==================== block 1
File: config.mk
export PLATFORM = sky130hd
export DESIGN_NAME = cpu_step_ctrl
export DESIGN_NICKNAME = d
export VERILOG_FILES = /design/src/rtl/cpu_step_ctrl.sv
export SDC_FILE = /design/constraint.sdc
export NUM_CORES = 1
export LEC_CHECK = 0
export CORE_ASPECT_RATIO = 0.5
export CORE_MARGIN = 5
export CORE_UTILIZATION = 40
export DETAILED_ROUTE_END_ITERATION = 12
export GPL_TIMING_DRIVEN = 0
export PLACE_DENSITY = 0.7
export SYNTH_ARGS = -nofsm -noshare
export SYNTH_HDL_FRONTEND = slang
export SYNTH_SLANG_ARGS = --single-unit
File: constraint.sdc
create_clock -name clk -period 2.6 [get_ports clk]
set_input_delay 0.26 -clock clk [delete_from_list [all_inputs] [get_ports clk]]
set_output_delay 0.26 -clock clk [all_outputs]
set_load 0.1 [all_outputs]
File: src/rtl/cpu_step_ctrl.sv
// cpu_step_ctrl: debounced single-step / free-run clock-enable generator for the CPU.
// Each accepted press gives one cpu_en pulse; run mode gives one every RUN_DIV cycles.
module cpu_step_ctrl #(
  parameter int DEB_CYCLES = 1000000,
  parameter int DEB_W      = 20,
  parameter int RUN_DIV    = 50000000,
  parameter int DIV_W      = 26,
  parameter int STEP_W     = 16
) (
  input  logic              clk,
  input  logic              rst,
  input  logic              btn_step,
  input  logic              sw_run,
  output logic              cpu_en,
  output logic [STEP_W-1:0] step_cnt,
  output logic [1:0]        state_dbg
);
  typedef enum logic [1:0] {
    S_IDLE      = 2'b00,
    S_DEB_PRESS = 2'b01,
    S_PULSE     = 2'b10,
    S_WAIT_REL  = 2'b11
  } state_t;
  localparam logic [DEB_W-1:0] DEB_LAST = DEB_W'(DEB_CYCLES - 1);
  localparam logic [DIV_W-1:0] DIV_LAST = DIV_W'(RUN_DIV - 1);
  state_t            state;
  logic [1:0]        btn_q, run_q;
  logic [DEB_W-1:0]  deb_cnt;
  logic [DIV_W-1:0]  div_cnt;
  logic              btn_s, run_s;
  assign btn_s     = btn_q[1];
  assign run_s     = run_q[1];
  assign state_dbg = state;
  // cpu_en and step_cnt are updated on the same edge, so step_cnt already counts the visible pulse
  always_ff @(posedge clk or negedge rst)
    if (!rst) begin
      state    <= S_IDLE;
      btn_q    <= '0;
      run_q    <= '0;
      deb_cnt  <= '0;
      div_cnt  <= '0;
      cpu_en   <= 1'b0;
      step_cnt <= '0;
    end else begin
      btn_q  <= {btn_q[0], btn_step};
      run_q  <= {run_q[0], sw_run};
      cpu_en <= 1'b0;
      case (state)
        S_IDLE:
          if (run_s) begin
            if (div_cnt == DIV_LAST) begin
              div_cnt  <= '0;
              cpu_en   <= 1'b1;
              step_cnt <= step_cnt + 1'b1;
            end else div_cnt <= div_cnt + 1'b1;
          end else begin
            div_cnt <= '0;
            if (btn_s) begin
              state   <= S_DEB_PRESS;
              deb_cnt <= '0;
            end
          end
        S_DEB_PRESS:
          if (!btn_s) state <= S_IDLE;
          else if (deb_cnt == DEB_LAST) begin
            state    <= S_PULSE;
            cpu_en   <= 1'b1;
            step_cnt <= step_cnt + 1'b1;
          end else deb_cnt <= deb_cnt + 1'b1;
        S_PULSE: begin
          state   <= S_WAIT_REL;
          deb_cnt <= '0;
        end
        S_WAIT_REL:
          if (btn_s) deb_cnt <= '0;
          else if (deb_cnt == DEB_LAST) state <= S_IDLE;
          else deb_cnt <= deb_cnt + 1'b1;
        default: state <= S_IDLE;
      endcase
    end
endmodule

==================== block 2
<file path="src/rtl/pipelined_chunk_adder.sv">
// pipelined_chunk_adder: WIDTH-bit add/subtract that resolves CHUNK bits per pipeline stage.
// The carry is registered between slices, and one global advance signal provides valid/ready flow control.
module pipelined_chunk_adder #(
  parameter int WIDTH = 32,
  parameter int CHUNK = 4
) (
  input  logic             clk,
  input  logic             rst,
  input  logic             in_valid,
  output logic             in_ready,
  input  logic [WIDTH-1:0] a,
  input  logic [WIDTH-1:0] b,
  input  logic             cin,
  input  logic             sub,
  output logic             out_valid,
  input  logic             out_ready,
  output logic [WIDTH-1:0] sum,
  output logic             cout,
  output logic             ovf
);
  localparam int NCHUNK = WIDTH / CHUNK;

  if ((WIDTH % CHUNK) != 0 || NCHUNK < 1) begin : g_param_check
    $error("pipelined_chunk_adder: WIDTH must be a non-zero multiple of CHUNK");
  end

  logic             adv_s;

  // Stage registers: a/b carry the unresolved upper slices, s holds the resolved lower slices.
  logic [WIDTH-1:0] a_r   [NCHUNK];
  logic [WIDTH-1:0] b_r   [NCHUNK];
  logic [WIDTH-1:0] s_r   [NCHUNK];
  logic             c_r   [NCHUNK];
  logic             v_r   [NCHUNK];
  logic             ovf_r;

  logic [WIDTH-1:0] a_in_s  [NCHUNK];
  logic [WIDTH-1:0] b_in_s  [NCHUNK];
  logic [WIDTH-1:0] s_in_s  [NCHUNK];
  logic             c_in_s  [NCHUNK];
  logic             v_in_s  [NCHUNK];
  logic [CHUNK:0]   slice_s [NCHUNK];
  logic [WIDTH-1:0] s_nxt_s [NCHUNK];
  logic             c_nxt_s [NCHUNK];
  logic             ovf_nxt_s;

  assign adv_s     = !v_r[NCHUNK-1] || out_ready;
  assign in_ready  = adv_s;
  assign out_valid = v_r[NCHUNK-1];
  assign sum       = s_r[NCHUNK-1];
  assign cout      = c_r[NCHUNK-1];
  assign ovf       = ovf_r;

  // Stage inputs: stage 0 takes the live operands; stage k takes stage k-1's registers.
  always_comb begin
    a_in_s[0] = a;
    b_in_s[0] = sub ? ~b : b;
    c_in_s[0] = sub ? 1'b1 : cin;
    s_in_s[0] = {WIDTH{1'b0}};
    v_in_s[0] = in_valid;
    for (int k = 1; k < NCHUNK; k++) begin
      a_in_s[k] = a_r[k-1];
      b_in_s[k] = b_r[k-1];
      c_in_s[k] = c_r[k-1];
      s_in_s[k] = s_r[k-1];
      v_in_s[k] = v_r[k-1];
    end
  end

  // Per-stage slice addition: resolve slice k and splice it into the partial sum.
  always_comb begin
    for (int k = 0; k < NCHUNK; k++) begin
      slice_s[k] = {1'b0, a_in_s[k][k*CHUNK +: CHUNK]}
                 + {1'b0, b_in_s[k][k*CHUNK +: CHUNK]}
                 + {{CHUNK{1'b0}}, c_in_s[k]};
      s_nxt_s[k] = s_in_s[k];
      s_nxt_s[k][k*CHUNK +: CHUNK] = slice_s[k][CHUNK-1:0];
      c_nxt_s[k] = slice_s[k][CHUNK];
    end
  end

  // Signed overflow: carry into the MSB (recovered as sum^a^b at the MSB) xor carry out.
  always_comb begin
    ovf_nxt_s = s_nxt_s[NCHUNK-1][WIDTH-1]
              ^ a_in_s[NCHUNK-1][WIDTH-1]
              ^ b_in_s[NCHUNK-1][WIDTH-1]
              ^ c_nxt_s[NCHUNK-1];
  end

  // Pipeline registers: reset wins; otherwise all stages shift together on adv.
  // Data loads only with a valid beat, so the outputs change only when a new result arrives.
  always_ff @(posedge clk) begin
    if (rst) begin
      for (int k = 0; k < NCHUNK; k++) begin
        v_r[k] <= 1'b0;
        a_r[k] <= {WIDTH{1'b0}};
        b_r[k] <= {WIDTH{1'b0}};
        s_r[k] <= {WIDTH{1'b0}};
        c_r[k] <= 1'b0;
      end
      ovf_r <= 1'b0;
    end else if (adv_s) begin
      for (int k = 0; k < NCHUNK; k++) begin
        v_r[k] <= v_in_s[k];
        if (v_in_s[k]) begin
          a_r[k] <= a_in_s[k];
          b_r[k] <= b_in_s[k];
          s_r[k] <= s_nxt_s[k];
          c_r[k] <= c_nxt_s[k];
        end
      end
      if (v_in_s[NCHUNK-1]) begin
        ovf_r <= ovf_nxt_s;
      end
    end
  end

endmodule

</file>
<file path="config.mk">
export PLATFORM = sky130hd
export DESIGN_NAME = pipelined_chunk_adder
export DESIGN_NICKNAME = d
export VERILOG_FILES = /design/src/rtl/pipelined_chunk_adder.sv
export SDC_FILE = /design/constraint.sdc
export NUM_CORES = 1
export LEC_CHECK = 0
export CAP_MARGIN = 20
export CORE_MARGIN = 5
export CORE_UTILIZATION = 40
export CTS_CLUSTER_DIAMETER = 50
export DETAILED_ROUTE_END_ITERATION = 10
export GPL_TIMING_DRIVEN = 0
export HOLD_SLACK_MARGIN = 0.1
export PLACE_DENSITY_LB_ADDON = 0.15
export SLEW_MARGIN = 20
export SYNTH_ARGS = -nofsm -noshare
export SYNTH_HDL_FRONTEND = slang
export SYNTH_SLANG_ARGS = --single-unit
</file>
<file path="constraint.sdc">
create_clock -name clk -period 3.05 [get_ports clk]
set_input_delay 0.4575 -clock clk [delete_from_list [all_inputs] [get_ports clk]]
set_output_delay 0.4575 -clock clk [all_outputs]
set_load 0.01 [all_outputs]
</file>
==================== block 3
--- src/rtl/toy_bus_dtcm_ctrl.sv ---
// DTCM target controller: request decode, SRAM drive, one inflight stage and a credit-protected
// response FIFO. Define TOY_BUS_DTCM_WR_ACK_EN to make in-range writes return a response.
module toy_bus_dtcm_ctrl #(
    parameter int unsigned ADDR_W    = 32,
    parameter int unsigned DATA_W    = 32,
    parameter int unsigned ID_W      = 4,
    parameter int unsigned SRAM_AW   = 14,
    parameter int unsigned RSP_DEPTH = 2
) (
    input  logic                clk,
    input  logic                rst,
    input  logic                req_vld,
    output logic                req_rdy,
    input  logic [ADDR_W-1:0]   req_addr,
    input  logic [DATA_W/8-1:0] req_strb,
    input  logic [DATA_W-1:0]   req_data,
    input  logic                req_opcode,
    input  logic [ID_W-1:0]     req_src_id,
    input  logic [ID_W-1:0]     req_tgt_id,
    output logic                sram_ce,
    output logic                sram_we,
    output logic [SRAM_AW-1:0]  sram_addr,
    output logic [DATA_W-1:0]   sram_wdata,
    output logic [DATA_W/8-1:0] sram_wstrb,
    input  logic [DATA_W-1:0]   sram_rdata,
    output logic                rsp_vld,
    input  logic                rsp_rdy,
    output logic [DATA_W-1:0]   rsp_data,
    output logic                rsp_opcode,
    output logic [ID_W-1:0]     rsp_src_id,
    output logic [ID_W-1:0]     rsp_tgt_id,
    output logic                rsp_err
);

    localparam int unsigned CNT_W = $clog2(RSP_DEPTH + 1);
    localparam int unsigned PTR_W = $clog2(RSP_DEPTH);

    logic             in_range;
    logic             accept;
    logic             needs_rsp;
    logic             push;
    logic             pop;
    logic [CNT_W:0]   used;
    logic             unused_addr;

    logic             infl_vld;
    logic             infl_op;
    logic             infl_err;
    logic [ID_W-1:0]  infl_src;
    logic [ID_W-1:0]  infl_tgt;

    logic [DATA_W-1:0] fifo_data [RSP_DEPTH];
    logic              fifo_op   [RSP_DEPTH];
    logic              fifo_err  [RSP_DEPTH];
    logic [ID_W-1:0]   fifo_src  [RSP_DEPTH];
    logic [ID_W-1:0]   fifo_tgt  [RSP_DEPTH];
    logic [PTR_W-1:0]  wr_ptr;
    logic [PTR_W-1:0]  rd_ptr;
    logic [CNT_W-1:0]  count;

    function automatic logic [PTR_W-1:0] ptr_inc(input logic [PTR_W-1:0] p);
        return (p == PTR_W'(RSP_DEPTH - 1)) ? '0 : p + 1'b1;
    endfunction

    assign unused_addr = ^req_addr[1:0];
    assign in_range    = (req_addr[ADDR_W-1:SRAM_AW+2] == '0);
    assign accept      = req_vld & req_rdy;

`ifdef TOY_BUS_DTCM_WR_ACK_EN
    assign needs_rsp = 1'b1;
`else
    // In-range writes are posted: no credit, no inflight slot, no response.
    assign needs_rsp = ~req_opcode | ~in_range;
`endif

    assign sram_ce    = accept & in_range;
    assign sram_we    = req_opcode;
    assign sram_addr  = req_addr[SRAM_AW+1:2];
    assign sram_wdata = req_data;
    assign sram_wstrb = req_strb;

    assign push = infl_vld;
    assign pop  = rsp_vld & rsp_rdy;

    // A pop this cycle frees a credit immediately, hence the rsp_rdy -> req_rdy path.
    assign used    = {1'b0, count} + (CNT_W + 1)'(infl_vld) - (CNT_W + 1)'(pop);
    assign req_rdy = ~rst & (used < (CNT_W + 1)'(RSP_DEPTH));

    assign rsp_vld    = (count != '0);
    assign rsp_data   = fifo_data[rd_ptr];
    assign rsp_opcode = fifo_op[rd_ptr];
    assign rsp_err    = fifo_err[rd_ptr];
    assign rsp_src_id = fifo_src[rd_ptr];
    assign rsp_tgt_id = fifo_tgt[rd_ptr];

    always_ff @(posedge clk) begin
        if (rst) begin
            infl_vld <= 1'b0;
            infl_op  <= 1'b0;
            infl_err <= 1'b0;
            infl_src <= '0;
            infl_tgt <= '0;
            wr_ptr   <= '0;
            rd_ptr   <= '0;
            count    <= '0;
            for (int i = 0; i < int'(RSP_DEPTH); i++) begin
                fifo_data[i] <= '0;
                fifo_op[i]   <= 1'b0;
                fifo_err[i]  <= 1'b0;
                fifo_src[i]  <= '0;
                fifo_tgt[i]  <= '0;
            end
        end else begin
            infl_vld <= accept & needs_rsp;
            if (accept & needs_rsp) begin
                infl_op  <= req_opcode;
                infl_err <= ~in_range;
                infl_src <= req_tgt_id;
                infl_tgt <= req_src_id;
            end
            if (push) begin
                // SRAM read data is only valid during the stage-1 cycle, so capture it now.
                fifo_data[wr_ptr] <= (~infl_op & ~infl_err) ? sram_rdata : '0;
                fifo_op[wr_ptr]   <= infl_op;
                fifo_err[wr_ptr]  <= infl_err;
                fifo_src[wr_ptr]  <= infl_src;
                fifo_tgt[wr_ptr]  <= infl_tgt;
                wr_ptr            <= ptr_inc(wr_ptr);
            end
            if (pop) begin
                rd_ptr <= ptr_inc(rd_ptr);
            end
            case ({push, pop})
                2'b10:   count <= count + 1'b1;
                2'b01:   count <= count - 1'b1;
                default: count <= count;
            endcase
        end
    end

endmodule

--- config.mk ---
export PLATFORM = sky130hd
export DESIGN_NAME = toy_bus_dtcm_ctrl
export DESIGN_NICKNAME = d
export VERILOG_FILES = /design/src/rtl/toy_bus_dtcm_ctrl.sv
export SDC_FILE = /design/constraint.sdc
export NUM_CORES = 1
export LEC_CHECK = 0
export CELL_PAD_IN_SITES_DETAIL_PLACEMENT = 1
export CELL_PAD_IN_SITES_GLOBAL_PLACEMENT = 1
export CORE_MARGIN = 2
export CORE_UTILIZATION = 30
export DETAILED_ROUTE_END_ITERATION = 16
export PLACE_DENSITY_LB_ADDON = 0.15
export SLEW_MARGIN = 20
export SYNTH_ARGS = -nofsm -noshare
export SYNTH_HDL_FRONTEND = slang
export SYNTH_SLANG_ARGS = --single-unit
--- constraint.sdc ---
create_clock -name clk -period 3.9 [get_ports clk]
set_clock_uncertainty 0.15 [all_clocks]
set_input_delay 0.78 -clock clk [delete_from_list [all_inputs] [get_ports clk]]
set_output_delay 0.78 -clock clk [all_outputs]
set_load 0.01 [all_outputs]
==================== block 4
$ cat src/rtl/sdes_hex_display.sv
// Two-digit multiplexed hex display for an 8-bit S-DES result.
// It captures a byte on DataValid, scans the left and right digits using a
// prescaler, and drives active-low segments and anodes from registers.
module sdes_hex_display #(
    parameter int REFRESH_DIV = 50000
) (
    input  logic       CLK,
    input  logic       RST_N,
    input  logic [0:7] DataOutBlock,
    input  logic       DataValid,
    input  logic       Blank,
    output logic [0:6] Segments,
    output logic [0:1] Anodes,
    output logic [0:7] ShownValue,
    output logic       Updated
);

    localparam int             CW   = (REFRESH_DIV > 2) ? $clog2(REFRESH_DIV) : 1;
    localparam logic [CW-1:0]  TC   = CW'(REFRESH_DIV - 1);
    localparam logic [0:6]     DASH = 7'b1111110;
    localparam logic [0:6]     DARK = 7'b1111111;

    typedef enum logic {EMPTY, SHOW} state_t;

    state_t          state_q, state_d;
    logic [CW-1:0]   cnt_q, cnt_d;
    logic            sel_q, sel_d;
    logic [0:7]      shown_q, shown_d;
    logic            upd_q, upd_d;
    logic [0:6]      seg_q, seg_d;
    logic [0:1]      an_q, an_d;
    logic            tc;
    logic [3:0]      nib;

    // Active-low abcdefg pattern for a hex nibble
    function automatic logic [0:6] hex7(input logic [3:0] v);
        logic [0:6] p;
        case (v)
            4'h0: p = 7'b0000001;
            4'h1: p = 7'b1001111;
            4'h2: p = 7'b0010010;
            4'h3: p = 7'b0000110;
            4'h4: p = 7'b1001100;
            4'h5: p = 7'b0100100;
            4'h6: p = 7'b0100000;
            4'h7: p = 7'b0001111;
            4'h8: p = 7'b0000000;
            4'h9: p = 7'b0000100;
            4'hA: p = 7'b0001000;
            4'hB: p = 7'b1100000;
            4'hC: p = 7'b0110001;
            4'hD: p = 7'b1000010;
            4'hE: p = 7'b0110000;
            default: p = 7'b0111000;
        endcase
        return p;
    endfunction

    // State register plus datapath registers; reset wins over every input
    always_ff @(posedge CLK) begin
        if (!RST_N) begin
            state_q <= EMPTY;
            cnt_q   <= '0;
            sel_q   <= 1'b0;
            shown_q <= 8'h00;
            upd_q   <= 1'b0;
            seg_q   <= DASH;
            an_q    <= 2'b01;
        end else begin
            state_q <= state_d;
            cnt_q   <= cnt_d;
            sel_q   <= sel_d;
            shown_q <= shown_d;
            upd_q   <= upd_d;
            seg_q   <= seg_d;
            an_q    <= an_d;
        end
    end

    // Next-state, capture, scan and display decode.
    // Segments and anodes both use the next digit select, so they always agree.
    always_comb begin
        state_d = state_q;
        shown_d = shown_q;
        upd_d   = 1'b0;
        if (DataValid) begin
            state_d = SHOW;
            shown_d = DataOutBlock;
            upd_d   = (state_q == EMPTY) || (DataOutBlock != shown_q);
        end

        tc    = (cnt_q == TC);
        cnt_d = tc ? '0 : cnt_q + CW'(1);
        sel_d = sel_q ^ tc;

        nib = sel_d ? shown_q[4:7] : shown_q[0:3];

        if (Blank) begin
            seg_d = DARK;
            an_d  = 2'b11;
        end else begin
            seg_d = (state_q == EMPTY) ? DASH : hex7(nib);
            an_d  = sel_d ? 2'b10 : 2'b01;
        end
    end

    assign Segments   = seg_q;
    assign Anodes     = an_q;
    assign ShownValue = shown_q;
    assign Updated    = upd_q;

endmodule

$ cat config.mk
export PLATFORM = sky130hd
export DESIGN_NAME = sdes_hex_display
export DESIGN_NICKNAME = d
export VERILOG_FILES = /design/src/rtl/sdes_hex_display.sv
export SDC_FILE = /design/constraint.sdc
export NUM_CORES = 1
export LEC_CHECK = 0
export ABC_AREA = 1
export CAP_MARGIN = 20
export CORE_MARGIN = 2
export CORE_UTILIZATION = 40
export CTS_CLUSTER_SIZE = 12
export DETAILED_ROUTE_END_ITERATION = 6
export PLACE_DENSITY = 0.71
export SLEW_MARGIN = 10
export SYNTH_ARGS = -nofsm -noshare
export SYNTH_HDL_FRONTEND = slang
export SYNTH_SLANG_ARGS = --single-unit
export TNS_END_PERCENT = 5
$ cat constraint.sdc
create_clock -name CLK -period 4.8 [get_ports CLK]
set_input_delay 0.72 -clock CLK [delete_from_list [all_inputs] [get_ports CLK]]
set_output_delay 0.72 -clock CLK [all_outputs]
set_load 0.05 [all_outputs]

==> layout pictures side by side <==
Cell placement.
image #1
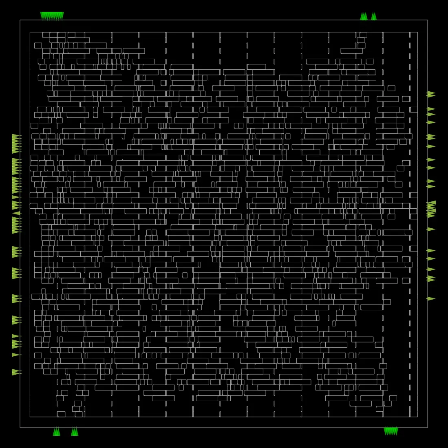
image #2
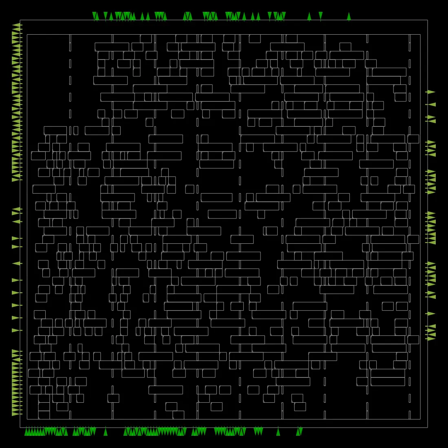
image #3
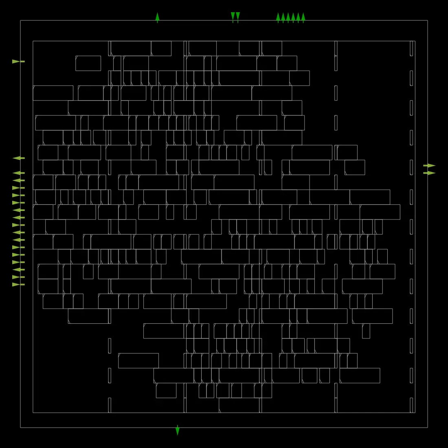
image #4
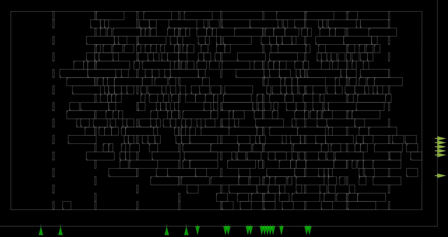
| from | picture |
|---|---|
| block 4 | image #3 |
| block 3 | image #2 |
| block 1 | image #4 |
| block 2 | image #1 |

==> block_4/wires.png <==
(4 px per um) Only two layers are drawn.
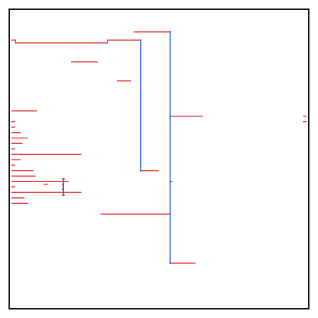
layer	color	wire length
metal 3	red	180 um
metal 4	blue	94.5 um

==> block_4/metal_density.png <==
(4 px per um) 15 x 15 tiles, from dark blue (low) to red (high), scaled to the fullest tile. Values are wire area over tile area, all layers added.
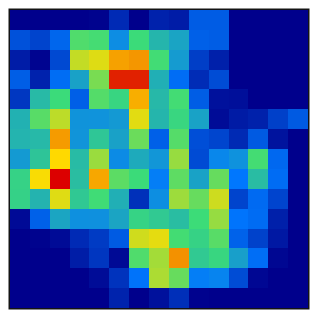
nearly empty tiles	26%
densest ninth of the die	middle left
mean over tiles	0.11

==> reports/results.tsv, block 4 <==
stage	metric	value	unit
detailed_routing	drc	0	
layout	signal_buffers	29	
critical_path	cp.depth	1	
critical_path	critPathMaxStageDelay	850	ps
floorplanning	die_x	74.5	um
power_and_ir_drop	pg_clk	217	uW
layout	syn_to_final_growth	22.3	%
critical_path	cp_cell_sequence	clkdlybuf4s50_1	
critical_path	worst_setup_path_start_kind	flop	
yosys	avgSynthCellArea	7.65	sq um
critical_path	cp_top_family	buffers and inverters	
timing	worst_hold_slack	452	ps
yosys	synth_top_cell_by_area	dfxtp_1	
status	status	complete, no violations	
clocking	cts_buffers	5	
timing	setup_viol	0	
layout	fill_cells	470	
clocking	clock_latency	290	ps
run	warnings	32	
detailed_routing	drtIter0Drc	48	
timing	finalCritPeriodShare	48.0	%
place	dp_hpwl	2.99	mm
yosys	synth_top_area_share	36.2	%
critical_path	arrival	1590	ps
timing	fin_skew	7.87	ps
power_and_ir_drop	p_int	469	uW
power_and_ir_drop	peakVddDrop	0.000118	V
yosys	synth_top_cell_by_count	nand2_1	
power_and_ir_drop	pwr-share-seq	48.9	%
clocking	cts_max_path_buffers	2	
layout	nets	312	
global_routing	grt_pass1_vias	1563	
detailed_routing	vias	1713	
layout	antenna_cells	0	
-- block 4: metal layers --
layer	up-vias	global-route usage (%)	wire (um)
li1	900	-	-
met1	769	20.3	1860
met2	35	24.1	1760
met3	9	4.88	179
met4	0	7.74	94
met5	-	0	0
-- block 4: flip-flops by register name, summed over array words and instances, names as in the netlist --
register and cells:
Anodes 2, Segments 7, ShownValue 8, Updated 1
cnt_q 16, sel_q 1, state_q 1
-- block 4: kinds of logic after synthesis --
kind of cell	Yosys count	share of synthesized area [%]
AOI/OAI and AO/OA	40	12.0
xor gates and xnor gates	6	2.64
adders and majority gates	8	5.03
buffers and inverters	41	8.31
DFF	36	36.2
and+or+nand+nor	129	35.7
-- block 4: stage by stage --
stage	cells	util [%]	power [mW]
after CTS	360	51.2	0.662
after global routing	360	51.2	0.684
after global placement	352	49.3	0.442
after floorplan	260	-	0.404
final	360	51.2	0.653
after detailed placement	352	49.3	0.442
-- block 4: worst paths after layout --
kind                  from       endpoint  slack (ps)
max reg2reg       cnt_q[0]    Segments[5]        2640
max          ShownValue[0]  ShownValue[0]        2490
min               cnt_q[0]       cnt_q[0]         450
min reg2reg       cnt_q[0]       cnt_q[0]         450
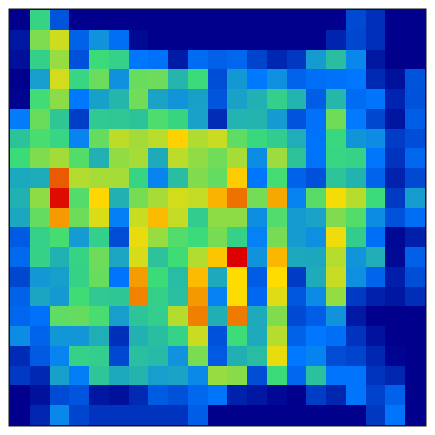
(block_2/metal_density.png)
(2 px per um) 21 x 21 tiles, from dark blue (low) to red (high), scaled to the fullest tile. Values are wire area over tile area, all layers added.
emptiest ninth of the die	lower right
nearly empty tiles	13%
fullest tile	0.28
mean over tiles	0.093
tiles over half the peak	24%
densest ninth of the die	center

==> reports/results.tsv, block 2 <==
stage	metric	value	unit
place	dp_slack	-161	ps
critical_path	arrival	2280	ps
power_and_ir_drop	p_sw_share	20.7	%
layout	flops	385	
power_and_ir_drop	design_power_total	11.9	mW
min_path	min_to	ovf	
global_routing	grt.met2_usage	20.4	%
clocking	clockRootBuffer	clkbuf_16	
floorplanning	fp_util	40.4	%
power_and_ir_drop	p_int	9.47	mW
power_and_ir_drop	p_comb_share	5.9	%
run	warnings	26	
yosys	synthFlopType	edfxtp_1	
layout	buffer_area_share	7.69	%
detailed_routing	wl_met3	1.09	mm
clocking	cts_max_path_buffers	3	
detailed_routing	drtIter0Drc	372	
status	status	complete, no violations	
critical_path	reg2reg_from	v_r[1][3]	
min_path	holdCritStartpoint	ovf	
place	place_area	0.0174	sq mm
yosys	yosys_register_bits	385	
min_path	hold_depth	2	
[block 2: logic make-up after synthesis]
| family | Yosys count | share of synthesized area (%) |
|---|---|---|
| AOI/OAI and AO/OA | 40 | 1.68 |
| buffers and inverters | 113 | 2.78 |
| adders and majority gates | 40 | 3.98 |
| DFF | 385 | 74.0 |
| and+or+nand+nor | 396 | 14.8 |
| xor gates and xnor gates | 46 | 2.67 |
[block 2: cells in the mapped netlist, types with 4 or more instances]
cell,number,area [sq um]
clkbuf_1,61,229
nor2_1,55,206
o21ai_0,4,20.0
fa_1,16,320
a21o_1,17,128
edfxtp_1,384,11500
nand2_1,8,30.0
xnor2_1,33,289
xor2_1,12,105
nor2b_1,71,444
buf_1,4,15.0
ha_1,24,300
inv_1,35,131
a21oi_1,14,70.1
inv_2,5,18.8
buf_2,8,40.0
nor3_1,4,20.0
and3_1,254,1590
[block 2: worst max-delay path, delay by kind of cell (launching register included)]
kind,cells,cell delay [ps]
buffers and inverters,2,1230
AND/OR/NAND/NOR,1,120
flip-flops,1,390
[block 2: registers in the layout, indices dropped and copies added, names as in the netlist]
signal / flops
v_r: 8
b_r: 112
a_r: 112
ovf: 1
s_r: 144
c_r: 8
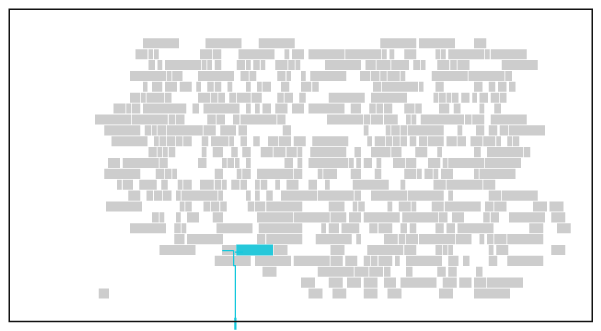
(block_1/io_fan.png)
(4 px per um)
port	color	direction	end cells	buffers	wire
sw_run	cyan	input	1	1	22.2 um

==> block_1/metal_density.png <==
(3 px per um) 29 x 16 tiles, from dark blue (low) to red (high), scaled to the fullest tile. Values are wire area over tile area, all layers added.
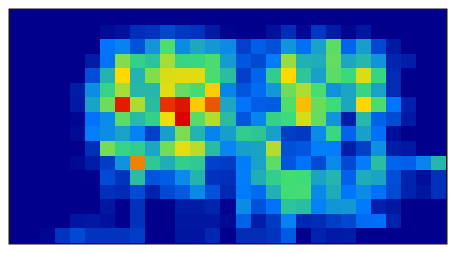
tiles over half the peak	12%
nearly empty tiles	34%
fullest tile	0.57
emptiest ninth of the die	lower left
densest ninth of the die	center
mean over tiles	0.12

==> reports/results.tsv, block 1 <==
stage	metric	value	unit
timing	hold_viol	0	
timing	fmax	413	MHz
layout	buffer_area_share	6.29	%
critical_path	cp_cell_sequence	ha_1 -> nand3_1 -> or4_4 -> o32ai_4 -> and2b_1 -> mux2_1	
status	status	complete, no violations	
yosys	syn_nets	395	
layout	layoutNonFillerInstCount	543	
timing	grt_setup_unrepaired	false	
clocking	htree_levels	3	
layout	flops	69	
critical_path	worst_setup_path_start_kind	flop	
yosys	ys_sh_xor	6.45	%
timing	worst_hold_slack	54.1	ps
timing	setup_viol	0	
layout	clock_cell_area_share	8.00	%
yosys	synthFlopType	dfrtp_1	
critical_path	critPathMaxStageDelay	600	ps
layout	final_common_cell	dfrtp_1	
place	gp_congestion	0.865	
layout	fin_util	49.6	%
detailed_routing	drtIter0Drc	262	
layout	register_area	0.00173	sq mm
floorplanning	die_x	145	um
clocking	cts_sinks	69	
critical_path	cp-endpoint	step_cnt[1]	
layout	antenna_cells	0	
floorplanning	fp.dieH	77.7	um
floorplanning	fp-row-count	24	
yosys	top_logic_kind	simple AND/OR/NAND/NOR gates	
critical_path	cp.depth	6	
critical_path	worstReg2RegEnd	step_cnt[1]	
layout	fill_cells	826	
critical_path	arrival	2640	ps
critical_path	critPathKind	flop to flop	
yosys	ys_warn_count	0	
min_path	hold_path_class	primary input to asynchronous set/reset pin	
power_and_ir_drop	peakVddDrop	0.000359	V
critical_path	startpoint	deb_cnt[0]	
timing	relSlewSlack	34.2	%
detailed_routing	vias	3062	
timing	tightest_slew	984	ps
global_routing	grt_max_degree	70	
clocking	cts_tree	done	
clocking	cts_resized	0	
layout	drive_gt1_share	7.04	%
global_routing	antenna_found_initial	0	
clocking	cts_max_path_buffers	2	
[block 1: where the power goes]
| part | internal [mW] | switching, mW |
|---|---|---|
| Sequential | 1.11 | 0.0375 |
| Combinational | 0.0545 | 0.109 |
| Clock | 0.966 | 0.453 |
[block 1: flip-flops by register name, summed over array words and instances (netlist names), named ones only]
register   flops
cpu_en         1
step_cnt      16
run_q          2
div_cnt       26
btn_q          2
deb_cnt       20
state_dbg      1
[block 1: cell usage after synthesis (all sizes together) (3+ instances only)]
cell type	instances	area, sq um
o21ai	16	80.1
ha	3	37.5
nor4b	5	43.8
a21oi	22	110
or2	3	18.8
nor3	8	40.0
nand4	15	100
and4b	4	40.0
nand2b	3	18.8
and2	7	43.8
o31ai	4	30.0
or3	4	25.0
and3	8	50.1
xnor2	19	166
nand2	33	124
a22o	5	43.8
a211oi	3	22.5
inv	8	30.0
clkbuf	11	41.3
dfrtp	69	1730
or4	3	30.0
nor2	36	135
a21o	4	30.0
o2bb2ai	3	26.3
nor4	5	37.5
xor2	8	70.1
a31oi	16	100
o211ai	5	37.5
nand3	34	180
[block 1: per-layer routing]
layer  wire [um]  vias to the layer above
li1            -                     1514
met1        4020                     1470
met2        3780                       62
met4         139                        0
met5           0                        -
met3         382                       16
==> block_3/io_fan.png <==
(4 px per um)
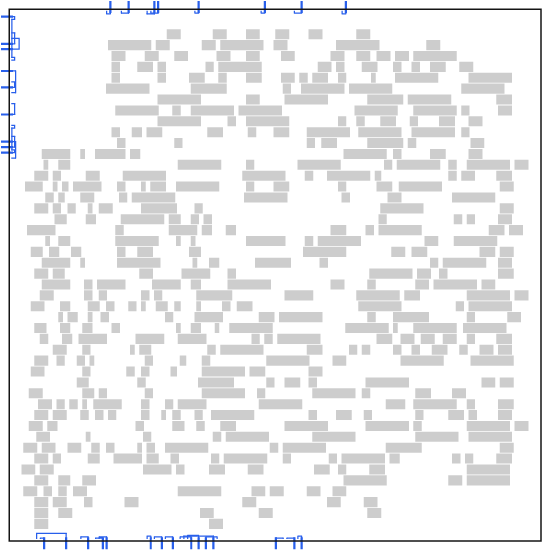
port	color	direction	end cells	buffers	wire
sram_wdata	blue	output	0	0	133 um

==> block_3/flops_by_reg.png <==
(4 px per um) Other sequential cells in the stronger gray, the rest of the logic in the fainter gray.
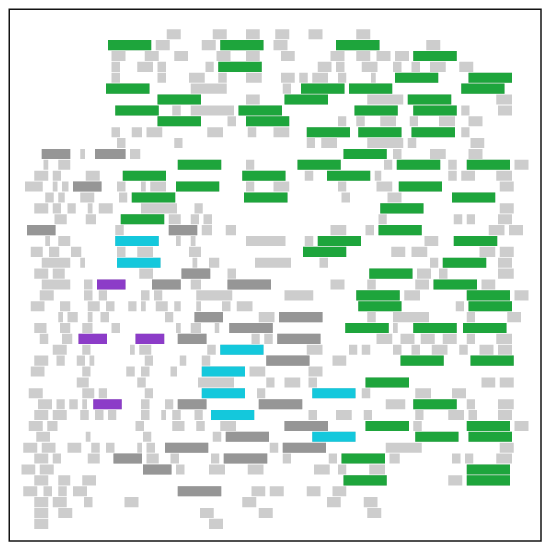
signal	color	flops
fifo_data	green	64
fifo_tgt	cyan	8
infl_tgt	purple	4

==> reports/results.tsv, block 3 <==
stage	metric	value	unit
yosys	syn_area	0.00496	sq mm
yosys	synthSimpleGateAreaFrac	17.8	%
power_and_ir_drop	p_int	1.93	mW
timing	tightest_slew	749	ps
status	status	complete, no violations	
layout	inverters	3	
detailed_routing	avgRoutedWirePerCell	17.8	um
floorplanning	fp.dieH	133	um
power_and_ir_drop	power_density	401	mW/mm^2
yosys	synthDistinctLibCells	35	
clocking	clock_latency	340	ps
place	io_buffer_count	106	
timing	setup_viol	0	
critical_path	reg2reg_from	count[1]	
layout	lay_top_cells	clkdlybuf4s50_1 (103), edfxtp_1 (84), and3_1 (66), mux2_2 (42), and2_1 (21)	
layout	syn_to_final_growth	25.5	%
global_routing	grtUsageMet1	17.6	%
layout	clock_cell_area_share	4.65	%
critical_path	cp.depth	9	
yosys	top_logic_kind	simple AND/OR/NAND/NOR gates	
yosys	edf_count	84	
layout	comb_cells	215	
clocking	cts_buffers	9	
yosys	synthCells	401	
clocking	cts_tree	done	
yosys	synth_top_cell_by_count	edfxtp_1	
critical_path	cp_cell_sequence	dlymetal6s2s_1 -> and3b_1 -> or2_2 -> nand2_1 -> fa_1 -> nand3b_4 -> nor2_1 -> and2_1 -> dlygate4sd2_1	
yosys	synth_top_area_share	50.9	%
run	warnings	28	
layout	register_area	0.00284	sq mm
global_routing	grtUsageTotal	13.6	%
yosys	postSynth.asyncResetShare	0	%
global_routing	top_usage_layer	met2	
clocking	cts_max_path_buffers	2	
layout	antenna_cells	1	
critical_path	cp-endpoint	sram_ce	
critical_path	rrSetupSlack	1050	ps
[block 3: sequential cells by signal (all words and copies together) (netlist names), named ones only]
name and count:
fifo_tgt 8, infl_vld 1, rd_ptr 1, fifo_src 8
fifo_op 2, wr_ptr 1, count 2, infl_src 4
infl_tgt 4, fifo_data 64, fifo_err 2, infl_op 1
infl_err 1
[block 3: through the flow]
stage	TNS (ps)	std cells	instance area [sq um]	worst slack [ps]
after floorplan	0	401	4960	764
after global placement	-130	656	5900	-108
after detailed placement	-166	656	5900	-139
after CTS	0	672	6190	66.2
after global routing	0	673	6220	311
final	0	674	6220	412
[block 3: repair_timing]
item                                    in CTS  in global routing
endpoints found under the setup margin       2                  1
pin swaps                                    1                  1
gates resized                                2                  1
setup buffers                                0                  0
[block 3: worst min path at each step]
stage	from	to	slack, ps	cells after the start
after global placement	rd_ptr	rd_ptr	340	2
final	rd_ptr	rd_ptr	360	2
after global routing	rd_ptr	rd_ptr	400	2
after detailed placement	rd_ptr	rd_ptr	350	2
after CTS	rd_ptr	rd_ptr	370	2
after floorplan	infl_op	infl_op	300	2

==================== block 5
==> block_5/placement.png <==
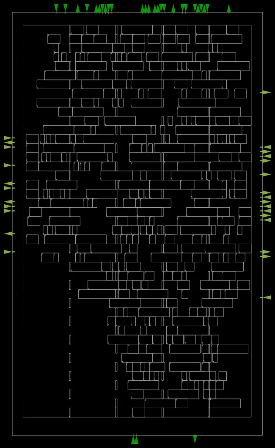

File: src/rtl/dram_pad_cal_sched_if.sv
// Calibration-code handshake and pad-side signals of one DRAM pad group.
interface dram_pad_cal_sched_if;
  logic       cal_req;
  logic [7:0] cal_cbu;
  logic [7:0] cal_cbd;
  logic [7:0] cal_vref;
  logic       pad_oe;
  logic       hold;
  logic [7:0] cbu;
  logic [7:0] cbd;
  logic [7:0] vrefcode;
  logic       cal_ack;
  logic       upd_busy;
  logic       forced;

  modport master (
    output cal_req, cal_cbu, cal_cbd, cal_vref, pad_oe, hold,
    input  cbu, cbd, vrefcode, cal_ack, upd_busy, forced
  );

  modport slave (
    input  cal_req, cal_cbu, cal_cbd, cal_vref, pad_oe, hold,
    output cbu, cbd, vrefcode, cal_ack, upd_busy, forced
  );
endinterface

File: src/rtl/dram_pad_cal_sched.sv
// Applies captured cbu/cbd/vref codes in a pad-quiet window (forced after MAX_WAIT), settles, then acks.
// `DRAM_CAL_STEP_EN: each APPLY moves every code by at most 1 LSB and loops until all match the shadow.
module dram_pad_cal_sched #(
  parameter int         IDLE_CYC   = 4,
  parameter int         SETTLE_CYC = 8,
  parameter int         MAX_WAIT   = 255,
  parameter logic [7:0] RST_CBU    = 8'h0F,
  parameter logic [7:0] RST_CBD    = 8'h0F,
  parameter logic [7:0] RST_VREF   = 8'h80
) (
  input logic                 rclk,
  input logic                 arst,
  dram_pad_cal_sched_if.slave bus
);

  localparam int IW = $clog2(IDLE_CYC + 1);
  localparam int WW = $clog2(MAX_WAIT + 1);
  localparam int SW = $clog2(SETTLE_CYC + 1);

  localparam logic [IW-1:0] IDLE_LAST   = IW'(IDLE_CYC - 1);
  localparam logic [WW-1:0] WAIT_LAST   = WW'(MAX_WAIT - 1);
  localparam logic [WW-1:0] WAIT_SAT    = WW'(MAX_WAIT);
  localparam logic [SW-1:0] SETTLE_LAST = SW'(SETTLE_CYC - 1);

  typedef enum logic [2:0] {
    S_IDLE,
    S_WAIT_WIN,
    S_APPLY,
    S_SETTLE,
    S_ACK
  } state_e;

  state_e        state_q, state_d;
  logic [IW-1:0] idle_cnt_q, idle_cnt_d;
  logic [WW-1:0] wait_cnt_q, wait_cnt_d;
  logic [SW-1:0] settle_cnt_q, settle_cnt_d;
  logic [7:0]    sh_cbu_q, sh_cbu_d;
  logic [7:0]    sh_cbd_q, sh_cbd_d;
  logic [7:0]    sh_vref_q, sh_vref_d;
  logic [7:0]    cbu_q, cbu_d;
  logic [7:0]    cbd_q, cbd_d;
  logic [7:0]    vref_q, vref_d;
  logic          forced_q, forced_d;
  logic          quiet;

`ifdef DRAM_CAL_STEP_EN
  function automatic logic [7:0] step_toward(input logic [7:0] cur, input logic [7:0] tgt);
    if (cur < tgt)      return cur + 8'd1;
    else if (cur > tgt) return cur - 8'd1;
    else                return cur;
  endfunction
`endif

  assign quiet = !bus.pad_oe && !bus.hold;

  always_comb begin
    state_d      = state_q;
    idle_cnt_d   = idle_cnt_q;
    wait_cnt_d   = wait_cnt_q;
    settle_cnt_d = settle_cnt_q;
    sh_cbu_d     = sh_cbu_q;
    sh_cbd_d     = sh_cbd_q;
    sh_vref_d    = sh_vref_q;
    cbu_d        = cbu_q;
    cbd_d        = cbd_q;
    vref_d       = vref_q;
    forced_d     = 1'b0;

    case (state_q)
      S_IDLE: begin
        if (bus.cal_req) begin
          sh_cbu_d   = bus.cal_cbu;
          sh_cbd_d   = bus.cal_cbd;
          sh_vref_d  = bus.cal_vref;
          idle_cnt_d = '0;
          wait_cnt_d = '0;
          state_d    = S_WAIT_WIN;
        end
      end

      S_WAIT_WIN: begin
        idle_cnt_d = quiet ? idle_cnt_q + 1'b1 : '0;
        wait_cnt_d = (wait_cnt_q == WAIT_SAT) ? WAIT_SAT : wait_cnt_q + 1'b1;
        // The timeout counts the current cycle, so APPLY lands right after MAX_WAIT waiting cycles.
        if (quiet && idle_cnt_q == IDLE_LAST) begin
          state_d = S_APPLY;
        end else if (wait_cnt_q >= WAIT_LAST && !bus.hold) begin
          state_d  = S_APPLY;
          forced_d = 1'b1;
        end
      end

      S_APPLY: begin
`ifdef DRAM_CAL_STEP_EN
        cbu_d  = step_toward(cbu_q, sh_cbu_q);
        cbd_d  = step_toward(cbd_q, sh_cbd_q);
        vref_d = step_toward(vref_q, sh_vref_q);
`else
        cbu_d  = sh_cbu_q;
        cbd_d  = sh_cbd_q;
        vref_d = sh_vref_q;
`endif
        settle_cnt_d = '0;
        state_d      = S_SETTLE;
      end

      S_SETTLE: begin
        settle_cnt_d = settle_cnt_q + 1'b1;
        if (settle_cnt_q == SETTLE_LAST) begin
`ifdef DRAM_CAL_STEP_EN
          if ({cbu_q, cbd_q, vref_q} != {sh_cbu_q, sh_cbd_q, sh_vref_q}) begin
            idle_cnt_d = '0;
            wait_cnt_d = '0;
            state_d    = S_WAIT_WIN;
          end else begin
            state_d = S_ACK;
          end
`else
          state_d = S_ACK;
`endif
        end
      end

      S_ACK:   state_d = S_IDLE;
      default: state_d = S_IDLE;
    endcase
  end

  always_ff @(posedge rclk or posedge arst) begin
    if (arst) begin
      state_q      <= S_IDLE;
      idle_cnt_q   <= '0;
      wait_cnt_q   <= '0;
      settle_cnt_q <= '0;
      sh_cbu_q     <= '0;
      sh_cbd_q     <= '0;
      sh_vref_q    <= '0;
      cbu_q        <= RST_CBU;
      cbd_q        <= RST_CBD;
      vref_q       <= RST_VREF;
      forced_q     <= 1'b0;
    end else begin
      state_q      <= state_d;
      idle_cnt_q   <= idle_cnt_d;
      wait_cnt_q   <= wait_cnt_d;
      settle_cnt_q <= settle_cnt_d;
      sh_cbu_q     <= sh_cbu_d;
      sh_cbd_q     <= sh_cbd_d;
      sh_vref_q    <= sh_vref_d;
      cbu_q        <= cbu_d;
      cbd_q        <= cbd_d;
      vref_q       <= vref_d;
      forced_q     <= forced_d;
    end
  end

  assign bus.cbu      = cbu_q;
  assign bus.cbd      = cbd_q;
  assign bus.vrefcode = vref_q;
  assign bus.cal_ack  = (state_q == S_ACK);
  assign bus.upd_busy = (state_q != S_IDLE);
  assign bus.forced   = forced_q;

endmodule
File: src/flat_wrapper.sv
// flat-port wrapper written by rule: the top's interface ports become plain ports
module dram_pad_cal_sched_flat 
#(
  parameter int         IDLE_CYC   = 4,
  parameter int         SETTLE_CYC = 8,
  parameter int         MAX_WAIT   = 255,
  parameter logic [7:0] RST_CBU    = 8'h0F,
  parameter logic [7:0] RST_CBD    = 8'h0F,
  parameter logic [7:0] RST_VREF   = 8'h80
)
  (rclk, arst, bus_cal_req, bus_cal_cbu, bus_cal_cbd, bus_cal_vref, bus_pad_oe, bus_hold, bus_cbu, bus_cbd, bus_vrefcode, bus_cal_ack, bus_upd_busy, bus_forced);
  dram_pad_cal_sched_if bus_i ();
  input logic rclk;
  input logic arst;
  input wire logic [$bits(bus_i.cal_req)-1:0] bus_cal_req;
  input wire logic [$bits(bus_i.cal_cbu)-1:0] bus_cal_cbu;
  input wire logic [$bits(bus_i.cal_cbd)-1:0] bus_cal_cbd;
  input wire logic [$bits(bus_i.cal_vref)-1:0] bus_cal_vref;
  input wire logic [$bits(bus_i.pad_oe)-1:0] bus_pad_oe;
  input wire logic [$bits(bus_i.hold)-1:0] bus_hold;
  output wire logic [$bits(bus_i.cbu)-1:0] bus_cbu;
  output wire logic [$bits(bus_i.cbd)-1:0] bus_cbd;
  output wire logic [$bits(bus_i.vrefcode)-1:0] bus_vrefcode;
  output wire logic [$bits(bus_i.cal_ack)-1:0] bus_cal_ack;
  output wire logic [$bits(bus_i.upd_busy)-1:0] bus_upd_busy;
  output wire logic [$bits(bus_i.forced)-1:0] bus_forced;
  assign bus_i.cal_req = bus_cal_req;
  assign bus_i.cal_cbu = bus_cal_cbu;
  assign bus_i.cal_cbd = bus_cal_cbd;
  assign bus_i.cal_vref = bus_cal_vref;
  assign bus_i.pad_oe = bus_pad_oe;
  assign bus_i.hold = bus_hold;
  assign bus_cbu = bus_i.cbu;
  assign bus_cbd = bus_i.cbd;
  assign bus_vrefcode = bus_i.vrefcode;
  assign bus_cal_ack = bus_i.cal_ack;
  assign bus_upd_busy = bus_i.upd_busy;
  assign bus_forced = bus_i.forced;
  dram_pad_cal_sched #(.IDLE_CYC(IDLE_CYC), .SETTLE_CYC(SETTLE_CYC), .MAX_WAIT(MAX_WAIT), .RST_CBU(RST_CBU), .RST_CBD(RST_CBD), .RST_VREF(RST_VREF)) u_core (.rclk(rclk), .arst(arst), .bus(bus_i));
endmodule
File: config.mk
export PLATFORM = sky130hd
export DESIGN_NAME = dram_pad_cal_sched_flat
export DESIGN_NICKNAME = d
export VERILOG_FILES = /design/src/rtl/dram_pad_cal_sched_if.sv /design/src/rtl/dram_pad_cal_sched.sv /design/src/flat_wrapper.sv
export SDC_FILE = /design/constraint.sdc
export NUM_CORES = 1
export LEC_CHECK = 0
export CORE_ASPECT_RATIO = 1.75
export CORE_MARGIN = 3
export CORE_UTILIZATION = 35
export CTS_CLUSTER_DIAMETER = 40
export DETAILED_ROUTE_END_ITERATION = 12
export PLACE_DENSITY_LB_ADDON = 0.25
export SLEW_MARGIN = 10
export SYNTH_ARGS = -nofsm -noshare
export SYNTH_HDL_FRONTEND = slang
export SYNTH_SLANG_ARGS = --single-unit
File: constraint.sdc
create_clock -name rclk -period 2.8 [get_ports rclk]
set_input_delay 0.84 -clock rclk [delete_from_list [all_inputs] [get_ports rclk]]
set_output_delay 0.84 -clock rclk [all_outputs]
set_load 0.05 [all_outputs]
==================== block 6
`config.mk`:
```
export PLATFORM = sky130hd
export DESIGN_NAME = fwnoc_host_ep
export DESIGN_NICKNAME = d
export VERILOG_FILES = /design/src/rtl/fwnoc_host_ep.sv
export SDC_FILE = /design/constraint.sdc
export NUM_CORES = 1
export LEC_CHECK = 0
export CELL_PAD_IN_SITES_DETAIL_PLACEMENT = 0
export CELL_PAD_IN_SITES_GLOBAL_PLACEMENT = 1
export CORE_ASPECT_RATIO = 1.75
export CORE_MARGIN = 5
export CORE_UTILIZATION = 32
export DETAILED_ROUTE_END_ITERATION = 7
export PLACE_DENSITY = 0.84
export SETUP_SLACK_MARGIN = 0.4
export SKIP_LAST_GASP = 1
export SYNTH_ARGS = -nofsm -noshare
export SYNTH_HDL_FRONTEND = slang
export SYNTH_SLANG_ARGS = --single-unit
```
`constraint.sdc`:
```
create_clock -name clock -period 3.5 [get_ports clock]
set_clock_uncertainty 0.2 [all_clocks]
set_input_delay 0.525 -clock clock [delete_from_list [all_inputs] [get_ports clock]]
set_output_delay 0.525 -clock clock [all_outputs]
set_load 0.02 [all_outputs]
```
`src/rtl/fwnoc_host_ep.sv`:
```
// Host endpoint on a router host port: frames host messages into
// header+payload flits on TX and filters and unpacks packets on RX.
module fwnoc_host_ep #(
  parameter logic [1:0] X_ID = 2'd0,
  parameter logic [1:0] Y_ID = 2'd0
) (
  input  logic        clock,
  input  logic        reset,
  input  logic        tx_hdr_valid,
  output logic        tx_hdr_ready,
  input  logic [1:0]  tx_hdr_dst_x,
  input  logic [1:0]  tx_hdr_dst_y,
  input  logic [7:0]  tx_hdr_len,
  input  logic [15:0] tx_hdr_tag,
  input  logic [31:0] tx_dat,
  input  logic        tx_valid,
  output logic        tx_ready,
  output logic [31:0] rt_o_dat,
  output logic        rt_o_valid,
  input  logic        rt_o_ready,
  input  logic [31:0] rt_i_dat,
  input  logic        rt_i_valid,
  output logic        rt_i_ready,
  output logic        rx_hdr_valid,
  input  logic        rx_hdr_ready,
  output logic [1:0]  rx_hdr_src_x,
  output logic [1:0]  rx_hdr_src_y,
  output logic [7:0]  rx_hdr_len,
  output logic [15:0] rx_hdr_tag,
  output logic [31:0] rx_dat,
  output logic        rx_valid,
  input  logic        rx_ready,
  output logic [15:0] rx_drop_cnt
);

  typedef enum logic [1:0] {
    T_IDLE,
    T_HDR,
    T_PAY
  } tx_state_t;

  typedef enum logic [1:0] {
    R_HDR,
    R_HOLD,
    R_PAY,
    R_DROP
  } rx_state_t;

  tx_state_t   tx_st;
  logic [31:0] tx_hdr_q;
  logic [7:0]  tx_cnt;

  rx_state_t   rx_st;
  logic [7:0]  rx_cnt;
  logic        rx_hit;

  always_ff @(posedge clock or posedge reset) begin
    if (reset) begin
      tx_st    <= T_IDLE;
      tx_hdr_q <= '0;
      tx_cnt   <= '0;
    end else begin
      unique case (tx_st)
        T_IDLE: begin
          if (tx_hdr_valid) begin
            tx_hdr_q <= {tx_hdr_tag, tx_hdr_len,
                         Y_ID, X_ID,
                         tx_hdr_dst_y, tx_hdr_dst_x};
            tx_cnt   <= tx_hdr_len;
            tx_st    <= T_HDR;
          end
        end
        T_HDR: begin
          if (rt_o_ready)
            tx_st <= (tx_cnt != 8'd0) ? T_PAY : T_IDLE;
        end
        T_PAY: begin
          if (tx_valid && rt_o_ready) begin
            tx_cnt <= tx_cnt - 8'd1;
            if (tx_cnt == 8'd1)
              tx_st <= T_IDLE;
          end
        end
        default: tx_st <= T_IDLE;
      endcase
    end
  end

  // Payload words flow straight through; only the header is buffered.
  assign tx_hdr_ready = (tx_st == T_IDLE);
  assign tx_ready     = (tx_st == T_PAY) && rt_o_ready;
  assign rt_o_valid   = (tx_st == T_HDR) ||
                        ((tx_st == T_PAY) && tx_valid);

  always_comb begin
    rt_o_dat = '0;
    unique case (tx_st)
      T_HDR:   rt_o_dat = tx_hdr_q;
      T_PAY:   rt_o_dat = tx_dat;
      default: rt_o_dat = '0;
    endcase
  end

  assign rx_hit = (rt_i_dat[1:0] == X_ID) &&
                  (rt_i_dat[3:2] == Y_ID);

  always_ff @(posedge clock or posedge reset) begin
    if (reset) begin
      rx_st        <= R_HDR;
      rx_cnt       <= '0;
      rx_hdr_src_x <= '0;
      rx_hdr_src_y <= '0;
      rx_hdr_len   <= '0;
      rx_hdr_tag   <= '0;
      rx_drop_cnt  <= '0;
    end else begin
      unique case (rx_st)
        R_HDR: begin
          if (rt_i_valid) begin
            rx_hdr_src_x <= rt_i_dat[5:4];
            rx_hdr_src_y <= rt_i_dat[7:6];
            rx_hdr_len   <= rt_i_dat[15:8];
            rx_hdr_tag   <= rt_i_dat[31:16];
            rx_cnt       <= rt_i_dat[15:8];
            if (rx_hit) begin
              rx_st <= R_HOLD;
            end else begin
              if (rx_drop_cnt != 16'hffff)
                rx_drop_cnt <= rx_drop_cnt + 16'd1;
              rx_st <= (rt_i_dat[15:8] != 8'd0) ? R_DROP : R_HDR;
            end
          end
        end
        R_HOLD: begin
          if (rx_hdr_ready)
            rx_st <= (rx_cnt != 8'd0) ? R_PAY : R_HDR;
        end
        R_PAY: begin
          if (rt_i_valid && rx_ready) begin
            rx_cnt <= rx_cnt - 8'd1;
            if (rx_cnt == 8'd1)
              rx_st <= R_HDR;
          end
        end
        R_DROP: begin
          if (rt_i_valid) begin
            rx_cnt <= rx_cnt - 8'd1;
            if (rx_cnt == 8'd1)
              rx_st <= R_HDR;
          end
        end
        default: rx_st <= R_HDR;
      endcase
    end
  end

  assign rx_hdr_valid = (rx_st == R_HOLD);
  assign rx_valid     = (rx_st == R_PAY) && rt_i_valid;
  assign rx_dat       = (rx_st == R_PAY) ? rt_i_dat : 32'd0;

  always_comb begin
    rt_i_ready = 1'b0;
    unique case (rx_st)
      R_HDR:   rt_i_ready = 1'b1;
      R_DROP:  rt_i_ready = 1'b1;
      R_PAY:   rt_i_ready = rx_ready;
      default: rt_i_ready = 1'b0;
    endcase
  end

endmodule

```
==================== block 7
<file path="src/rtl/instruction_fetch_queue_pkg.sv">
// instruction_fetch_queue_pkg: shared widths and the queue entry pairing a fetched word with its PC.
package instruction_fetch_queue_pkg;
    localparam int WORD_SIZE = 32;
    localparam int PC_INCREMENT = 4;
    localparam int PC_MAX_BITS = 32;
    typedef struct packed {
        logic [PC_MAX_BITS-1:0] pc;
        logic [WORD_SIZE-1:0]   instr;
    } fetch_entry_t;
endpackage

</file>
<file path="src/rtl/instruction_fetch_queue_if.sv">
// instruction_fetch_queue_if: memory-side fetch bus plus core-side instruction handshake.
interface instruction_fetch_queue_if
    import instruction_fetch_queue_pkg::*;
#(
    parameter int BIT_COUNT = 32
);
    logic [BIT_COUNT-1:0] InstrAdr, RedirectPC, InstrPC;
    logic [WORD_SIZE-1:0] MemInstr, Instr;
    logic                 Redirect, InstrValid, InstrReady;
    modport master (
        output InstrAdr, InstrValid, Instr, InstrPC,
        input  MemInstr, Redirect, RedirectPC, InstrReady
    );
    modport slave (
        input  InstrAdr, InstrValid, Instr, InstrPC,
        output MemInstr, Redirect, RedirectPC, InstrReady
    );
endinterface

</file>
<file path="src/rtl/instruction_fetch_queue_fetch_fifo.sv">
// fetch_fifo: circular entry store with flush; pointers wrap modulo DEPTH (power of two).
module fetch_fifo
    import instruction_fetch_queue_pkg::*;
#(
    parameter int DEPTH = 4,
    parameter type entry_t = fetch_entry_t
) (
    input  logic                   clk,
    input  logic                   reset,
    input  logic                   push_i,
    input  entry_t                 push_data_i,
    input  logic                   pop_i,
    input  logic                   flush_i,
    output entry_t                 head_o,
    output logic [$clog2(DEPTH):0] count_o
);
    localparam int PW = $clog2(DEPTH);
    entry_t        mem_q [DEPTH];
    logic [PW-1:0] rd_q, wr_q;
    logic [PW:0]   count_q;
    always_ff @(posedge clk)
        if (push_i && !flush_i) mem_q[wr_q] <= push_data_i;
    always_ff @(posedge clk or negedge reset) begin
        if (!reset) begin
            rd_q    <= '0;
            wr_q    <= '0;
            count_q <= '0;
        end else if (flush_i) begin
            rd_q    <= '0;
            wr_q    <= '0;
            count_q <= '0;
        end else begin
            wr_q    <= push_i ? wr_q + PW'(1) : wr_q;
            rd_q    <= pop_i ? rd_q + PW'(1) : rd_q;
            count_q <= count_q + (PW+1)'(push_i) - (PW+1)'(pop_i);
        end
    end
    assign head_o  = mem_q[rd_q];
    assign count_o = count_q;
    a_no_overflow: assert property (@(posedge clk) disable iff (!reset)
        !(push_i && !pop_i && !flush_i && count_q == (PW+1)'(DEPTH)));
    a_no_underflow: assert property (@(posedge clk) disable iff (!reset)
        !(pop_i && !flush_i && count_q == '0));
endmodule

</file>
<file path="src/rtl/instruction_fetch_queue.sv">
// instruction_fetch_queue: credit-limited sequential fetcher feeding a small instruction queue.
// A fetch is issued only if its return is guaranteed a free slot, so the queue never overflows.
module instruction_fetch_queue
    import instruction_fetch_queue_pkg::*;
#(
    parameter int                   BIT_COUNT = 32,
    parameter int                   DEPTH     = 4,
    parameter logic [BIT_COUNT-1:0] RESET_PC  = '0
) (
    input logic                    clk,
    input logic                    reset,
    instruction_fetch_queue_if.master bus
);
    localparam int CW = $clog2(DEPTH) + 1;
    fetch_entry_t         head, push_entry;
    logic [CW-1:0]        count;
    logic [CW:0]          credit;
    logic [BIT_COUNT-1:0] fetch_pc_q, fetch_pc_d, pend_pc_q;
    logic                 pend_q, pop, push, issue;
    assign pop    = bus.InstrValid && bus.InstrReady && !bus.Redirect;
    assign push   = pend_q && !bus.Redirect;
    assign credit = {1'b0, count} + (CW+1)'(pend_q) - (CW+1)'(pop);
    assign issue  = !bus.Redirect && credit < (CW+1)'(DEPTH);
    always_comb begin
        push_entry.pc    = PC_MAX_BITS'(pend_pc_q);
        push_entry.instr = bus.MemInstr;
        fetch_pc_d = bus.Redirect ? {bus.RedirectPC[BIT_COUNT-1:2], 2'b00}
                   : issue        ? fetch_pc_q + BIT_COUNT'(PC_INCREMENT)
                   :                fetch_pc_q;
    end
    always_ff @(posedge clk or negedge reset) begin
        if (!reset) begin
            fetch_pc_q <= RESET_PC;
            pend_q     <= 1'b0;
            pend_pc_q  <= '0;
        end else begin
            fetch_pc_q <= fetch_pc_d;
            pend_q     <= issue;
            pend_pc_q  <= fetch_pc_q;
        end
    end
    fetch_fifo #(.DEPTH(DEPTH), .entry_t(fetch_entry_t)) u_fifo (
        .clk        (clk),
        .reset      (reset),
        .push_i     (push),
        .push_data_i(push_entry),
        .pop_i      (pop),
        .flush_i    (bus.Redirect),
        .head_o     (head),
        .count_o    (count)
    );
    assign bus.InstrAdr   = fetch_pc_q;
    assign bus.InstrValid = count != '0;
    assign bus.Instr      = bus.InstrValid ? head.instr : '0;
    assign bus.InstrPC    = bus.InstrValid ? head.pc[BIT_COUNT-1:0] : '0;
endmodule
</file>
<file path="src/flat_wrapper.sv">
// flat-port wrapper written by rule: the top's interface ports become plain ports
module instruction_fetch_queue_flat import instruction_fetch_queue_pkg::*;
#(
    parameter int                   BIT_COUNT = 32,
    parameter int                   DEPTH     = 4,
    parameter logic [BIT_COUNT-1:0] RESET_PC  = '0
)
  (clk, reset, bus_InstrAdr, bus_InstrValid, bus_Instr, bus_InstrPC, bus_MemInstr, bus_Redirect, bus_RedirectPC, bus_InstrReady);
  instruction_fetch_queue_if #(.BIT_COUNT(BIT_COUNT)) bus_i ();
  input logic clk;
  input logic reset;
  output wire logic [$bits(bus_i.InstrAdr)-1:0] bus_InstrAdr;
  output wire logic [$bits(bus_i.InstrValid)-1:0] bus_InstrValid;
  output wire logic [$bits(bus_i.Instr)-1:0] bus_Instr;
  output wire logic [$bits(bus_i.InstrPC)-1:0] bus_InstrPC;
  input wire logic [$bits(bus_i.MemInstr)-1:0] bus_MemInstr;
  input wire logic [$bits(bus_i.Redirect)-1:0] bus_Redirect;
  input wire logic [$bits(bus_i.RedirectPC)-1:0] bus_RedirectPC;
  input wire logic [$bits(bus_i.InstrReady)-1:0] bus_InstrReady;
  assign bus_InstrAdr = bus_i.InstrAdr;
  assign bus_InstrValid = bus_i.InstrValid;
  assign bus_Instr = bus_i.Instr;
  assign bus_InstrPC = bus_i.InstrPC;
  assign bus_i.MemInstr = bus_MemInstr;
  assign bus_i.Redirect = bus_Redirect;
  assign bus_i.RedirectPC = bus_RedirectPC;
  assign bus_i.InstrReady = bus_InstrReady;
  instruction_fetch_queue #(.BIT_COUNT(BIT_COUNT), .DEPTH(DEPTH), .RESET_PC(RESET_PC)) u_core (.clk(clk), .reset(reset), .bus(bus_i));
endmodule
</file>
<file path="config.mk">
export PLATFORM = sky130hd
export DESIGN_NAME = instruction_fetch_queue_flat
export DESIGN_NICKNAME = d
export VERILOG_FILES = /design/src/rtl/instruction_fetch_queue_pkg.sv /design/src/rtl/instruction_fetch_queue_if.sv /design/src/rtl/instruction_fetch_queue_fetch_fifo.sv /design/src/rtl/instruction_fetch_queue.sv /design/src/flat_wrapper.sv
export SDC_FILE = /design/constraint.sdc
export NUM_CORES = 1
export LEC_CHECK = 0
export ABC_AREA = 1
export CORE_UTILIZATION = 56
export DETAILED_ROUTE_END_ITERATION = 6
export PLACE_DENSITY = 0.8
export RECOVER_POWER = 100
export SLEW_MARGIN = 40
export SYNTH_ARGS = -nofsm -noshare
export SYNTH_HDL_FRONTEND = slang
export SYNTH_HIERARCHICAL = 1
export SYNTH_SLANG_ARGS = --single-unit
</file>
<file path="constraint.sdc">
create_clock -name clk -period 4.2 [get_ports clk]
set_input_delay 0.42 -clock clk [delete_from_list [all_inputs] [get_ports clk]]
set_output_delay 0.42 -clock clk [all_outputs]
set_load 0.03 [all_outputs]
</file>
==================== block 8
File: config.mk
export PLATFORM = sky130hd
export DESIGN_NAME = if_fetch
export DESIGN_NICKNAME = d
export VERILOG_FILES = /design/src/rtl/cpu_pkg.sv /design/src/rtl/if_npc.sv /design/src/rtl/if_fetch.sv
export SDC_FILE = /design/constraint.sdc
export NUM_CORES = 1
export LEC_CHECK = 0
export CAP_MARGIN = 20
export CORE_ASPECT_RATIO = 1.2
export CORE_UTILIZATION = 30
export CTS_BUF_LIST = sky130_fd_sc_hd__clkbuf_2 sky130_fd_sc_hd__clkbuf_4 sky130_fd_sc_hd__clkbuf_8
export DETAILED_ROUTE_END_ITERATION = 10
export GPL_TIMING_DRIVEN = 0
export PLACE_DENSITY = 0.66
export SYNTH_ARGS = -nofsm -noshare
export SYNTH_HDL_FRONTEND = slang
export SYNTH_SLANG_ARGS = --single-unit
File: constraint.sdc
create_clock -name clk -period 2.8 [get_ports clk]
set_input_delay 0.56 -clock clk [delete_from_list [all_inputs] [get_ports clk]]
set_output_delay 0.56 -clock clk [all_outputs]
set_load 0.03 [all_outputs]
File: src/rtl/cpu_pkg.sv
// Shared definitions for the fetch stage: FSM encoding, reset PC and IF/ID field layout.
package cpu_pkg;

  typedef enum logic [1:0] {
    ST_FETCH = 2'd0,
    ST_HOLD  = 2'd1,
    ST_DRAIN = 2'd2
  } fetch_state_e;

  localparam logic [31:0] RESET_PC_DEF = 32'h0000_3000;

  localparam int IFID_PC4_HI   = 63;
  localparam int IFID_PC4_LO   = 32;
  localparam int IFID_INSTR_HI = 31;
  localparam int IFID_INSTR_LO = 0;

  function automatic logic [31:0] align_word(input logic [31:0] addr);
    return {addr[31:2], 2'b00};
  endfunction

endpackage

File: src/rtl/if_npc.sv
// Next-PC select: sequential pc+4, or a word-aligned redirect target with jump over branch.
module if_npc
  import cpu_pkg::*;
(
  input  logic [31:0] pc,
  input  logic        jump,
  input  logic [31:0] jump_target,
  input  logic        branch_taken,
  input  logic [31:0] branch_target,
  output logic [31:0] pc_plus4,
  output logic [31:0] npc_redir
);

  always_comb begin
    pc_plus4 = pc + 32'd4;
    if (jump) begin
      npc_redir = align_word(jump_target);
    end else if (branch_taken) begin
      npc_redir = align_word(branch_target);
    end else begin
      npc_redir = pc_plus4;
    end
  end

endmodule

File: src/rtl/if_fetch.sv
// Instruction-fetch stage: owns the PC, runs the imem req/ack handshake and drives the IF/ID register.
module if_fetch
  import cpu_pkg::*;
#(
  parameter logic [31:0] RESET_PC = RESET_PC_DEF
) (
  input  logic        clk,
  input  logic        rst,
  input  logic        PCWr,
  input  logic        jump,
  input  logic [31:0] jump_target,
  input  logic        branch_taken,
  input  logic [31:0] branch_target,
  output logic        imem_req,
  output logic [31:0] imem_addr,
  input  logic        imem_ack,
  input  logic [31:0] imem_rdata,
  output logic [31:0] pc,
  output logic [63:0] IFID_in,
  output logic        IFIDWr,
  output logic        rstIFID
);

  fetch_state_e state_q, state_d;
  logic [31:0]  pc_q, pc_d;
  logic [31:0]  shadow_q, shadow_d;
  logic [31:0]  hold_q, hold_d;
  logic [31:0]  pc_plus4;
  logic [31:0]  npc_redir;
  logic         redir;
  logic         outstanding;

  if_npc u_npc (
    .pc            (pc_q),
    .jump          (jump),
    .jump_target   (jump_target),
    .branch_taken  (branch_taken),
    .branch_target (branch_target),
    .pc_plus4      (pc_plus4),
    .npc_redir     (npc_redir)
  );

  assign redir       = (jump | branch_taken) & PCWr;
  assign outstanding = (state_q != ST_HOLD);

  always_ff @(posedge clk) begin
    if (rst) begin
      state_q  <= ST_FETCH;
      pc_q     <= RESET_PC;
      shadow_q <= '0;
      hold_q   <= '0;
    end else begin
      state_q  <= state_d;
      pc_q     <= pc_d;
      shadow_q <= shadow_d;
      hold_q   <= hold_d;
    end
  end

  always_comb begin
    state_d  = state_q;
    pc_d     = pc_q;
    shadow_d = shadow_q;
    hold_d   = hold_q;
    if (redir) begin
      pc_d = npc_redir;
      // An unacked fetch must still complete on its original address before the target is requested.
      if (outstanding && !imem_ack) begin
        state_d  = ST_DRAIN;
        shadow_d = imem_addr;
      end else begin
        state_d = ST_FETCH;
      end
    end else begin
      case (state_q)
        ST_FETCH: begin
          if (imem_ack) begin
            if (PCWr) begin
              pc_d = pc_plus4;
            end else begin
              hold_d  = imem_rdata;
              state_d = ST_HOLD;
            end
          end
        end
        ST_HOLD: begin
          if (PCWr) begin
            pc_d    = pc_plus4;
            state_d = ST_FETCH;
          end
        end
        ST_DRAIN: begin
          if (imem_ack) begin
            state_d = ST_FETCH;
          end
        end
        default: state_d = ST_FETCH;
      endcase
    end
  end

  always_comb begin
    imem_req  = !rst && outstanding;
    imem_addr = (state_q == ST_DRAIN) ? shadow_q : pc_q;
    pc        = pc_q;
    rstIFID   = rst | redir;
    IFIDWr    = 1'b0;
    IFID_in   = '0;
    if (!rst) begin
      case (state_q)
        ST_FETCH: begin
          IFID_in = {pc_plus4, imem_rdata};
          IFIDWr  = imem_ack & PCWr & !redir;
        end
        ST_HOLD: begin
          IFID_in = {pc_plus4, hold_q};
          IFIDWr  = PCWr & !redir;
        end
        default: begin
          IFID_in = '0;
          IFIDWr  = 1'b0;
        end
      endcase
    end
  end

endmodule

==> screenshots <==
Wiring by layer.
panel A
(2 px per um) Only two layers are drawn.
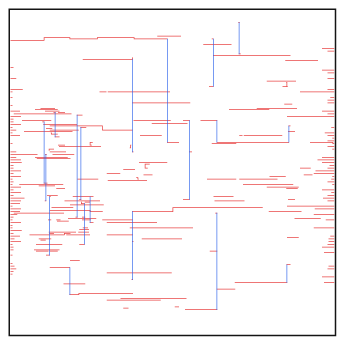
panel B
(2 px per um) Only two layers are drawn.
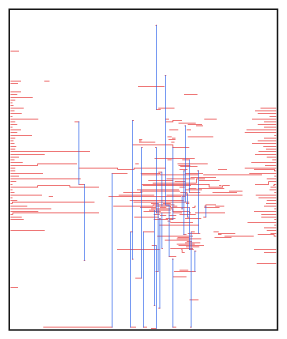
panel C
(4 px per um) Only two layers are drawn.
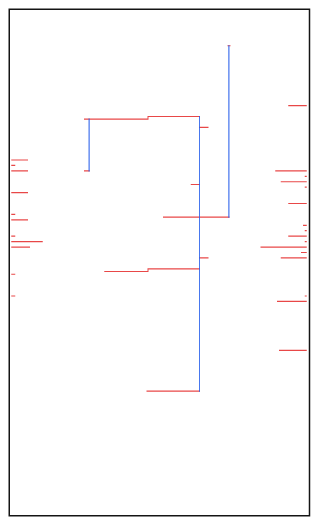
panel D
(3 px per um) Only two layers are drawn.
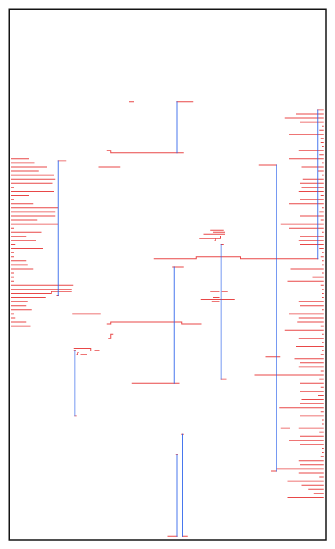
The one with the largest die is panel A.
The one with the smallest die is panel C.
| from | picture |
|---|---|
| block 5 | panel C |
| block 7 | panel A |
| block 8 | panel B |
| block 6 | panel D |

==> block_5/io_fan.png <==
(4 px per um)
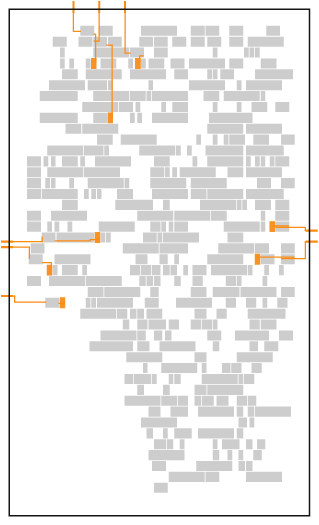
port	color	direction	end cells	buffers	wire
bus_cal_vref	orange	input	8	8	134 um

==> block_5/metal_density.png <==
(4 px per um) 15 x 25 tiles, from dark blue (low) to red (high), scaled to the fullest tile. Values are wire area over tile area, all layers added.
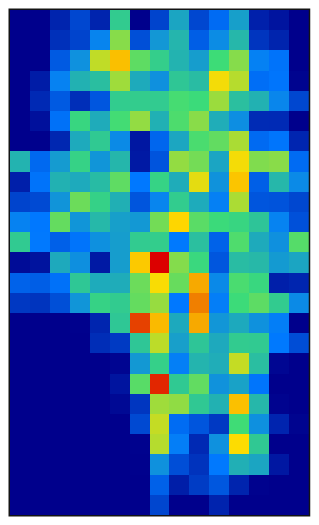
mean over tiles	0.098
fullest tile	0.37
emptiest ninth of the die	lower left
tiles over half the peak	16%
nearly empty tiles	26%

About block_5/placement.png:
Final Util: 49.0%
Finished Layout Cells: 420

==> reports/results.tsv, block 5 <==
stage	metric	value	unit
timing	setup-tns-final	0	ps
detailed_routing	avgRoutedWirePerCell	14.2	um
detailed_routing	ant_nets	0	
yosys	synthSimpleGateAreaFrac	19.6	%
floorplanning	fp_util	36.3	%
clocking	path_clk_slew	50	ps
global_routing	grt_pass1_vias	2087	
global_routing	antenna_found_initial	0	
yosys	syn_area	0.00289	sq mm
timing	worst_hold_slack	470	ps
detailed_routing	wirelength	5.96	mm
yosys	ys_sh_xor	0.303	%
detailed_routing	drtIter0Drc	88	
yosys	synth_top_area_share	50.2	%
global_routing	grtUsageTotal	13.7	%
timing	relSlewSlack	63.9	%
global_routing	grt_pass1_wl	9.92	mm
yosys	edf_count	0	
power_and_ir_drop	design_power_total	4.96	mW
yosys	synth_top_cell_by_area	dfrtp_1	
critical_path	cp.depth	2	
power_and_ir_drop	top_power_group	combinational cells	
yosys	synthFlopType	dfrtp_1	
yosys	yosys_register_bits	67	
power_and_ir_drop	power_frac_clock	24.9	%
power_and_ir_drop	p_sw_share	38.2	%
timing	fmax	384	MHz
status	status	complete, no violations	
clocking	post_cts_buffers	0	
place	gp_congestion	0.726	
critical_path	worstReg2RegEnd	u_core.wait_cnt_q[1]	
detailed_routing	vias	2084	
clocking	cts_tree	done	
power_and_ir_drop	pg_comb	2.08	mW
critical_path	cp-endpoint	bus_upd_busy	
floorplanning	pin_count	56	
critical_path	critPathKind	flop to output port	
detailed_routing	highest_layer	met4	
min_path	min_to	u_core.sh_vref_q[3]	
critical_path	arrival	1770	ps
place	dp.cells	404	
critical_path	worstRegToRegCells	5	
yosys	ys_sh_aoi	6.27	%
detailed_routing	dr.pass1.iters	4	
yosys	ys_area	0.00289	sq mm
critical_path	reg2reg_from	u_core.state_q[0]	
global_routing	grt_max_degree	50	
global_routing	grtUsageMet1	16.5	%
power_and_ir_drop	p_comb_share	41.8	%
yosys	ys_warn_count	0	
==> block 5: tightest hold or removal path, stage by stage (launching register included) <==
cell and delay (ps):
dfrtp_1 330, nand2_1 50, nand2_1 50
==> block 5: placed cells by master (no fill, tap or decap), types with 2 or more instances in the layout <==
cell type,synthesis,layout
nand2_1,80,80
dfrtp_1,58,58
clkdlybuf4s50_1,0,54
mux2_2,24,24
nand3_1,9,9
clkbuf_16,0,9
buf_4,5,9
dfstp_2,9,9
a21oi_1,6,6
o21ai_0,6,6
nor2_1,5,5
ha_1,5,5
nor3_1,4,4
inv_1,5,4
a31oi_1,3,3
a211oi_1,3,3
nor3b_1,2,2
and3_2,2,2
and3_1,2,2
o41ai_1,2,2
nand4_1,2,2
mux2i_1,2,2
nand2b_1,2,2
or3_1,2,2
clkinv_4,0,2
bufinv_16,0,2
clkbuf_8,0,2
==> block 5: area by class of cell <==
class,count,area [sq um]
flip-flops and latches,67,1690
well taps,90,113
fillers,767,4060
clock inverters,5,85.1
clock buffers,11,253
inverters,5,18.8
repair buffers,64,628
multi-input cells,178,1110
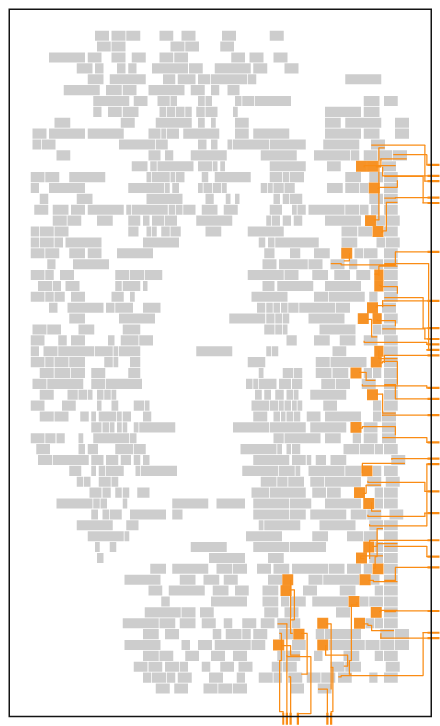
(block_6/io_fan.png)
(4 px per um)
port	color	direction	end cells	buffers	wire
tx_dat	orange	input	32	32	848 um

==> block_6/placement.png <==
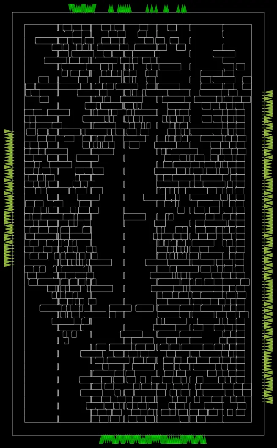
Finished Layout Cells: 885
fraction of area in registers: 29.6%

==> reports/results.tsv, block 6 <==
stage	metric	value	unit
timing	tightest_slew	818	ps
min_path	hold_path_class	flop to flop	
critical_path	cp_slowest_cell	clkdlybuf4s50_1	
yosys	synthSimpleGateAreaFrac	19.6	%
status	status	complete, no violations	
power_and_ir_drop	p_leak	3.08	nW
layout	antenna_cells	0	
global_routing	grt.met2_usage	32.8	%
global_routing	grt_pass1_vias	4821	
layout	lay_top_cells	clkdlybuf4s50_1 (212), dfrtp_1 (92), mux2_2 (60), and2_1 (39), nor2b_1 (32)	
critical_path	critPathKind	flop to output port	
yosys	synth_seq_share	45.5	%
clocking	path_clk_slew	60	ps
global_routing	use_met3	4.76	%
layout	clock_cell_area_share	3.78	%
min_path	min_to	tx_hdr_q[29]	
layout	nets	807	
[block 6: synthesized netlist by cell type, types with 4 or more instances]
master     count
dfrtp_1       92
mux2_2        60
and2_1        39
nor2b_1       32
a22oi_1       29
nand2_1       19
o21ai_0       19
clkbuf_1      18
nor2_1        18
ha_1          16
a21oi_1       15
inv_1         15
nand3_1       15
nor4_1         9
mux2i_1        8
nor3_1         8
xor2_1         6
a2bb2oi_1      5
buf_1          5
nand4_1        5
or4_1          4
[block 6: sequential cells by signal, indices dropped and copies added (netlist names)]
signal        count
rx_hdr_src_x      2
tx_cnt            8
tx_hdr_q         28
rx_hdr_src_y      2
rx_st             2
rx_drop_cnt      16
rx_hdr_tag       16
tx_st             2
rx_cnt            8
rx_hdr_len        8
[block 6: worst reg2reg max path, stage by stage, from the launching register on]
cell and delay, ps:
dfrtp_1 410, inv_1 120, ha_1 290, buf_12 210
nor2_1 120, buf_4 180, a31oi_1 70, a2111oi_2 510
mux2i_1 250
[block 6: what timing repair did]
action	CTS	global route
pin swaps	0	1
buffers inserted	0	1
endpoints found under the setup margin	60	3
resized	5	2
hold endpoints to repair	0	0
==> block_8/flops_by_reg.png <==
(4 px per um) Other sequential cells in the stronger gray, the rest of the logic in the fainter gray.
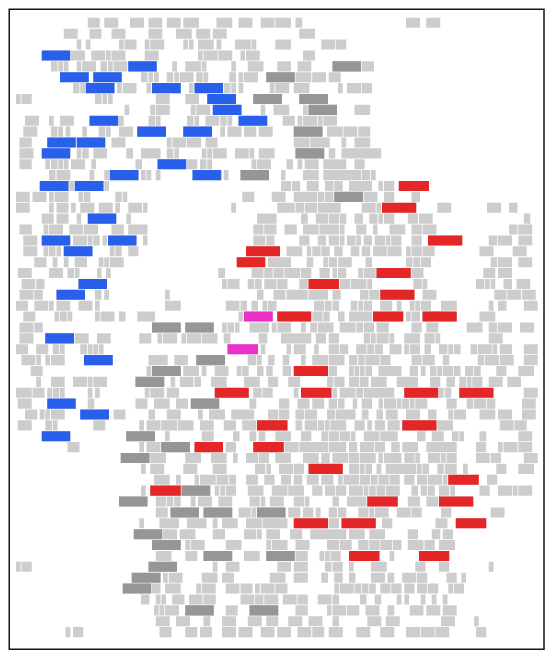
signal	color	flops
hold_q	blue	32
state_q	magenta	2
pc	red	30
not colored	32

==> block_8/metal_density.png <==
(2 px per um) 27 x 32 tiles, from dark blue (low) to red (high), scaled to the fullest tile. Values are wire area over tile area, all layers added.
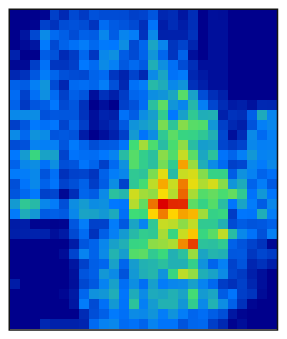
nearly empty tiles	16%
mean over tiles	0.20
densest ninth of the die	center
emptiest ninth of the die	upper right
fullest tile	0.88
tiles over half the peak	9.4%

==> reports/results.tsv, block 8 <==
stage	metric	value	unit
status	status	finished with violations	
status	violations	negative setup slack	
yosys	synthSimpleGateAreaFrac	25.1	%
critical_path	cp.depth	6	
yosys	synthDistinctLibCells	72	
layout	drive_gt1_share	24.9	%
timing	worst_hold_slack	461	ps
timing	worst_slack	-51.7	ps
clocking	clockRootBuffer	clkbuf_8	
critical_path	startpoint	pc[14]	
yosys	synth_seq_share	30.9	%
detailed_routing	wl_met3	2.07	mm
clocking	holdBufCountCts	0	
detailed_routing	wl_met2	12.3	mm
critical_path	worstRegToRegCells	6	
yosys	postSynth.asyncResetShare	0	%
critical_path	worst_setup_path_start_kind	flop	
yosys	yosys_cells	795	
layout	nets	1185	
global_routing	grt_pass1_wl	39.5	mm
clocking	path_clk_slew	110	ps
detailed_routing	drtIter0Drc	562	
timing	setup_viol	5	
yosys	top_logic_kind	simple AND/OR/NAND/NOR gates	
critical_path	worstReg2RegEnd	pc[11]	
## block 8: cell type report
cell class	instances	share of cell area (%)
clock inverter	7	0.579
sequential	96	20.6
inverter	12	0.463
multi-input combinational	609	42.7
buffer	69	4.23
clock buffer	9	1.27
tap	265	3.41
timing repair buffer	285	26.7
## block 8: metrics by stage
step / total power [mW] / std cells
after global placement: 2.70 / 1285
after floorplan: 2.17 / 798
final: 3.62 / 1352
after detailed placement: 2.70 / 1285
after global routing: 3.77 / 1352
after CTS: 3.61 / 1327
## block 8: where the power goes
| part | leakage, nW | switching, mW | internal [mW] | total (mW) |
|---|---|---|---|---|
| combinational | 2.88 | 0.700 | 0.516 | 1.22 |
| clock | 0.0833 | 0.576 | 0.331 | 0.907 |
| sequential | 0.798 | 0.0745 | 1.43 | 1.50 |
## block 8: flip-flops by register name, indices dropped and copies added (netlist names)
name and count:
hold_q 32, pc 30, shadow_q 32, state_q 2
## block 8: metal layers
layer	track usage, %	up-vias
met2	40.0	377
met1	29.4	3385
met3	4.01	64
li1	-	3439
met4	12.2	0
met5	0	-
## block 8: what timing repair did
action,CTS,global route
endpoints found under the setup margin,97,32
gates resized,297,84
hold endpoints to repair,0,0
cloned,0,1
setup buffers,34,27
pin swaps,14,12
==> block_7/flops_by_reg.png <==
(4 px per um) Other sequential cells in the stronger gray, the rest of the logic in the fainter gray.
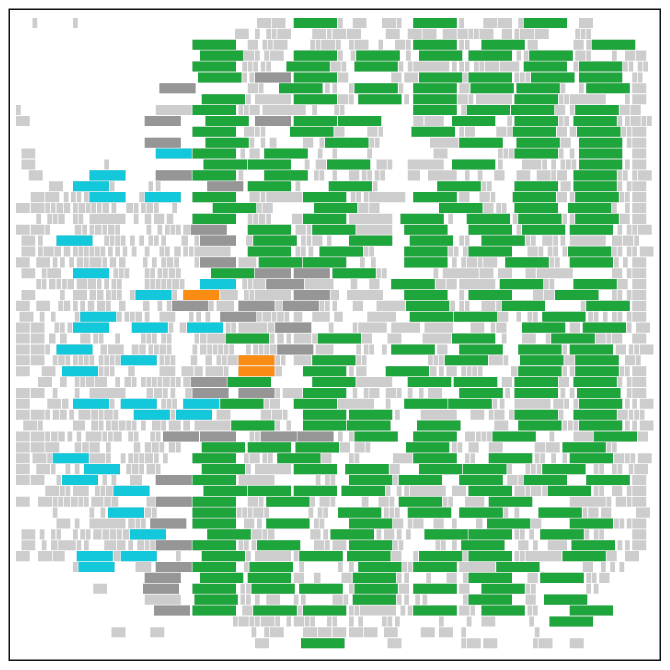
signal	color	flops
u_core/u_fifo/mem_q	green	256
u_core/bus.InstrAdr	cyan	30
u_core/u_fifo/count_o	orange	3
not colored	35

==> reports/results.tsv, block 7 <==
stage	metric	value	unit
status	status	finished with violations	
status	violations	max-capacitance violations, max-slew violations	
floorplanning	fp_util	57.2	%
clocking	cts_max_path_buffers	3	
timing	worst_slack	541	ps
yosys	synthFlopType	edfxtp_1	
critical_path	cp-end-kind	output port	
place	place_area	0.0163	sq mm
layout	antenna_cells	0	
place	io_buffer_count	160	
clocking	cts_resized	0	
layout	syn_to_final_growth	20.2	%
critical_path	arrival	3240	ps
run	cap_violations	2	
clocking	cts_tree	done	
floorplanning	fp.dieH	162	um
critical_path	critPathMaxFanout	43	
global_routing	grtUsageTotal	22.4	%
critical_path	cp_cell_sequence	inv_1 -> buf_12 -> o211ai_1 -> nand2_1 -> inv_1 -> nor2_1 -> dlygate4sd3_1	
timing	fmax	273	MHz
clocking	htree_levels	1	
power_and_ir_drop	design_power_total	11.0	mW
clocking	cts_buffers	31	
critical_path	startpoint	u_core/u_fifo/rd_q[1]	
run	warnings	32	
power_and_ir_drop	power_density	636	mW/mm^2
critical_path	worst_setup_path_start_kind	flop	
floorplanning	die_x	162	um
clocking	clock_latency	540	ps
detailed_routing	avgRoutedWirePerCell	15.4	um
critical_path	critPathKind	flop to output port	
timing	slew_violations	73	
layout	register_area	0.00939	sq mm
yosys	edf_count	256	
==> block 7: report_power, final <==
group	leakage, nW	internal [mW]	total (mW)	switching, mW
logic	3.92	1.22	3.69	2.47
registers	3.16	4.02	4.51	0.497
clock network	0.537	1.69	2.80	1.12
==> block 7: critical path, delay by kind of cell, from the launching register on <==
family	cells	cell delay, ps
DFF	1	400
AOI/OAI and AO/OA	1	130
and+or+nand+nor	2	230
buffers and inverters	4	1920
==> block 7: sequential cells by signal, indices dropped and copies added, names as in the netlist <==
signal	flops
u_core/u_fifo/mem_q	256
u_core/bus.InstrAdr	30
u_core/pend_pc_q	30
u_core/u_fifo/count_o	3
u_core/u_fifo/rd_q	2
u_core/u_fifo/wr_q	2
u_core/pend_q	1
==> block 7: final cells by class <==
cell class	instances	share of cell area, %
Clock buffer	42	5.43
Inverter	255	5.56
Tap cell	330	2.38
Multi-Input combinational cell	738	20.9
Timing Repair Buffer	181	10.7
Sequential cell	324	54.2
Clock inverter	15	0.788
==> block 7: per-layer routing <==
layer	track usage [%]	up-vias	wire, um
met4	5.36	0	516
met5	0	-	0
met2	39.9	393	14800
li1	-	4798	-
met3	2.72	47	2050
met1	29.2	4644	11700

==================== block 9
==> block_9/flops_by_reg.png <==
(2 px per um) Other sequential cells in the stronger gray, the rest of the logic in the fainter gray.
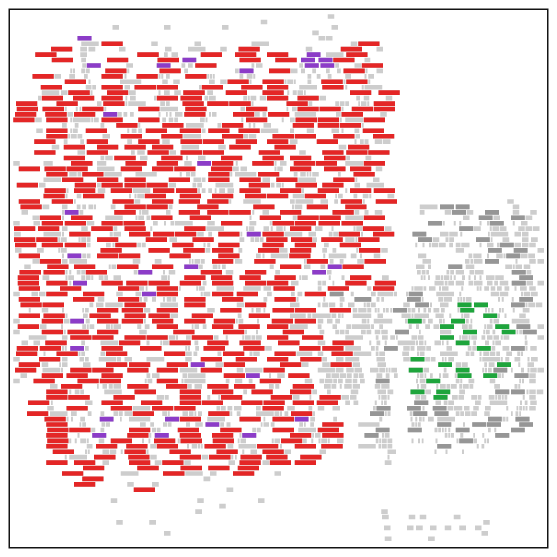

--- src/rtl/note_sequencer.sv ---
// Step sequencer: plays a STEPS-deep {note_on, period} pattern as trig gate + oscillator pitch.
// Optional SEQ_ONESHOT_EN adds a oneshot input and done pulse for single-pass playback.
module note_sequencer #(
    parameter int STEPS  = 16,
    parameter int TICK_W = 24,
    localparam int IDX_W = $clog2(STEPS),
    localparam int LEN_W = IDX_W + 1
) (
    input  logic              clk,
    input  logic              rst,
    input  logic              run,
    input  logic [TICK_W-1:0] step_ticks,
    input  logic [TICK_W-1:0] gate_ticks,
    input  logic [LEN_W-1:0]  length,
    input  logic              wr_en,
    input  logic [IDX_W-1:0]  wr_addr,
    input  logic [31:0]       wr_period,
    input  logic              wr_note_on,
`ifdef SEQ_ONESHOT_EN
    input  logic              oneshot,
    output logic              done,
`endif
    output logic              trig,
    output logic [31:0]       count_max,
    output logic [IDX_W-1:0]  step_idx,
    output logic              busy
);

    typedef enum logic {S_IDLE, S_PLAY} state_t;

    state_t             r_state;
    state_t             w_state_nxt;

    logic [32:0]        r_mem [STEPS];

    logic [TICK_W-1:0]  r_tick;
    logic [TICK_W-1:0]  r_step_ticks;
    logic [TICK_W-1:0]  r_gate_ticks;
    logic [LEN_W-1:0]   r_len;
    logic               r_note_on;
    logic [IDX_W-1:0]   r_step_idx;
    logic [31:0]        r_count_max;
    logic               r_trig;
    logic               r_busy;

    logic [TICK_W-1:0]  w_tick_nxt;
    logic [TICK_W-1:0]  w_step_ticks_nxt;
    logic [TICK_W-1:0]  w_gate_ticks_nxt;
    logic [LEN_W-1:0]   w_len_nxt;
    logic               w_note_on_nxt;
    logic [IDX_W-1:0]   w_step_idx_nxt;
    logic [31:0]        w_count_max_nxt;
    logic               w_trig_nxt;
    logic               w_load;

    logic [LEN_W-1:0]   w_len_eff;
    logic               w_last;
    logic               w_tick_end;
    logic [IDX_W-1:0]   w_next_idx;
    logic [IDX_W-1:0]   w_ld_addr;
    logic [32:0]        w_rd;

`ifdef SEQ_ONESHOT_EN
    // r_wait_low blocks a restart until run has been seen low after a one-shot finish
    logic               r_done;
    logic               r_wait_low;
    logic               w_done_nxt;
    logic               w_wait_low_nxt;
`endif

    assign w_len_eff  = (length == '0 || length > LEN_W'(STEPS)) ? LEN_W'(STEPS) : length;
    assign w_last     = ({1'b0, r_step_idx} >= (r_len - LEN_W'(1)));
    assign w_tick_end = (r_tick == r_step_ticks);
    assign w_next_idx = w_last ? '0 : r_step_idx + 1'b1;
    assign w_ld_addr  = (r_state == S_PLAY) ? w_next_idx : '0;
    assign w_rd       = r_mem[w_ld_addr];

    always_comb begin
        w_state_nxt      = r_state;
        w_tick_nxt       = r_tick;
        w_step_ticks_nxt = r_step_ticks;
        w_gate_ticks_nxt = r_gate_ticks;
        w_len_nxt        = r_len;
        w_note_on_nxt    = r_note_on;
        w_step_idx_nxt   = r_step_idx;
        w_count_max_nxt  = r_count_max;
        w_load           = 1'b0;
`ifdef SEQ_ONESHOT_EN
        w_done_nxt       = 1'b0;
        w_wait_low_nxt   = r_wait_low & run;
`endif
        case (r_state)
            S_IDLE: begin
`ifdef SEQ_ONESHOT_EN
                if (run && !r_wait_low) begin
`else
                if (run) begin
`endif
                    w_state_nxt = S_PLAY;
                    w_load      = 1'b1;
                end
            end
            S_PLAY: begin
                if (!run) begin
                    w_state_nxt    = S_IDLE;
                    w_step_idx_nxt = '0;
                    w_tick_nxt     = '0;
                end else if (w_tick_end) begin
`ifdef SEQ_ONESHOT_EN
                    if (oneshot && w_last) begin
                        w_state_nxt    = S_IDLE;
                        w_step_idx_nxt = '0;
                        w_tick_nxt     = '0;
                        w_done_nxt     = 1'b1;
                        w_wait_low_nxt = 1'b1;
                    end else begin
                        w_load = 1'b1;
                    end
`else
                    w_load = 1'b1;
`endif
                end else begin
                    w_tick_nxt = r_tick + 1'b1;
                end
            end
            default: w_state_nxt = S_IDLE;
        endcase

        // A rest keeps the previous pitch so the envelope release tail does not jump
        if (w_load) begin
            w_step_idx_nxt   = w_ld_addr;
            w_tick_nxt       = '0;
            w_step_ticks_nxt = step_ticks;
            w_gate_ticks_nxt = gate_ticks;
            w_len_nxt        = w_len_eff;
            w_note_on_nxt    = w_rd[32];
            if (w_rd[32]) begin
                w_count_max_nxt = w_rd[31:0];
            end
        end

        w_trig_nxt = (w_state_nxt == S_PLAY) && w_note_on_nxt && (w_tick_nxt < w_gate_ticks_nxt);
    end

    always_ff @(posedge clk) begin
        if (rst) begin
            r_state      <= S_IDLE;
            r_tick       <= '0;
            r_step_ticks <= '0;
            r_gate_ticks <= '0;
            r_len        <= '0;
            r_note_on    <= 1'b0;
            r_step_idx   <= '0;
            r_count_max  <= '0;
            r_trig       <= 1'b0;
            r_busy       <= 1'b0;
`ifdef SEQ_ONESHOT_EN
            r_done       <= 1'b0;
            r_wait_low   <= 1'b0;
`endif
        end else begin
            r_state      <= w_state_nxt;
            r_tick       <= w_tick_nxt;
            r_step_ticks <= w_step_ticks_nxt;
            r_gate_ticks <= w_gate_ticks_nxt;
            r_len        <= w_len_nxt;
            r_note_on    <= w_note_on_nxt;
            r_step_idx   <= w_step_idx_nxt;
            r_count_max  <= w_count_max_nxt;
            r_trig       <= w_trig_nxt;
            r_busy       <= (w_state_nxt == S_PLAY);
`ifdef SEQ_ONESHOT_EN
            r_done       <= w_done_nxt;
            r_wait_low   <= w_wait_low_nxt;
`endif
        end
    end

    // Pattern store has no reset; writes are only blocked while rst is held
    always_ff @(posedge clk) begin
        if (wr_en && !rst) begin
            r_mem[wr_addr] <= {wr_note_on, wr_period};
        end
    end

    assign trig      = r_trig;
    assign count_max = r_count_max;
    assign step_idx  = r_step_idx;
    assign busy      = r_busy;
`ifdef SEQ_ONESHOT_EN
    assign done      = r_done;
`endif

endmodule

--- config.mk ---
export PLATFORM = sky130hd
export DESIGN_NAME = note_sequencer
export DESIGN_NICKNAME = d
export VERILOG_FILES = /design/src/rtl/note_sequencer.sv
export SDC_FILE = /design/constraint.sdc
export NUM_CORES = 1
export LEC_CHECK = 0
export CORE_MARGIN = 1
export CORE_UTILIZATION = 36
export DETAILED_ROUTE_END_ITERATION = 8
export SETUP_SLACK_MARGIN = 0.15
export SYNTH_ARGS = -nofsm -noshare
export SYNTH_HDL_FRONTEND = slang
export SYNTH_SLANG_ARGS = --single-unit
--- constraint.sdc ---
create_clock -name clk -period 9.5 [get_ports clk]
set_clock_uncertainty 0.05 [all_clocks]
set_input_delay 0.95 -clock clk [delete_from_list [all_inputs] [get_ports clk]]
set_output_delay 0.95 -clock clk [all_outputs]
set_load 0.01 [all_outputs]
==================== block 10
<file path="src/rtl/fsk4_symbol_framer.sv">
// Byte-to-symbol framer feeding the 4-FSK modulator: one start pulse per frame,
// MSB-first 2-bit symbols held for a fixed sample count, fill symbols on underrun.
`timescale 1ns/1ps
module fsk4_symbol_framer #(
    parameter int SAMPLES_PER_SYMBOL = 64,
    parameter int GUARD_CYCLES       = 12,
    parameter int GAP_CYCLES         = 16
) (
    input  logic       clk,
    input  logic       reset,
    input  logic [7:0] byte_data,
    input  logic       byte_valid,
    input  logic       byte_last,
    output logic       byte_ready,
    output logic [1:0] sym_out,
    output logic       start,
    output logic       sym_strobe,
    output logic       underrun,
    output logic       frame_done,
    output logic       busy
);
    localparam int MAX_A = (SAMPLES_PER_SYMBOL > GUARD_CYCLES) ? SAMPLES_PER_SYMBOL : GUARD_CYCLES;
    localparam int MAX_C = (MAX_A > GAP_CYCLES) ? MAX_A : GAP_CYCLES;
    localparam int CW    = $clog2(MAX_C + 1);

    localparam logic [CW-1:0] SPS_LAST   = CW'(SAMPLES_PER_SYMBOL - 1);
    localparam logic [CW-1:0] GUARD_LAST = CW'(GUARD_CYCLES - 1);
    localparam logic [CW-1:0] GAP_LAST   = CW'(GAP_CYCLES - 1);

    typedef enum logic [1:0] {IDLE, SYNC, SEND, GAP} state_t;

    state_t        r_state;
    logic [CW-1:0] r_cnt;
    logic [7:0]    r_cur;
    logic          r_cur_last;
    logic [7:0]    r_buf;
    logic          r_buf_last;
    logic          r_buf_full;
    logic [1:0]    r_idx;
    logic          r_fill;
    logic          w_xfer;

    function automatic logic [1:0] sym_sel(input logic [7:0] b, input logic [1:0] idx);
        case (idx)
            2'd0:    sym_sel = b[7:6];
            2'd1:    sym_sel = b[5:4];
            2'd2:    sym_sel = b[3:2];
            default: sym_sel = b[1:0];
        endcase
    endfunction

    // Ready is combinational so it drops the moment reset rises.
    always_comb begin
        byte_ready = 1'b0;
        if (!reset) begin
            case (r_state)
                IDLE:       byte_ready = 1'b1;
                SYNC, SEND: byte_ready = !r_buf_full && !r_cur_last;
                default:    byte_ready = 1'b0;
            endcase
        end
    end

    assign w_xfer = byte_valid && byte_ready;
    assign busy   = (r_state != IDLE);

    always_ff @(posedge clk or posedge reset) begin
        if (reset) begin
            r_state    <= IDLE;
            r_cnt      <= '0;
            r_cur      <= '0;
            r_cur_last <= 1'b0;
            r_buf      <= '0;
            r_buf_last <= 1'b0;
            r_buf_full <= 1'b0;
            r_idx      <= '0;
            r_fill     <= 1'b0;
            sym_out    <= '0;
            start      <= 1'b0;
            sym_strobe <= 1'b0;
            underrun   <= 1'b0;
            frame_done <= 1'b0;
        end else begin
            start      <= 1'b0;
            sym_strobe <= 1'b0;
            underrun   <= 1'b0;
            frame_done <= 1'b0;

            // Buffer writes only happen while it is empty, so they never collide with a drain.
            if (w_xfer && r_state != IDLE) begin
                r_buf      <= byte_data;
                r_buf_last <= byte_last;
                r_buf_full <= 1'b1;
            end

            case (r_state)
                IDLE: begin
                    r_cnt <= '0;
                    if (w_xfer) begin
                        r_cur      <= byte_data;
                        r_cur_last <= byte_last;
                        r_idx      <= '0;
                        r_fill     <= 1'b0;
                        start      <= 1'b1;
                        sym_strobe <= 1'b1;
                        sym_out    <= byte_data[7:6];
                        r_state    <= SYNC;
                    end
                end
                SYNC: begin
                    if (r_cnt == GUARD_LAST) begin
                        r_cnt   <= '0;
                        r_state <= SEND;
                    end else begin
                        r_cnt <= r_cnt + 1'b1;
                    end
                end
                SEND: begin
                    if (r_cnt != SPS_LAST) begin
                        r_cnt <= r_cnt + 1'b1;
                    end else begin
                        r_cnt <= '0;
                        if (!r_fill && r_idx != 2'd3) begin
                            r_idx      <= r_idx + 2'd1;
                            sym_out    <= sym_sel(r_cur, r_idx + 2'd1);
                            sym_strobe <= 1'b1;
                        end else if (!r_fill && r_cur_last) begin
                            frame_done <= 1'b1;
                            sym_out    <= '0;
                            r_state    <= GAP;
                        end else if (r_buf_full) begin
                            r_cur      <= r_buf;
                            r_cur_last <= r_buf_last;
                            r_buf_full <= 1'b0;
                            r_idx      <= '0;
                            r_fill     <= 1'b0;
                            sym_out    <= r_buf[7:6];
                            sym_strobe <= 1'b1;
                        end else begin
                            r_fill     <= 1'b1;
                            sym_out    <= '0;
                            underrun   <= 1'b1;
                            sym_strobe <= 1'b1;
                        end
                    end
                end
                default: begin
                    if (r_cnt == GAP_LAST) begin
                        r_cnt      <= '0;
                        r_cur_last <= 1'b0;
                        r_state    <= IDLE;
                    end else begin
                        r_cnt <= r_cnt + 1'b1;
                    end
                end
            endcase
        end
    end
endmodule
</file>
<file path="config.mk">
export PLATFORM = sky130hd
export DESIGN_NAME = fsk4_symbol_framer
export DESIGN_NICKNAME = d
export VERILOG_FILES = /design/src/rtl/fsk4_symbol_framer.sv
export SDC_FILE = /design/constraint.sdc
export NUM_CORES = 1
export LEC_CHECK = 0
export ABC_AREA = 1
export CAP_MARGIN = 40
export CORE_MARGIN = 10
export CORE_UTILIZATION = 50
export CTS_BUF_LIST = sky130_fd_sc_hd__clkbuf_4 sky130_fd_sc_hd__clkbuf_8
export CTS_CLUSTER_DIAMETER = 120
export CTS_CLUSTER_SIZE = 20
export DETAILED_ROUTE_END_ITERATION = 6
export GPL_ROUTABILITY_DRIVEN = 0
export GPL_TIMING_DRIVEN = 1
export PLACE_DENSITY = 0.71
export REMOVE_ABC_BUFFERS = 1
export SETUP_SLACK_MARGIN = 0.3
export SKIP_CTS_REPAIR_TIMING = 1
export SLEW_MARGIN = 20
export SYNTH_ARGS = -nofsm -noshare
export SYNTH_HDL_FRONTEND = slang
export SYNTH_SLANG_ARGS = --single-unit
</file>
<file path="constraint.sdc">
create_clock -name clk -period 1.57 [get_ports clk]
set_clock_uncertainty 0.05 [all_clocks]
set_input_delay 0.471 -clock clk [delete_from_list [all_inputs] [get_ports clk]]
set_output_delay 0.471 -clock clk [all_outputs]
set_load 0.01 [all_outputs]
</file>
==================== block 11
### src/rtl/sv_counter_pkg.sv
// Shared types and helpers for the parametrised counter.
// Direction encoding and load clamping.
package sv_counter_pkg;

  typedef enum logic {
    DIR_DOWN = 1'b0,
    DIR_UP   = 1'b1
  } dir_e;

  function automatic logic [31:0] clamp_load(
    input logic [31:0] v,
    input logic [31:0] maxv
  );
    return (v > maxv) ? maxv : v;
  endfunction

endpackage

### src/rtl/sv_counter_prescaler.sv
// Step-tick generator: one tick every PRESCALE enabled cycles.
// Collapses to a wire (tick = en) when PRESCALE is 1.
module sv_counter_prescaler #(
  parameter int PRESCALE = 1
) (
  input  logic clk,
  input  logic rst,
  input  logic en,
  input  logic restart,
  output logic tick
);

  if (PRESCALE == 1) begin : g_bypass
    logic unused_ps;
    assign unused_ps = ^{clk, rst, restart};
    assign tick = en;
  end else begin : g_div
    localparam int PW = (PRESCALE > 2) ? $clog2(PRESCALE) : 1;
    localparam logic [PW-1:0] LAST = PW'(PRESCALE - 1);

    logic [PW-1:0] ps;

    always_ff @(posedge clk or posedge rst) begin
      if (rst) begin
        ps <= '0;
      end else if (restart) begin
        ps <= '0;
      end else if (en) begin
        ps <= (ps == LAST) ? '0 : ps + 1'b1;
      end
    end

    assign tick = en && (ps == LAST);
  end

endmodule

### src/rtl/sv_param_counter.sv
// Parametrised up/down counter with prescaler, load/clear,
// wrap-or-saturate limits and terminal-count/wrap/sat flags.
module sv_param_counter
  import sv_counter_pkg::*;
#(
  parameter int          WIDTH    = 8,
  parameter int unsigned MAX_VAL  = 32'((64'd1 << WIDTH) - 64'd1),
  parameter int          PRESCALE = 1,
  parameter bit          SATURATE = 1'b0
) (
  input  logic             clk,
  input  logic             rst,
  input  logic             en,
  input  logic             up_dn,
  input  logic             clear,
  input  logic             load,
  input  logic [WIDTH-1:0] load_val,
  output logic [WIDTH-1:0] count,
  output logic             tc,
  output logic             wrap,
  output logic             sat
);

  if (WIDTH < 2 || WIDTH > 32) begin : g_bad_width
    $error("sv_param_counter: WIDTH must be 2..32");
  end
  if (64'(MAX_VAL) > ((64'd1 << WIDTH) - 64'd1)) begin : g_bad_max
    $error("sv_param_counter: MAX_VAL exceeds 2**WIDTH-1");
  end
  if (PRESCALE < 1) begin : g_bad_pre
    $error("sv_param_counter: PRESCALE must be >= 1");
  end

  localparam logic [WIDTH-1:0] MAXV = WIDTH'(MAX_VAL);

  dir_e             dir;
  logic             tick;
  logic             restart;
  logic [WIDTH-1:0] load_cl;
  logic [WIDTH-1:0] cnt_n;
  logic             wrap_n;
  logic             sat_n;

  assign dir     = dir_e'(up_dn);
  assign restart = clear | load;
  assign load_cl = WIDTH'(clamp_load(32'(load_val), MAX_VAL));

  sv_counter_prescaler #(
    .PRESCALE(PRESCALE)
  ) u_ps (
    .clk    (clk),
    .rst    (rst),
    .en     (en),
    .restart(restart),
    .tick   (tick)
  );

  // clear beats load beats step; limit handling depends on SATURATE
  always_comb begin
    cnt_n  = count;
    wrap_n = 1'b0;
    sat_n  = 1'b0;
    if (clear) begin
      cnt_n = '0;
    end else if (load) begin
      cnt_n = load_cl;
    end else if (tick) begin
      if (dir == DIR_UP) begin
        if (count == MAXV) begin
          if (SATURATE) begin
            sat_n = 1'b1;
          end else begin
            cnt_n  = '0;
            wrap_n = 1'b1;
          end
        end else begin
          cnt_n = count + 1'b1;
        end
      end else begin
        if (count == '0) begin
          if (SATURATE) begin
            sat_n = 1'b1;
          end else begin
            cnt_n  = MAXV;
            wrap_n = 1'b1;
          end
        end else begin
          cnt_n = count - 1'b1;
        end
      end
    end
  end

  always_ff @(posedge clk or posedge rst) begin
    if (rst) begin
      count <= '0;
      wrap  <= 1'b0;
      sat   <= 1'b0;
    end else begin
      count <= cnt_n;
      wrap  <= wrap_n;
      sat   <= sat_n;
    end
  end

  assign tc = (up_dn && (count == MAXV)) ||
              (!up_dn && (count == '0));

endmodule

### config.mk
export PLATFORM = sky130hd
export DESIGN_NAME = sv_param_counter
export DESIGN_NICKNAME = d
export VERILOG_FILES = /design/src/rtl/sv_counter_pkg.sv /design/src/rtl/sv_counter_prescaler.sv /design/src/rtl/sv_param_counter.sv
export SDC_FILE = /design/constraint.sdc
export NUM_CORES = 1
export LEC_CHECK = 0
export CORE_AREA = 5 5 68 70
export CTS_CLUSTER_DIAMETER = 40
export DETAILED_ROUTE_END_ITERATION = 7
export DIE_AREA = 0 0 73 75
export PLACE_DENSITY_LB_ADDON = 0.25
export SYNTH_ARGS = -nofsm -noshare
export SYNTH_HDL_FRONTEND = slang
export SYNTH_HIERARCHICAL = 1
export SYNTH_SLANG_ARGS = --single-unit
export TNS_END_PERCENT = 50
### constraint.sdc
create_clock -name clk -period 1.6 [get_ports clk]
set_input_delay 0.32 -clock clk [delete_from_list [all_inputs] [get_ports clk]]
set_output_delay 0.32 -clock clk [all_outputs]
set_load 0.005 [all_outputs]
==================== block 12
### src/rtl/fifo_parity_tx.sv
// fifo_parity_tx
//
// Serial transmitter that drains a synchronous FIFO from its read side. Each
// popped word goes out as one frame: start bit (0), WIDTH data bits LSB first,
// an optional parity bit, and a stop bit (1). Every bit lasts CLKS_PER_BIT
// cycles.
//
// Build option: define TX_PARITY_EN to include the parity bit in each frame.
// Without it, frames are WIDTH+2 bits, PARITY_ODD has no effect, and no parity
// logic is built.
//
// Parameters:
//   WIDTH         data word width; must match the FIFO width
//   CLKS_PER_BIT  clock cycles per serial bit, >= 2
//   PARITY_ODD    0 = even parity, 1 = odd parity
//
// Ports:
//   clk           single clock, rising edge
//   reset_n       asynchronous active-low reset
//   fifo_empty    FIFO empty flag
//   fifo_dout     FIFO read data, valid the cycle after fifo_rd_en
//   fifo_rd_en    FIFO pop strobe (combinational, IDLE only)
//   tx_enable     allows new words to be popped; a running frame always completes
//   tx            registered serial line, idles high
//   busy          high whenever the state is not IDLE
//   frame_done    one-cycle pulse in the IDLE cycle after a stop bit
//   frames_sent   count of completed frames, wraps at 16 bits
//
// state  | meaning
// -------+---------------------------------------------------------------
// IDLE   | line high; pops a word when enabled and the FIFO is not empty
// LOAD   | one cycle; captures fifo_dout and the parity of the word
// START  | start bit (0)
// DATA   | WIDTH data bits, LSB first
// PARITY | parity bit (only reachable with TX_PARITY_EN)
// STOP   | stop bit (1); returns to IDLE and counts the frame

module fifo_parity_tx #(
    parameter int WIDTH        = 8,
    parameter int CLKS_PER_BIT = 4,
    parameter int PARITY_ODD   = 0
) (
    input  logic             clk,
    input  logic             reset_n,
    input  logic             fifo_empty,
    input  logic [WIDTH-1:0] fifo_dout,
    output logic             fifo_rd_en,
    input  logic             tx_enable,
    output logic             tx,
    output logic             busy,
    output logic             frame_done,
    output logic [15:0]      frames_sent
);

    localparam int CW = (CLKS_PER_BIT > 1) ? $clog2(CLKS_PER_BIT) : 1;
    localparam int BW = (WIDTH > 1) ? $clog2(WIDTH) : 1;
    localparam logic [CW-1:0] CYC_LAST = CW'(CLKS_PER_BIT - 1);
    localparam logic [BW-1:0] BIT_LAST = BW'(WIDTH - 1);

    typedef enum logic [2:0] {
        S_IDLE   = 3'd0,
        S_LOAD   = 3'd1,
        S_START  = 3'd2,
        S_DATA   = 3'd3,
        S_PARITY = 3'd4,
        S_STOP   = 3'd5
    } state_t;

    state_t           state_q, state_d;
    logic [CW-1:0]    cyc_q, cyc_d;
    logic [BW-1:0]    bit_q, bit_d;
    logic [WIDTH-1:0] shift_q, shift_d;
    logic             tx_q, tx_d;
    logic             frame_done_q, frame_done_d;
    logic [15:0]      frames_sent_q, frames_sent_d;
    logic             parity_bit;
    logic             bit_end;

`ifdef TX_PARITY_EN
    logic parity_q, parity_d;

    // Parity is taken from the FIFO data in the same cycle it is captured.
    always_comb begin
        parity_d = parity_q;
        if (state_q == S_LOAD) begin
            parity_d = (^fifo_dout) ^ (PARITY_ODD != 0);
        end
    end

    always_ff @(posedge clk or negedge reset_n) begin
        if (!reset_n) begin
            parity_q <= 1'b0;
        end else begin
            parity_q <= parity_d;
        end
    end

    assign parity_bit = parity_q;
`else
    logic unused_parity_odd;

    assign parity_bit        = 1'b1;
    assign unused_parity_odd = (PARITY_ODD != 0);
`endif

    always_comb begin
        state_d       = state_q;
        cyc_d         = cyc_q;
        bit_d         = bit_q;
        shift_d       = shift_q;
        frame_done_d  = 1'b0;
        frames_sent_d = frames_sent_q;
        fifo_rd_en    = 1'b0;
        bit_end       = (cyc_q == CYC_LAST);

        case (state_q)
            S_IDLE: begin
                // reset_n in the term keeps the pop strobe low while reset is held.
                fifo_rd_en = tx_enable & ~fifo_empty & reset_n;
                if (fifo_rd_en) begin
                    state_d = S_LOAD;
                end
            end
            S_LOAD: begin
                shift_d = fifo_dout;
                cyc_d   = '0;
                bit_d   = '0;
                state_d = S_START;
            end
            S_START: begin
                cyc_d = bit_end ? '0 : cyc_q + CW'(1);
                if (bit_end) begin
                    state_d = S_DATA;
                end
            end
            S_DATA: begin
                cyc_d = bit_end ? '0 : cyc_q + CW'(1);
                if (bit_end) begin
                    if (bit_q == BIT_LAST) begin
                        bit_d = '0;
`ifdef TX_PARITY_EN
                        state_d = S_PARITY;
`else
                        state_d = S_STOP;
`endif
                    end else begin
                        bit_d   = bit_q + BW'(1);
                        shift_d = shift_q >> 1;
                    end
                end
            end
            S_PARITY: begin
                cyc_d = bit_end ? '0 : cyc_q + CW'(1);
                if (bit_end) begin
                    state_d = S_STOP;
                end
            end
            S_STOP: begin
                cyc_d = bit_end ? '0 : cyc_q + CW'(1);
                if (bit_end) begin
                    state_d       = S_IDLE;
                    frame_done_d  = 1'b1;
                    frames_sent_d = frames_sent_q + 16'd1;
                end
            end
            default: begin
                state_d = S_IDLE;
            end
        endcase

        // tx is registered, so it is computed from the state being entered.
        case (state_d)
            S_START:  tx_d = 1'b0;
            S_DATA:   tx_d = shift_d[0];
            S_PARITY: tx_d = parity_bit;
            default:  tx_d = 1'b1;
        endcase
    end

    always_ff @(posedge clk or negedge reset_n) begin
        if (!reset_n) begin
            state_q       <= S_IDLE;
            cyc_q         <= '0;
            bit_q         <= '0;
            shift_q       <= '0;
            tx_q          <= 1'b1;
            frame_done_q  <= 1'b0;
            frames_sent_q <= 16'd0;
        end else begin
            state_q       <= state_d;
            cyc_q         <= cyc_d;
            bit_q         <= bit_d;
            shift_q       <= shift_d;
            tx_q          <= tx_d;
            frame_done_q  <= frame_done_d;
            frames_sent_q <= frames_sent_d;
        end
    end

    assign tx          = tx_q;
    assign busy        = (state_q != S_IDLE);
    assign frame_done  = frame_done_q;
    assign frames_sent = frames_sent_q;

endmodule
### config.mk
export PLATFORM = sky130hd
export DESIGN_NAME = fifo_parity_tx
export DESIGN_NICKNAME = d
export VERILOG_FILES = /design/src/rtl/fifo_parity_tx.sv
export SDC_FILE = /design/constraint.sdc
export NUM_CORES = 1
export LEC_CHECK = 0
export CORE_ASPECT_RATIO = 0.9
export CORE_MARGIN = 2
export CORE_UTILIZATION = 45
export DETAILED_ROUTE_END_ITERATION = 8
export DONT_BUFFER_PORTS = 1
export PLACE_DENSITY_LB_ADDON = 0.25
export SYNTH_ARGS = -nofsm -noshare
export SYNTH_HDL_FRONTEND = slang
export SYNTH_SLANG_ARGS = --single-unit
### constraint.sdc
create_clock -name clk -period 1.9 [get_ports clk]
set_input_delay 0.38 -clock clk [delete_from_list [all_inputs] [get_ports clk]]
set_output_delay 0.38 -clock clk [all_outputs]
set_load 0.05 [all_outputs]

==> notes/layouts.md <==
Pictures saved along the way, in no particular order.

Nets reached from selected ports.
shot_01.png
(6 px per um)
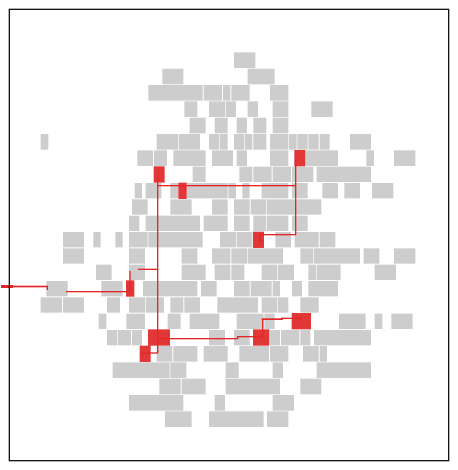
shot_02.png
(6 px per um)
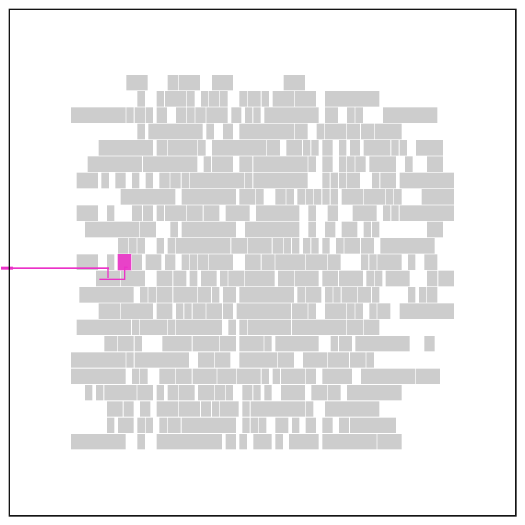
shot_03.png
(6 px per um)
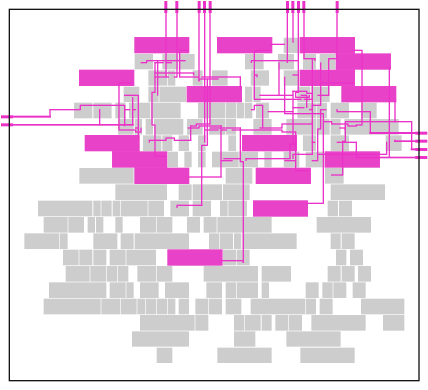
shot_04.png
(2 px per um)
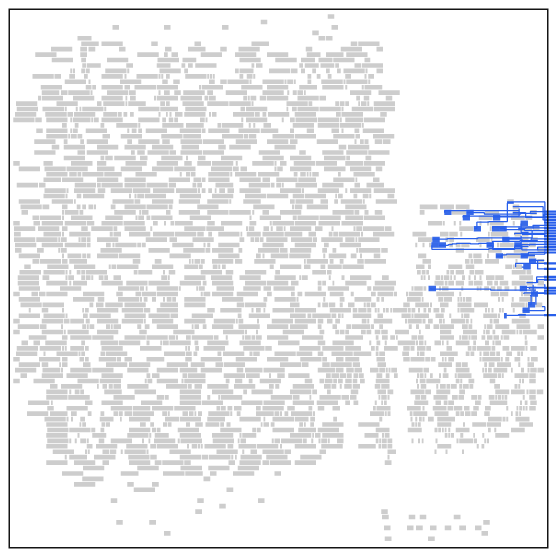
The one with the largest die is shot_04.png.
The one with the most cells is shot_04.png.
shot_02.png: block 10
shot_04.png: block 9
shot_01.png: block 11
shot_03.png: block 12

Key to shot_01.png:
port	color	direction	end cells	buffers	wire
en	red	input	9	2	128 um

==> block_12/flops_by_reg.png <==
(8 px per um) Other sequential cells in the stronger gray, the rest of the logic in the fainter gray.
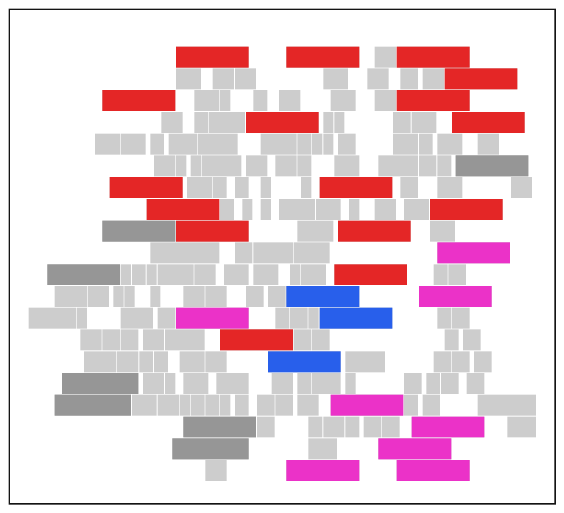
signal	color	flops
shift_q	magenta	8
frames_sent	red	16
bit_q	blue	3

==> reports/results.tsv, block 12 <==
stage	metric	value	unit
status	status	complete, no violations	
floorplanning	pin_count	32	
power_and_ir_drop	pg_clk	548	uW
min_path	hold_path_class	primary input to flop	
clocking	cts_max_path_buffers	2	
global_routing	grt_pass1_wl	5.96	mm
timing	finalCritPeriodShare	96.9	%
detailed_routing	vias	1303	
yosys	area_leaders	dfrtp_1 (50%), xnor2_1 (6.3%), o22ai_1 (5.6%), nand2_1 (3.6%), ha_1 (3.0%)	
critical_path	cp.buffers_inverters	1	
critical_path	rrSetupSlack	200	ps
power_and_ir_drop	p_comb_share	26.0	%
detailed_routing	avgRoutedWirePerCell	16.6	um
min_path	hold_depth	1	
critical_path	critPathMaxStageDelay	430	ps
yosys	avgSynthCellArea	10.7	sq um
layout	fill_cells	299	
critical_path	cp_top_family	simple AND/OR/NAND/NOR gates	
layout	lay_top_cells	dfrtp_1 (31), buf_4 (26), nand2_1 (16), o22ai_1 (15), xnor2_1 (12)	
yosys	ys_warn_count	0	
detailed_routing	ant_nets	0	
yosys	synth_seq_share	51.3	%
run	warnings	27	
yosys	edf_count	0	
timing	worst_hold_slack	260	ps
clocking	path_clk_slew	70	ps
layout	final_area	0.00200	sq mm
place	dp_slack	202	ps
timing	setup_viol	0	
run	cap_violations	0	
timing	fmax	543	MHz
yosys	yosys_register_bits	34	
critical_path	cp.depth	3	
detailed_routing	drc	0	
critical_path	cp_slowest_cell	dfrtp_1	
yosys	ys_sh_xor	8.43	%
timing	fin_skew	6.20	ps
## block 12: routing by layer
layer  vias up  GRT usage, %  wire, um
met2        44          32.0      1880
met1       631          25.1      1630
met5         -             0         0
li1        623             -         -
met4         0          6.86        40
met3         5          7.13       239
## block 12: what timing repair did
item / 4_1_cts / 5_1_grt
pin swaps: 0 / 2
endpoints found under the hold margin: 34 / 0
resized: 3 / 0
buffers inserted: 1 / 4
setup endpoints to repair: 1 / 1
hold buffers: 2 / 0
## block 12: per-stage QoR
| step | utilization, % | setup TNS [ps] | total power [mW] |
|---|---|---|---|
| global placement | 53.2 | 0 | 1.37 |
| CTS | 57.1 | 0 | 1.97 |
| finish | 58.0 | 0 | 1.99 |
| floorplan | - | -24.8 | 1.31 |
| detailed placement | 53.2 | 0 | 1.40 |
| global route | 58.0 | 0 | 2.12 |
## block 12: area by class of cell
type	instances	share of cell area [%]
clock inverters	1	0.250
inverters	4	0.812
repair buffers	29	11.8
multi-input cells	109	37.4
clock buffers	7	4.31
well taps	44	2.75
flip-flops and latches	34	42.7
## block 12: worst register-to-register path: cells and delay by family (launching register included)
kind	cells	cell delay, ps
AND/OR/NAND/NOR	1	510
buffers and inverters	1	210
flip-flops	1	430
AND-OR/OR-AND	3	490
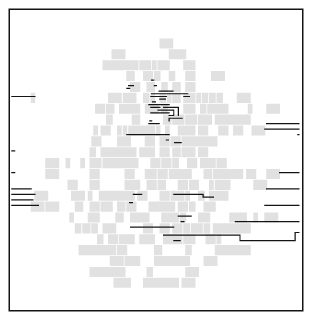
(block_11/layer_met3.png)
(4 px per um)
main direction	horizontal
wire length on this layer	216 um
longest straight run	19.1 um
nets with wire on the layer	32

==> reports/results.tsv, block 11 <==
stage	metric	value	unit
detailed_routing	avgRoutedWirePerCell	14.9	um
power_and_ir_drop	design_power_total	999	uW
timing	worst_hold_slack	366	ps
floorplanning	pin_count	25	
yosys	edf_count	0	
timing	grt_setup_unrepaired	true	
layout	comb_cells	86	
layout	fin_util	41.6	%
detailed_routing	wirelength	3.30	mm
timing	worst_slack	-251	ps
clocking	cts_resized	24	
timing	setup_viol	9	
critical_path	critPathMaxStageDelay	440	ps
status	violations	negative setup slack	
clocking	htree_levels	1	
run	warnings	31	
power_and_ir_drop	peakVddDrop	0.000214	V
power_and_ir_drop	p_leak	0.707	nW
status	status	finished with violations	
layout	flops	9	
clocking	cts_max_path_buffers	2	
clocking	path_clk_slew	50	ps
-- block 11: cells in the mapped netlist (3+ instances only) --
library cell	instances	area share, %
inv_1	10	4.0
dfrtp_1	9	24
a21oi_1	8	4.2
clkbuf_1	6	2.4
nand2_1	6	2.4
nor3_1	6	3.2
o21ai_0	6	3.2
nor2_1	4	1.6
nor2b_1	4	2.6
nor3b_1	4	3.2
buf_2	3	1.6
ha_1	3	4.0
nand3_1	3	1.6
nor4_1	3	2.0
xnor2_1	3	2.8
-- block 11: metal layers --
layer | track usage (%) | vias to the layer above | routed length, um
li1 | - | 544 | -
met1 | 15.4 | 526 | 1370
met2 | 21.4 | 55 | 1590
met3 | 3.20 | 18 | 215
met4 | 3.69 | 0 | 120
met5 | 0 | - | 0
-- block 11: stage by stage --
stage	setup TNS (ps)	cell area, sq um
3_3_place_gp	-2520	1460
6_report	-1460	1630
5_1_grt	-2140	1630
4_1_cts	-1340	1600
3_5_place_dp	-2410	1460
2_1_floorplan	-230	995
-- block 11: sequential cells by signal, summed over array words and instances, names as in the netlist --
name   flops
count      8
wrap       1
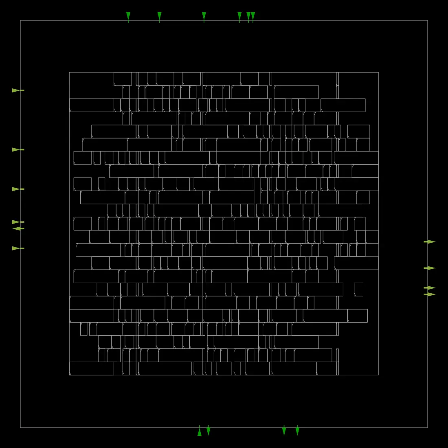
(block_10/placement.png)
flop count: 37
row count: 23

==> reports/results.tsv, block 10 <==
stage	metric	value	unit
clocking	cts_sinks	37	
floorplanning	die_x	84.2	um
timing	period_needed	2010	ps
power_and_ir_drop	pg_clk	878	uW
floorplanning	fp.dieH	84.2	um
power_and_ir_drop	p_sw_share	41.4	%
layout	comb_area_share	40.0	%
layout	lay_top_cells	nand2_1 (72), dfrtp_1 (37), buf_4 (34), inv_1 (28), nor2_1 (17)	
status	violations	negative setup slack	
min_path	hold_path_class	flop to flop	
layout	final_area	0.00298	sq mm
detailed_routing	post_drt_via_cell_ratio	5.09	
global_routing	antenna_found_initial	0	
layout	final.clkbuf_count	7	
critical_path	required	1050	ps
yosys	top_logic_kind	simple AND/OR/NAND/NOR gates	
clocking	cts_buffers	5	
critical_path	cp-end-kind	output port	
critical_path	cp_cell_sequence	inv_2 -> ha_4 -> nand2_2 -> nor2_2 -> o21a_1 -> buf_2	
critical_path	worst_setup_path_start_kind	flop	
yosys	synth_seq_share	45.0	%
power_and_ir_drop	design_power_total	5.30	mW
critical_path	cp_slowest_cell	dfrtp_1	
status	status	finished with violations	
timing	worst_slack	-441	ps
power_and_ir_drop	power_density	1780	mW/mm^2
layout	drive_gt1_share	35.9	%
timing	setup_viol	28	
floorplanning	fp_util	51.5	%
==> block 10: flip-flops by register name, indices dropped and copies added, names as in the netlist, 2 cells and up <==
signal   cells
r_buf        8
r_cur        8
r_cnt        7
r_idx        2
r_state      2
sym_out      2
==> block 10: cell usage after synthesis <==
cell	n	area share, %
buf_2	1	0.24
nor2_4	1	0.55
inv_2	6	1.1
nand2_1	89	16
a21oi_1	3	0.73
clkbuf_1	2	0.36
a22oi_1	1	0.36
inv_1	32	5.8
o21bai_1	2	0.73
ha_1	10	6.1
nor3_1	3	0.73
o21ai_0	8	1.9
nand3_2	1	0.49
nand4_2	1	0.61
o21ai_1	11	2.7
nor2_8	1	0.97
nor4_1	1	0.30
dfrtp_1	37	45
nand3b_1	2	0.73
xor2_1	2	0.85
nand2_4	3	1.6
o21a_1	1	0.36
a31oi_2	1	0.61
nand3_1	23	5.6
nor2_1	23	4.2
nand2_2	1	0.30
nor2_2	1	0.30
buf_6	1	0.55
==> block 10: per-layer routing <==
metal  track usage (%)  part of all wire, %  up-vias  routed length, um
met5                 0                    0        -                  0
met4              4.72                  1.1        0                 59
met3              4.15                  3.8        6                198
met2              19.8                   50       41               2620
met1              16.3                   45      937               2400
li1                  -                    -      969                  -
==> block_9/metal_density.png <==
(1.5 px per um) 27 x 27 tiles, from dark blue (low) to red (high), scaled to the fullest tile. Values are wire area over tile area, all layers added.
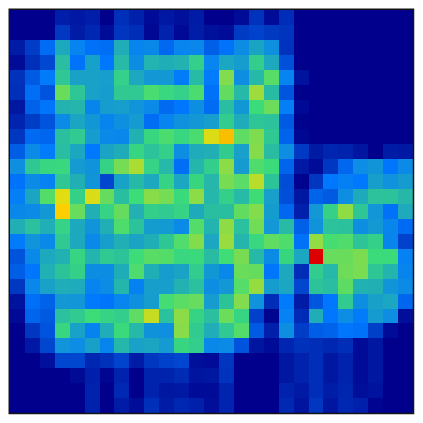
emptiest ninth of the die	upper right
tiles over half the peak	10%
fullest tile	0.59
densest ninth of the die	center
nearly empty tiles	18%

==> block_9/placement.png <==
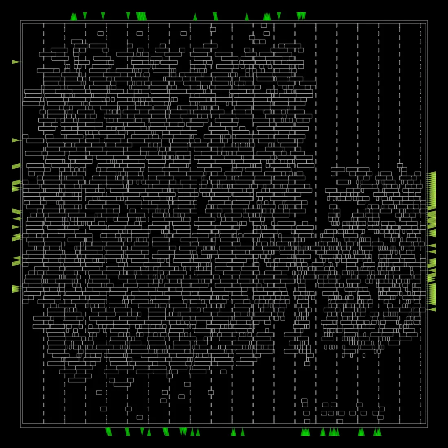
Tapcells: 940
Final Util: 43.2%
Finished Layout Cells: 2,914
row count: 97
Core ar.: 0.0701 sq mm

Notes on block_9/flops_by_reg.png above:
signal	color	flops
count_max	purple	32
r_mem	red	528
r_tick	green	24

==> reports/results.tsv, block 9 <==
stage	metric	value	unit
status	status	complete, no violations	
critical_path	cp_common_cell	buf_4	
layout	fill_cells	6374	
layout	largest_reg_flops	528	
min_path	hold_depth	2	
power_and_ir_drop	p_sw_share	21.5	%
yosys	area_leaders	edfxtp_1 (62%), dfxtp_1 (9.1%), mux2i_1 (3.4%), nor2_1 (3.2%), o22ai_1 (3.1%)	
yosys	synth_top_cell_by_area	edfxtp_1	
timing	slew_violations	0	
yosys	avgSynthCellArea	14.2	sq um
layout	largestClassByArea	flip-flops and latches	
critical_path	cp-end-kind	flop	
yosys	syn_area	0.0256	sq mm
yosys	edf_count	528	
yosys	synth_top_cell_by_count	edfxtp_1	
timing	fmax	183	MHz
place	place_area	0.0280	sq mm
yosys	postSynth.asyncResetShare	0	%
place	io_buffer_count	131	
critical_path	critPathMaxStageDelay	850	ps
critical_path	worstReg2RegEnd	count_max[17]	
floorplanning	die_x	268	um
timing	setup-tns-final	0	ps
power_and_ir_drop	pwr-share-seq	51.0	%
power_and_ir_drop	p_leak	9.95	nW
layout	comb_area_share	23.4	%
place	dp_hpwl	35.1	mm
detailed_routing	dr.pass1.iters	5	
critical_path	cp.buffers_inverters	4	
global_routing	grt_max_degree	88	
global_routing	overflow	0	
layout	sh_seq_area	60.0	%
critical_path	cp_slowest_cell	nand2b_2	
critical_path	worstRegToRegCells	11	
floorplanning	pin_count	132	
power_and_ir_drop	design_power_total	6.12	mW
global_routing	use_met3	3.67	%
timing	grt_setup_unrepaired	false	
critical_path	critPathKind	flop to flop	
==> block 9: layer usage <==
layer | wire length (um) | up-vias | share of wire, %
met5 | 37 | - | 0.054
met4 | 1450 | 6 | 2.1
met2 | 32500 | 503 | 48
met3 | 4240 | 121 | 6.2
li1 | - | 7139 | -
met1 | 29700 | 8029 | 44
==> block 9: logic make-up (layout without fill, tap and decap cells) <==
kind of cell             count (synthesis)  count (layout)  synth area share, %
buffers and inverters                  119             294                 1.85
multiplexers                           156             156                 6.62
adder cells (fa/ha/maj)                 31              31                 1.52
AND-OR/OR-AND                          335             335                 9.30
AND/OR/NAND/NOR                        460             460                 7.82
XOR/XNOR                                52              52                 1.78
flip-flops                             644             644                 71.1
other                                    0               2                    0
==> block 9: metrics by stage <==
step / instances / setup WS [ps]
final: 2914 / 4040
after detailed placement: 2793 / 4100
after CTS: 2912 / 4080
after global placement: 2793 / 4210
after floorplan: 1797 / 4960
after global routing: 2914 / 3740
==> block 9: worst register-to-register path, stage by stage, from the launching register on <==
cell,delay (ps)
dfxtp_4,330
buf_4,840
inv_1,310
ha_1,380
nor2b_1,50
o21a_1,230
o311ai_4,320
buf_4,590
buf_4,850
a311oi_4,260
nand2b_2,850
o22ai_1,250


## Gallery

Cell placement.
Plate I
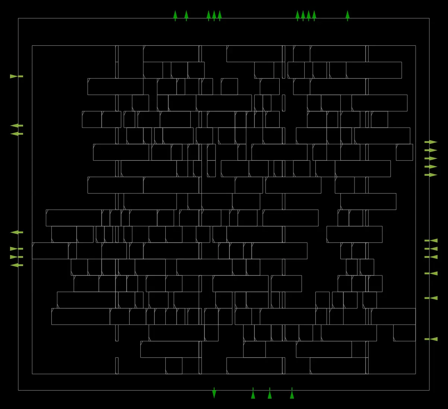
Plate II
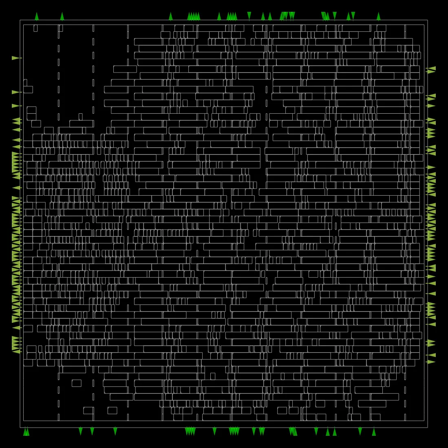
Plate III
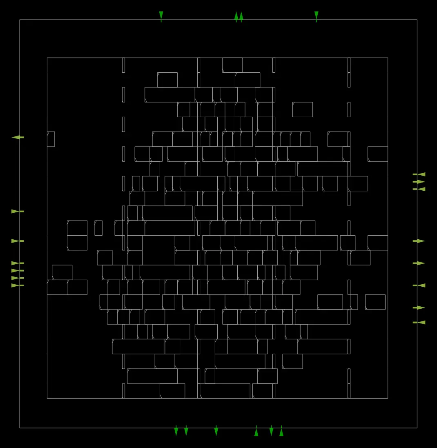
Plate IV
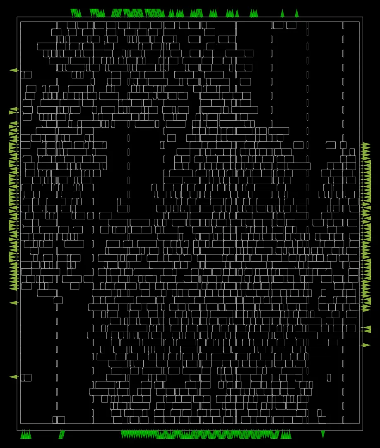
Plate IV -> block 8
Plate III -> block 11
Plate I -> block 12
Plate II -> block 7
Of these, most cells: Plate II


==> gallery <==
Routed metal per tile.
(a)
(3 px per um) 21 x 35 tiles, from dark blue (low) to red (high), scaled to the fullest tile. Values are wire area over tile area, all layers added.
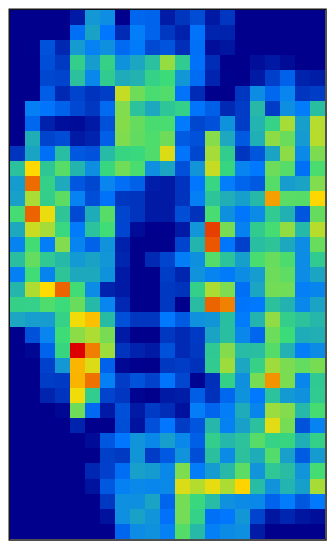
(b)
(3 px per um) 27 x 27 tiles, from dark blue (low) to red (high), scaled to the fullest tile. Values are wire area over tile area, all layers added.
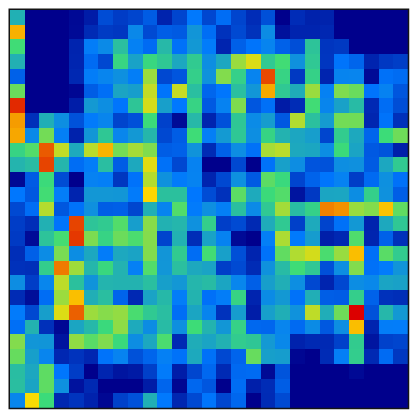
(c)
(6 px per um) 14 x 12 tiles, from dark blue (low) to red (high), scaled to the fullest tile. Values are wire area over tile area, all layers added.
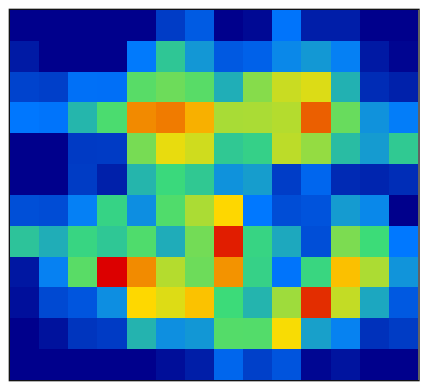
(d)
(2 px per um) 32 x 32 tiles, from dark blue (low) to red (high), scaled to the fullest tile. Values are wire area over tile area, all layers added.
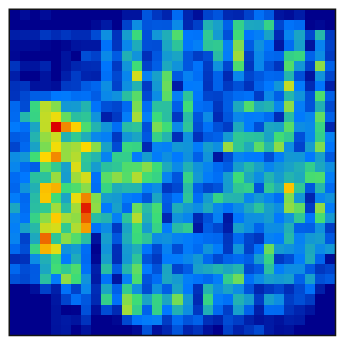
(e)
(4 px per um) 15 x 15 tiles, from dark blue (low) to red (high), scaled to the fullest tile. Values are wire area over tile area, all layers added.
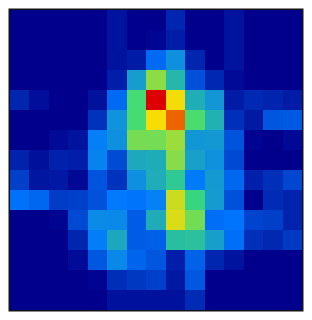
(f)
(4 px per um) 17 x 17 tiles, from dark blue (low) to red (high), scaled to the fullest tile. Values are wire area over tile area, all layers added.
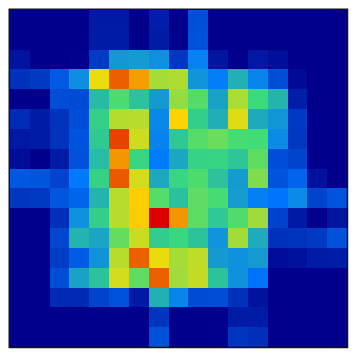
(d) -> block 7
(f) -> block 10
(c) -> block 12
(e) -> block 11
(b) -> block 3
(a) -> block 6
The one with the largest die is (d).

Power is estimated from default activity; no workload was simulated.
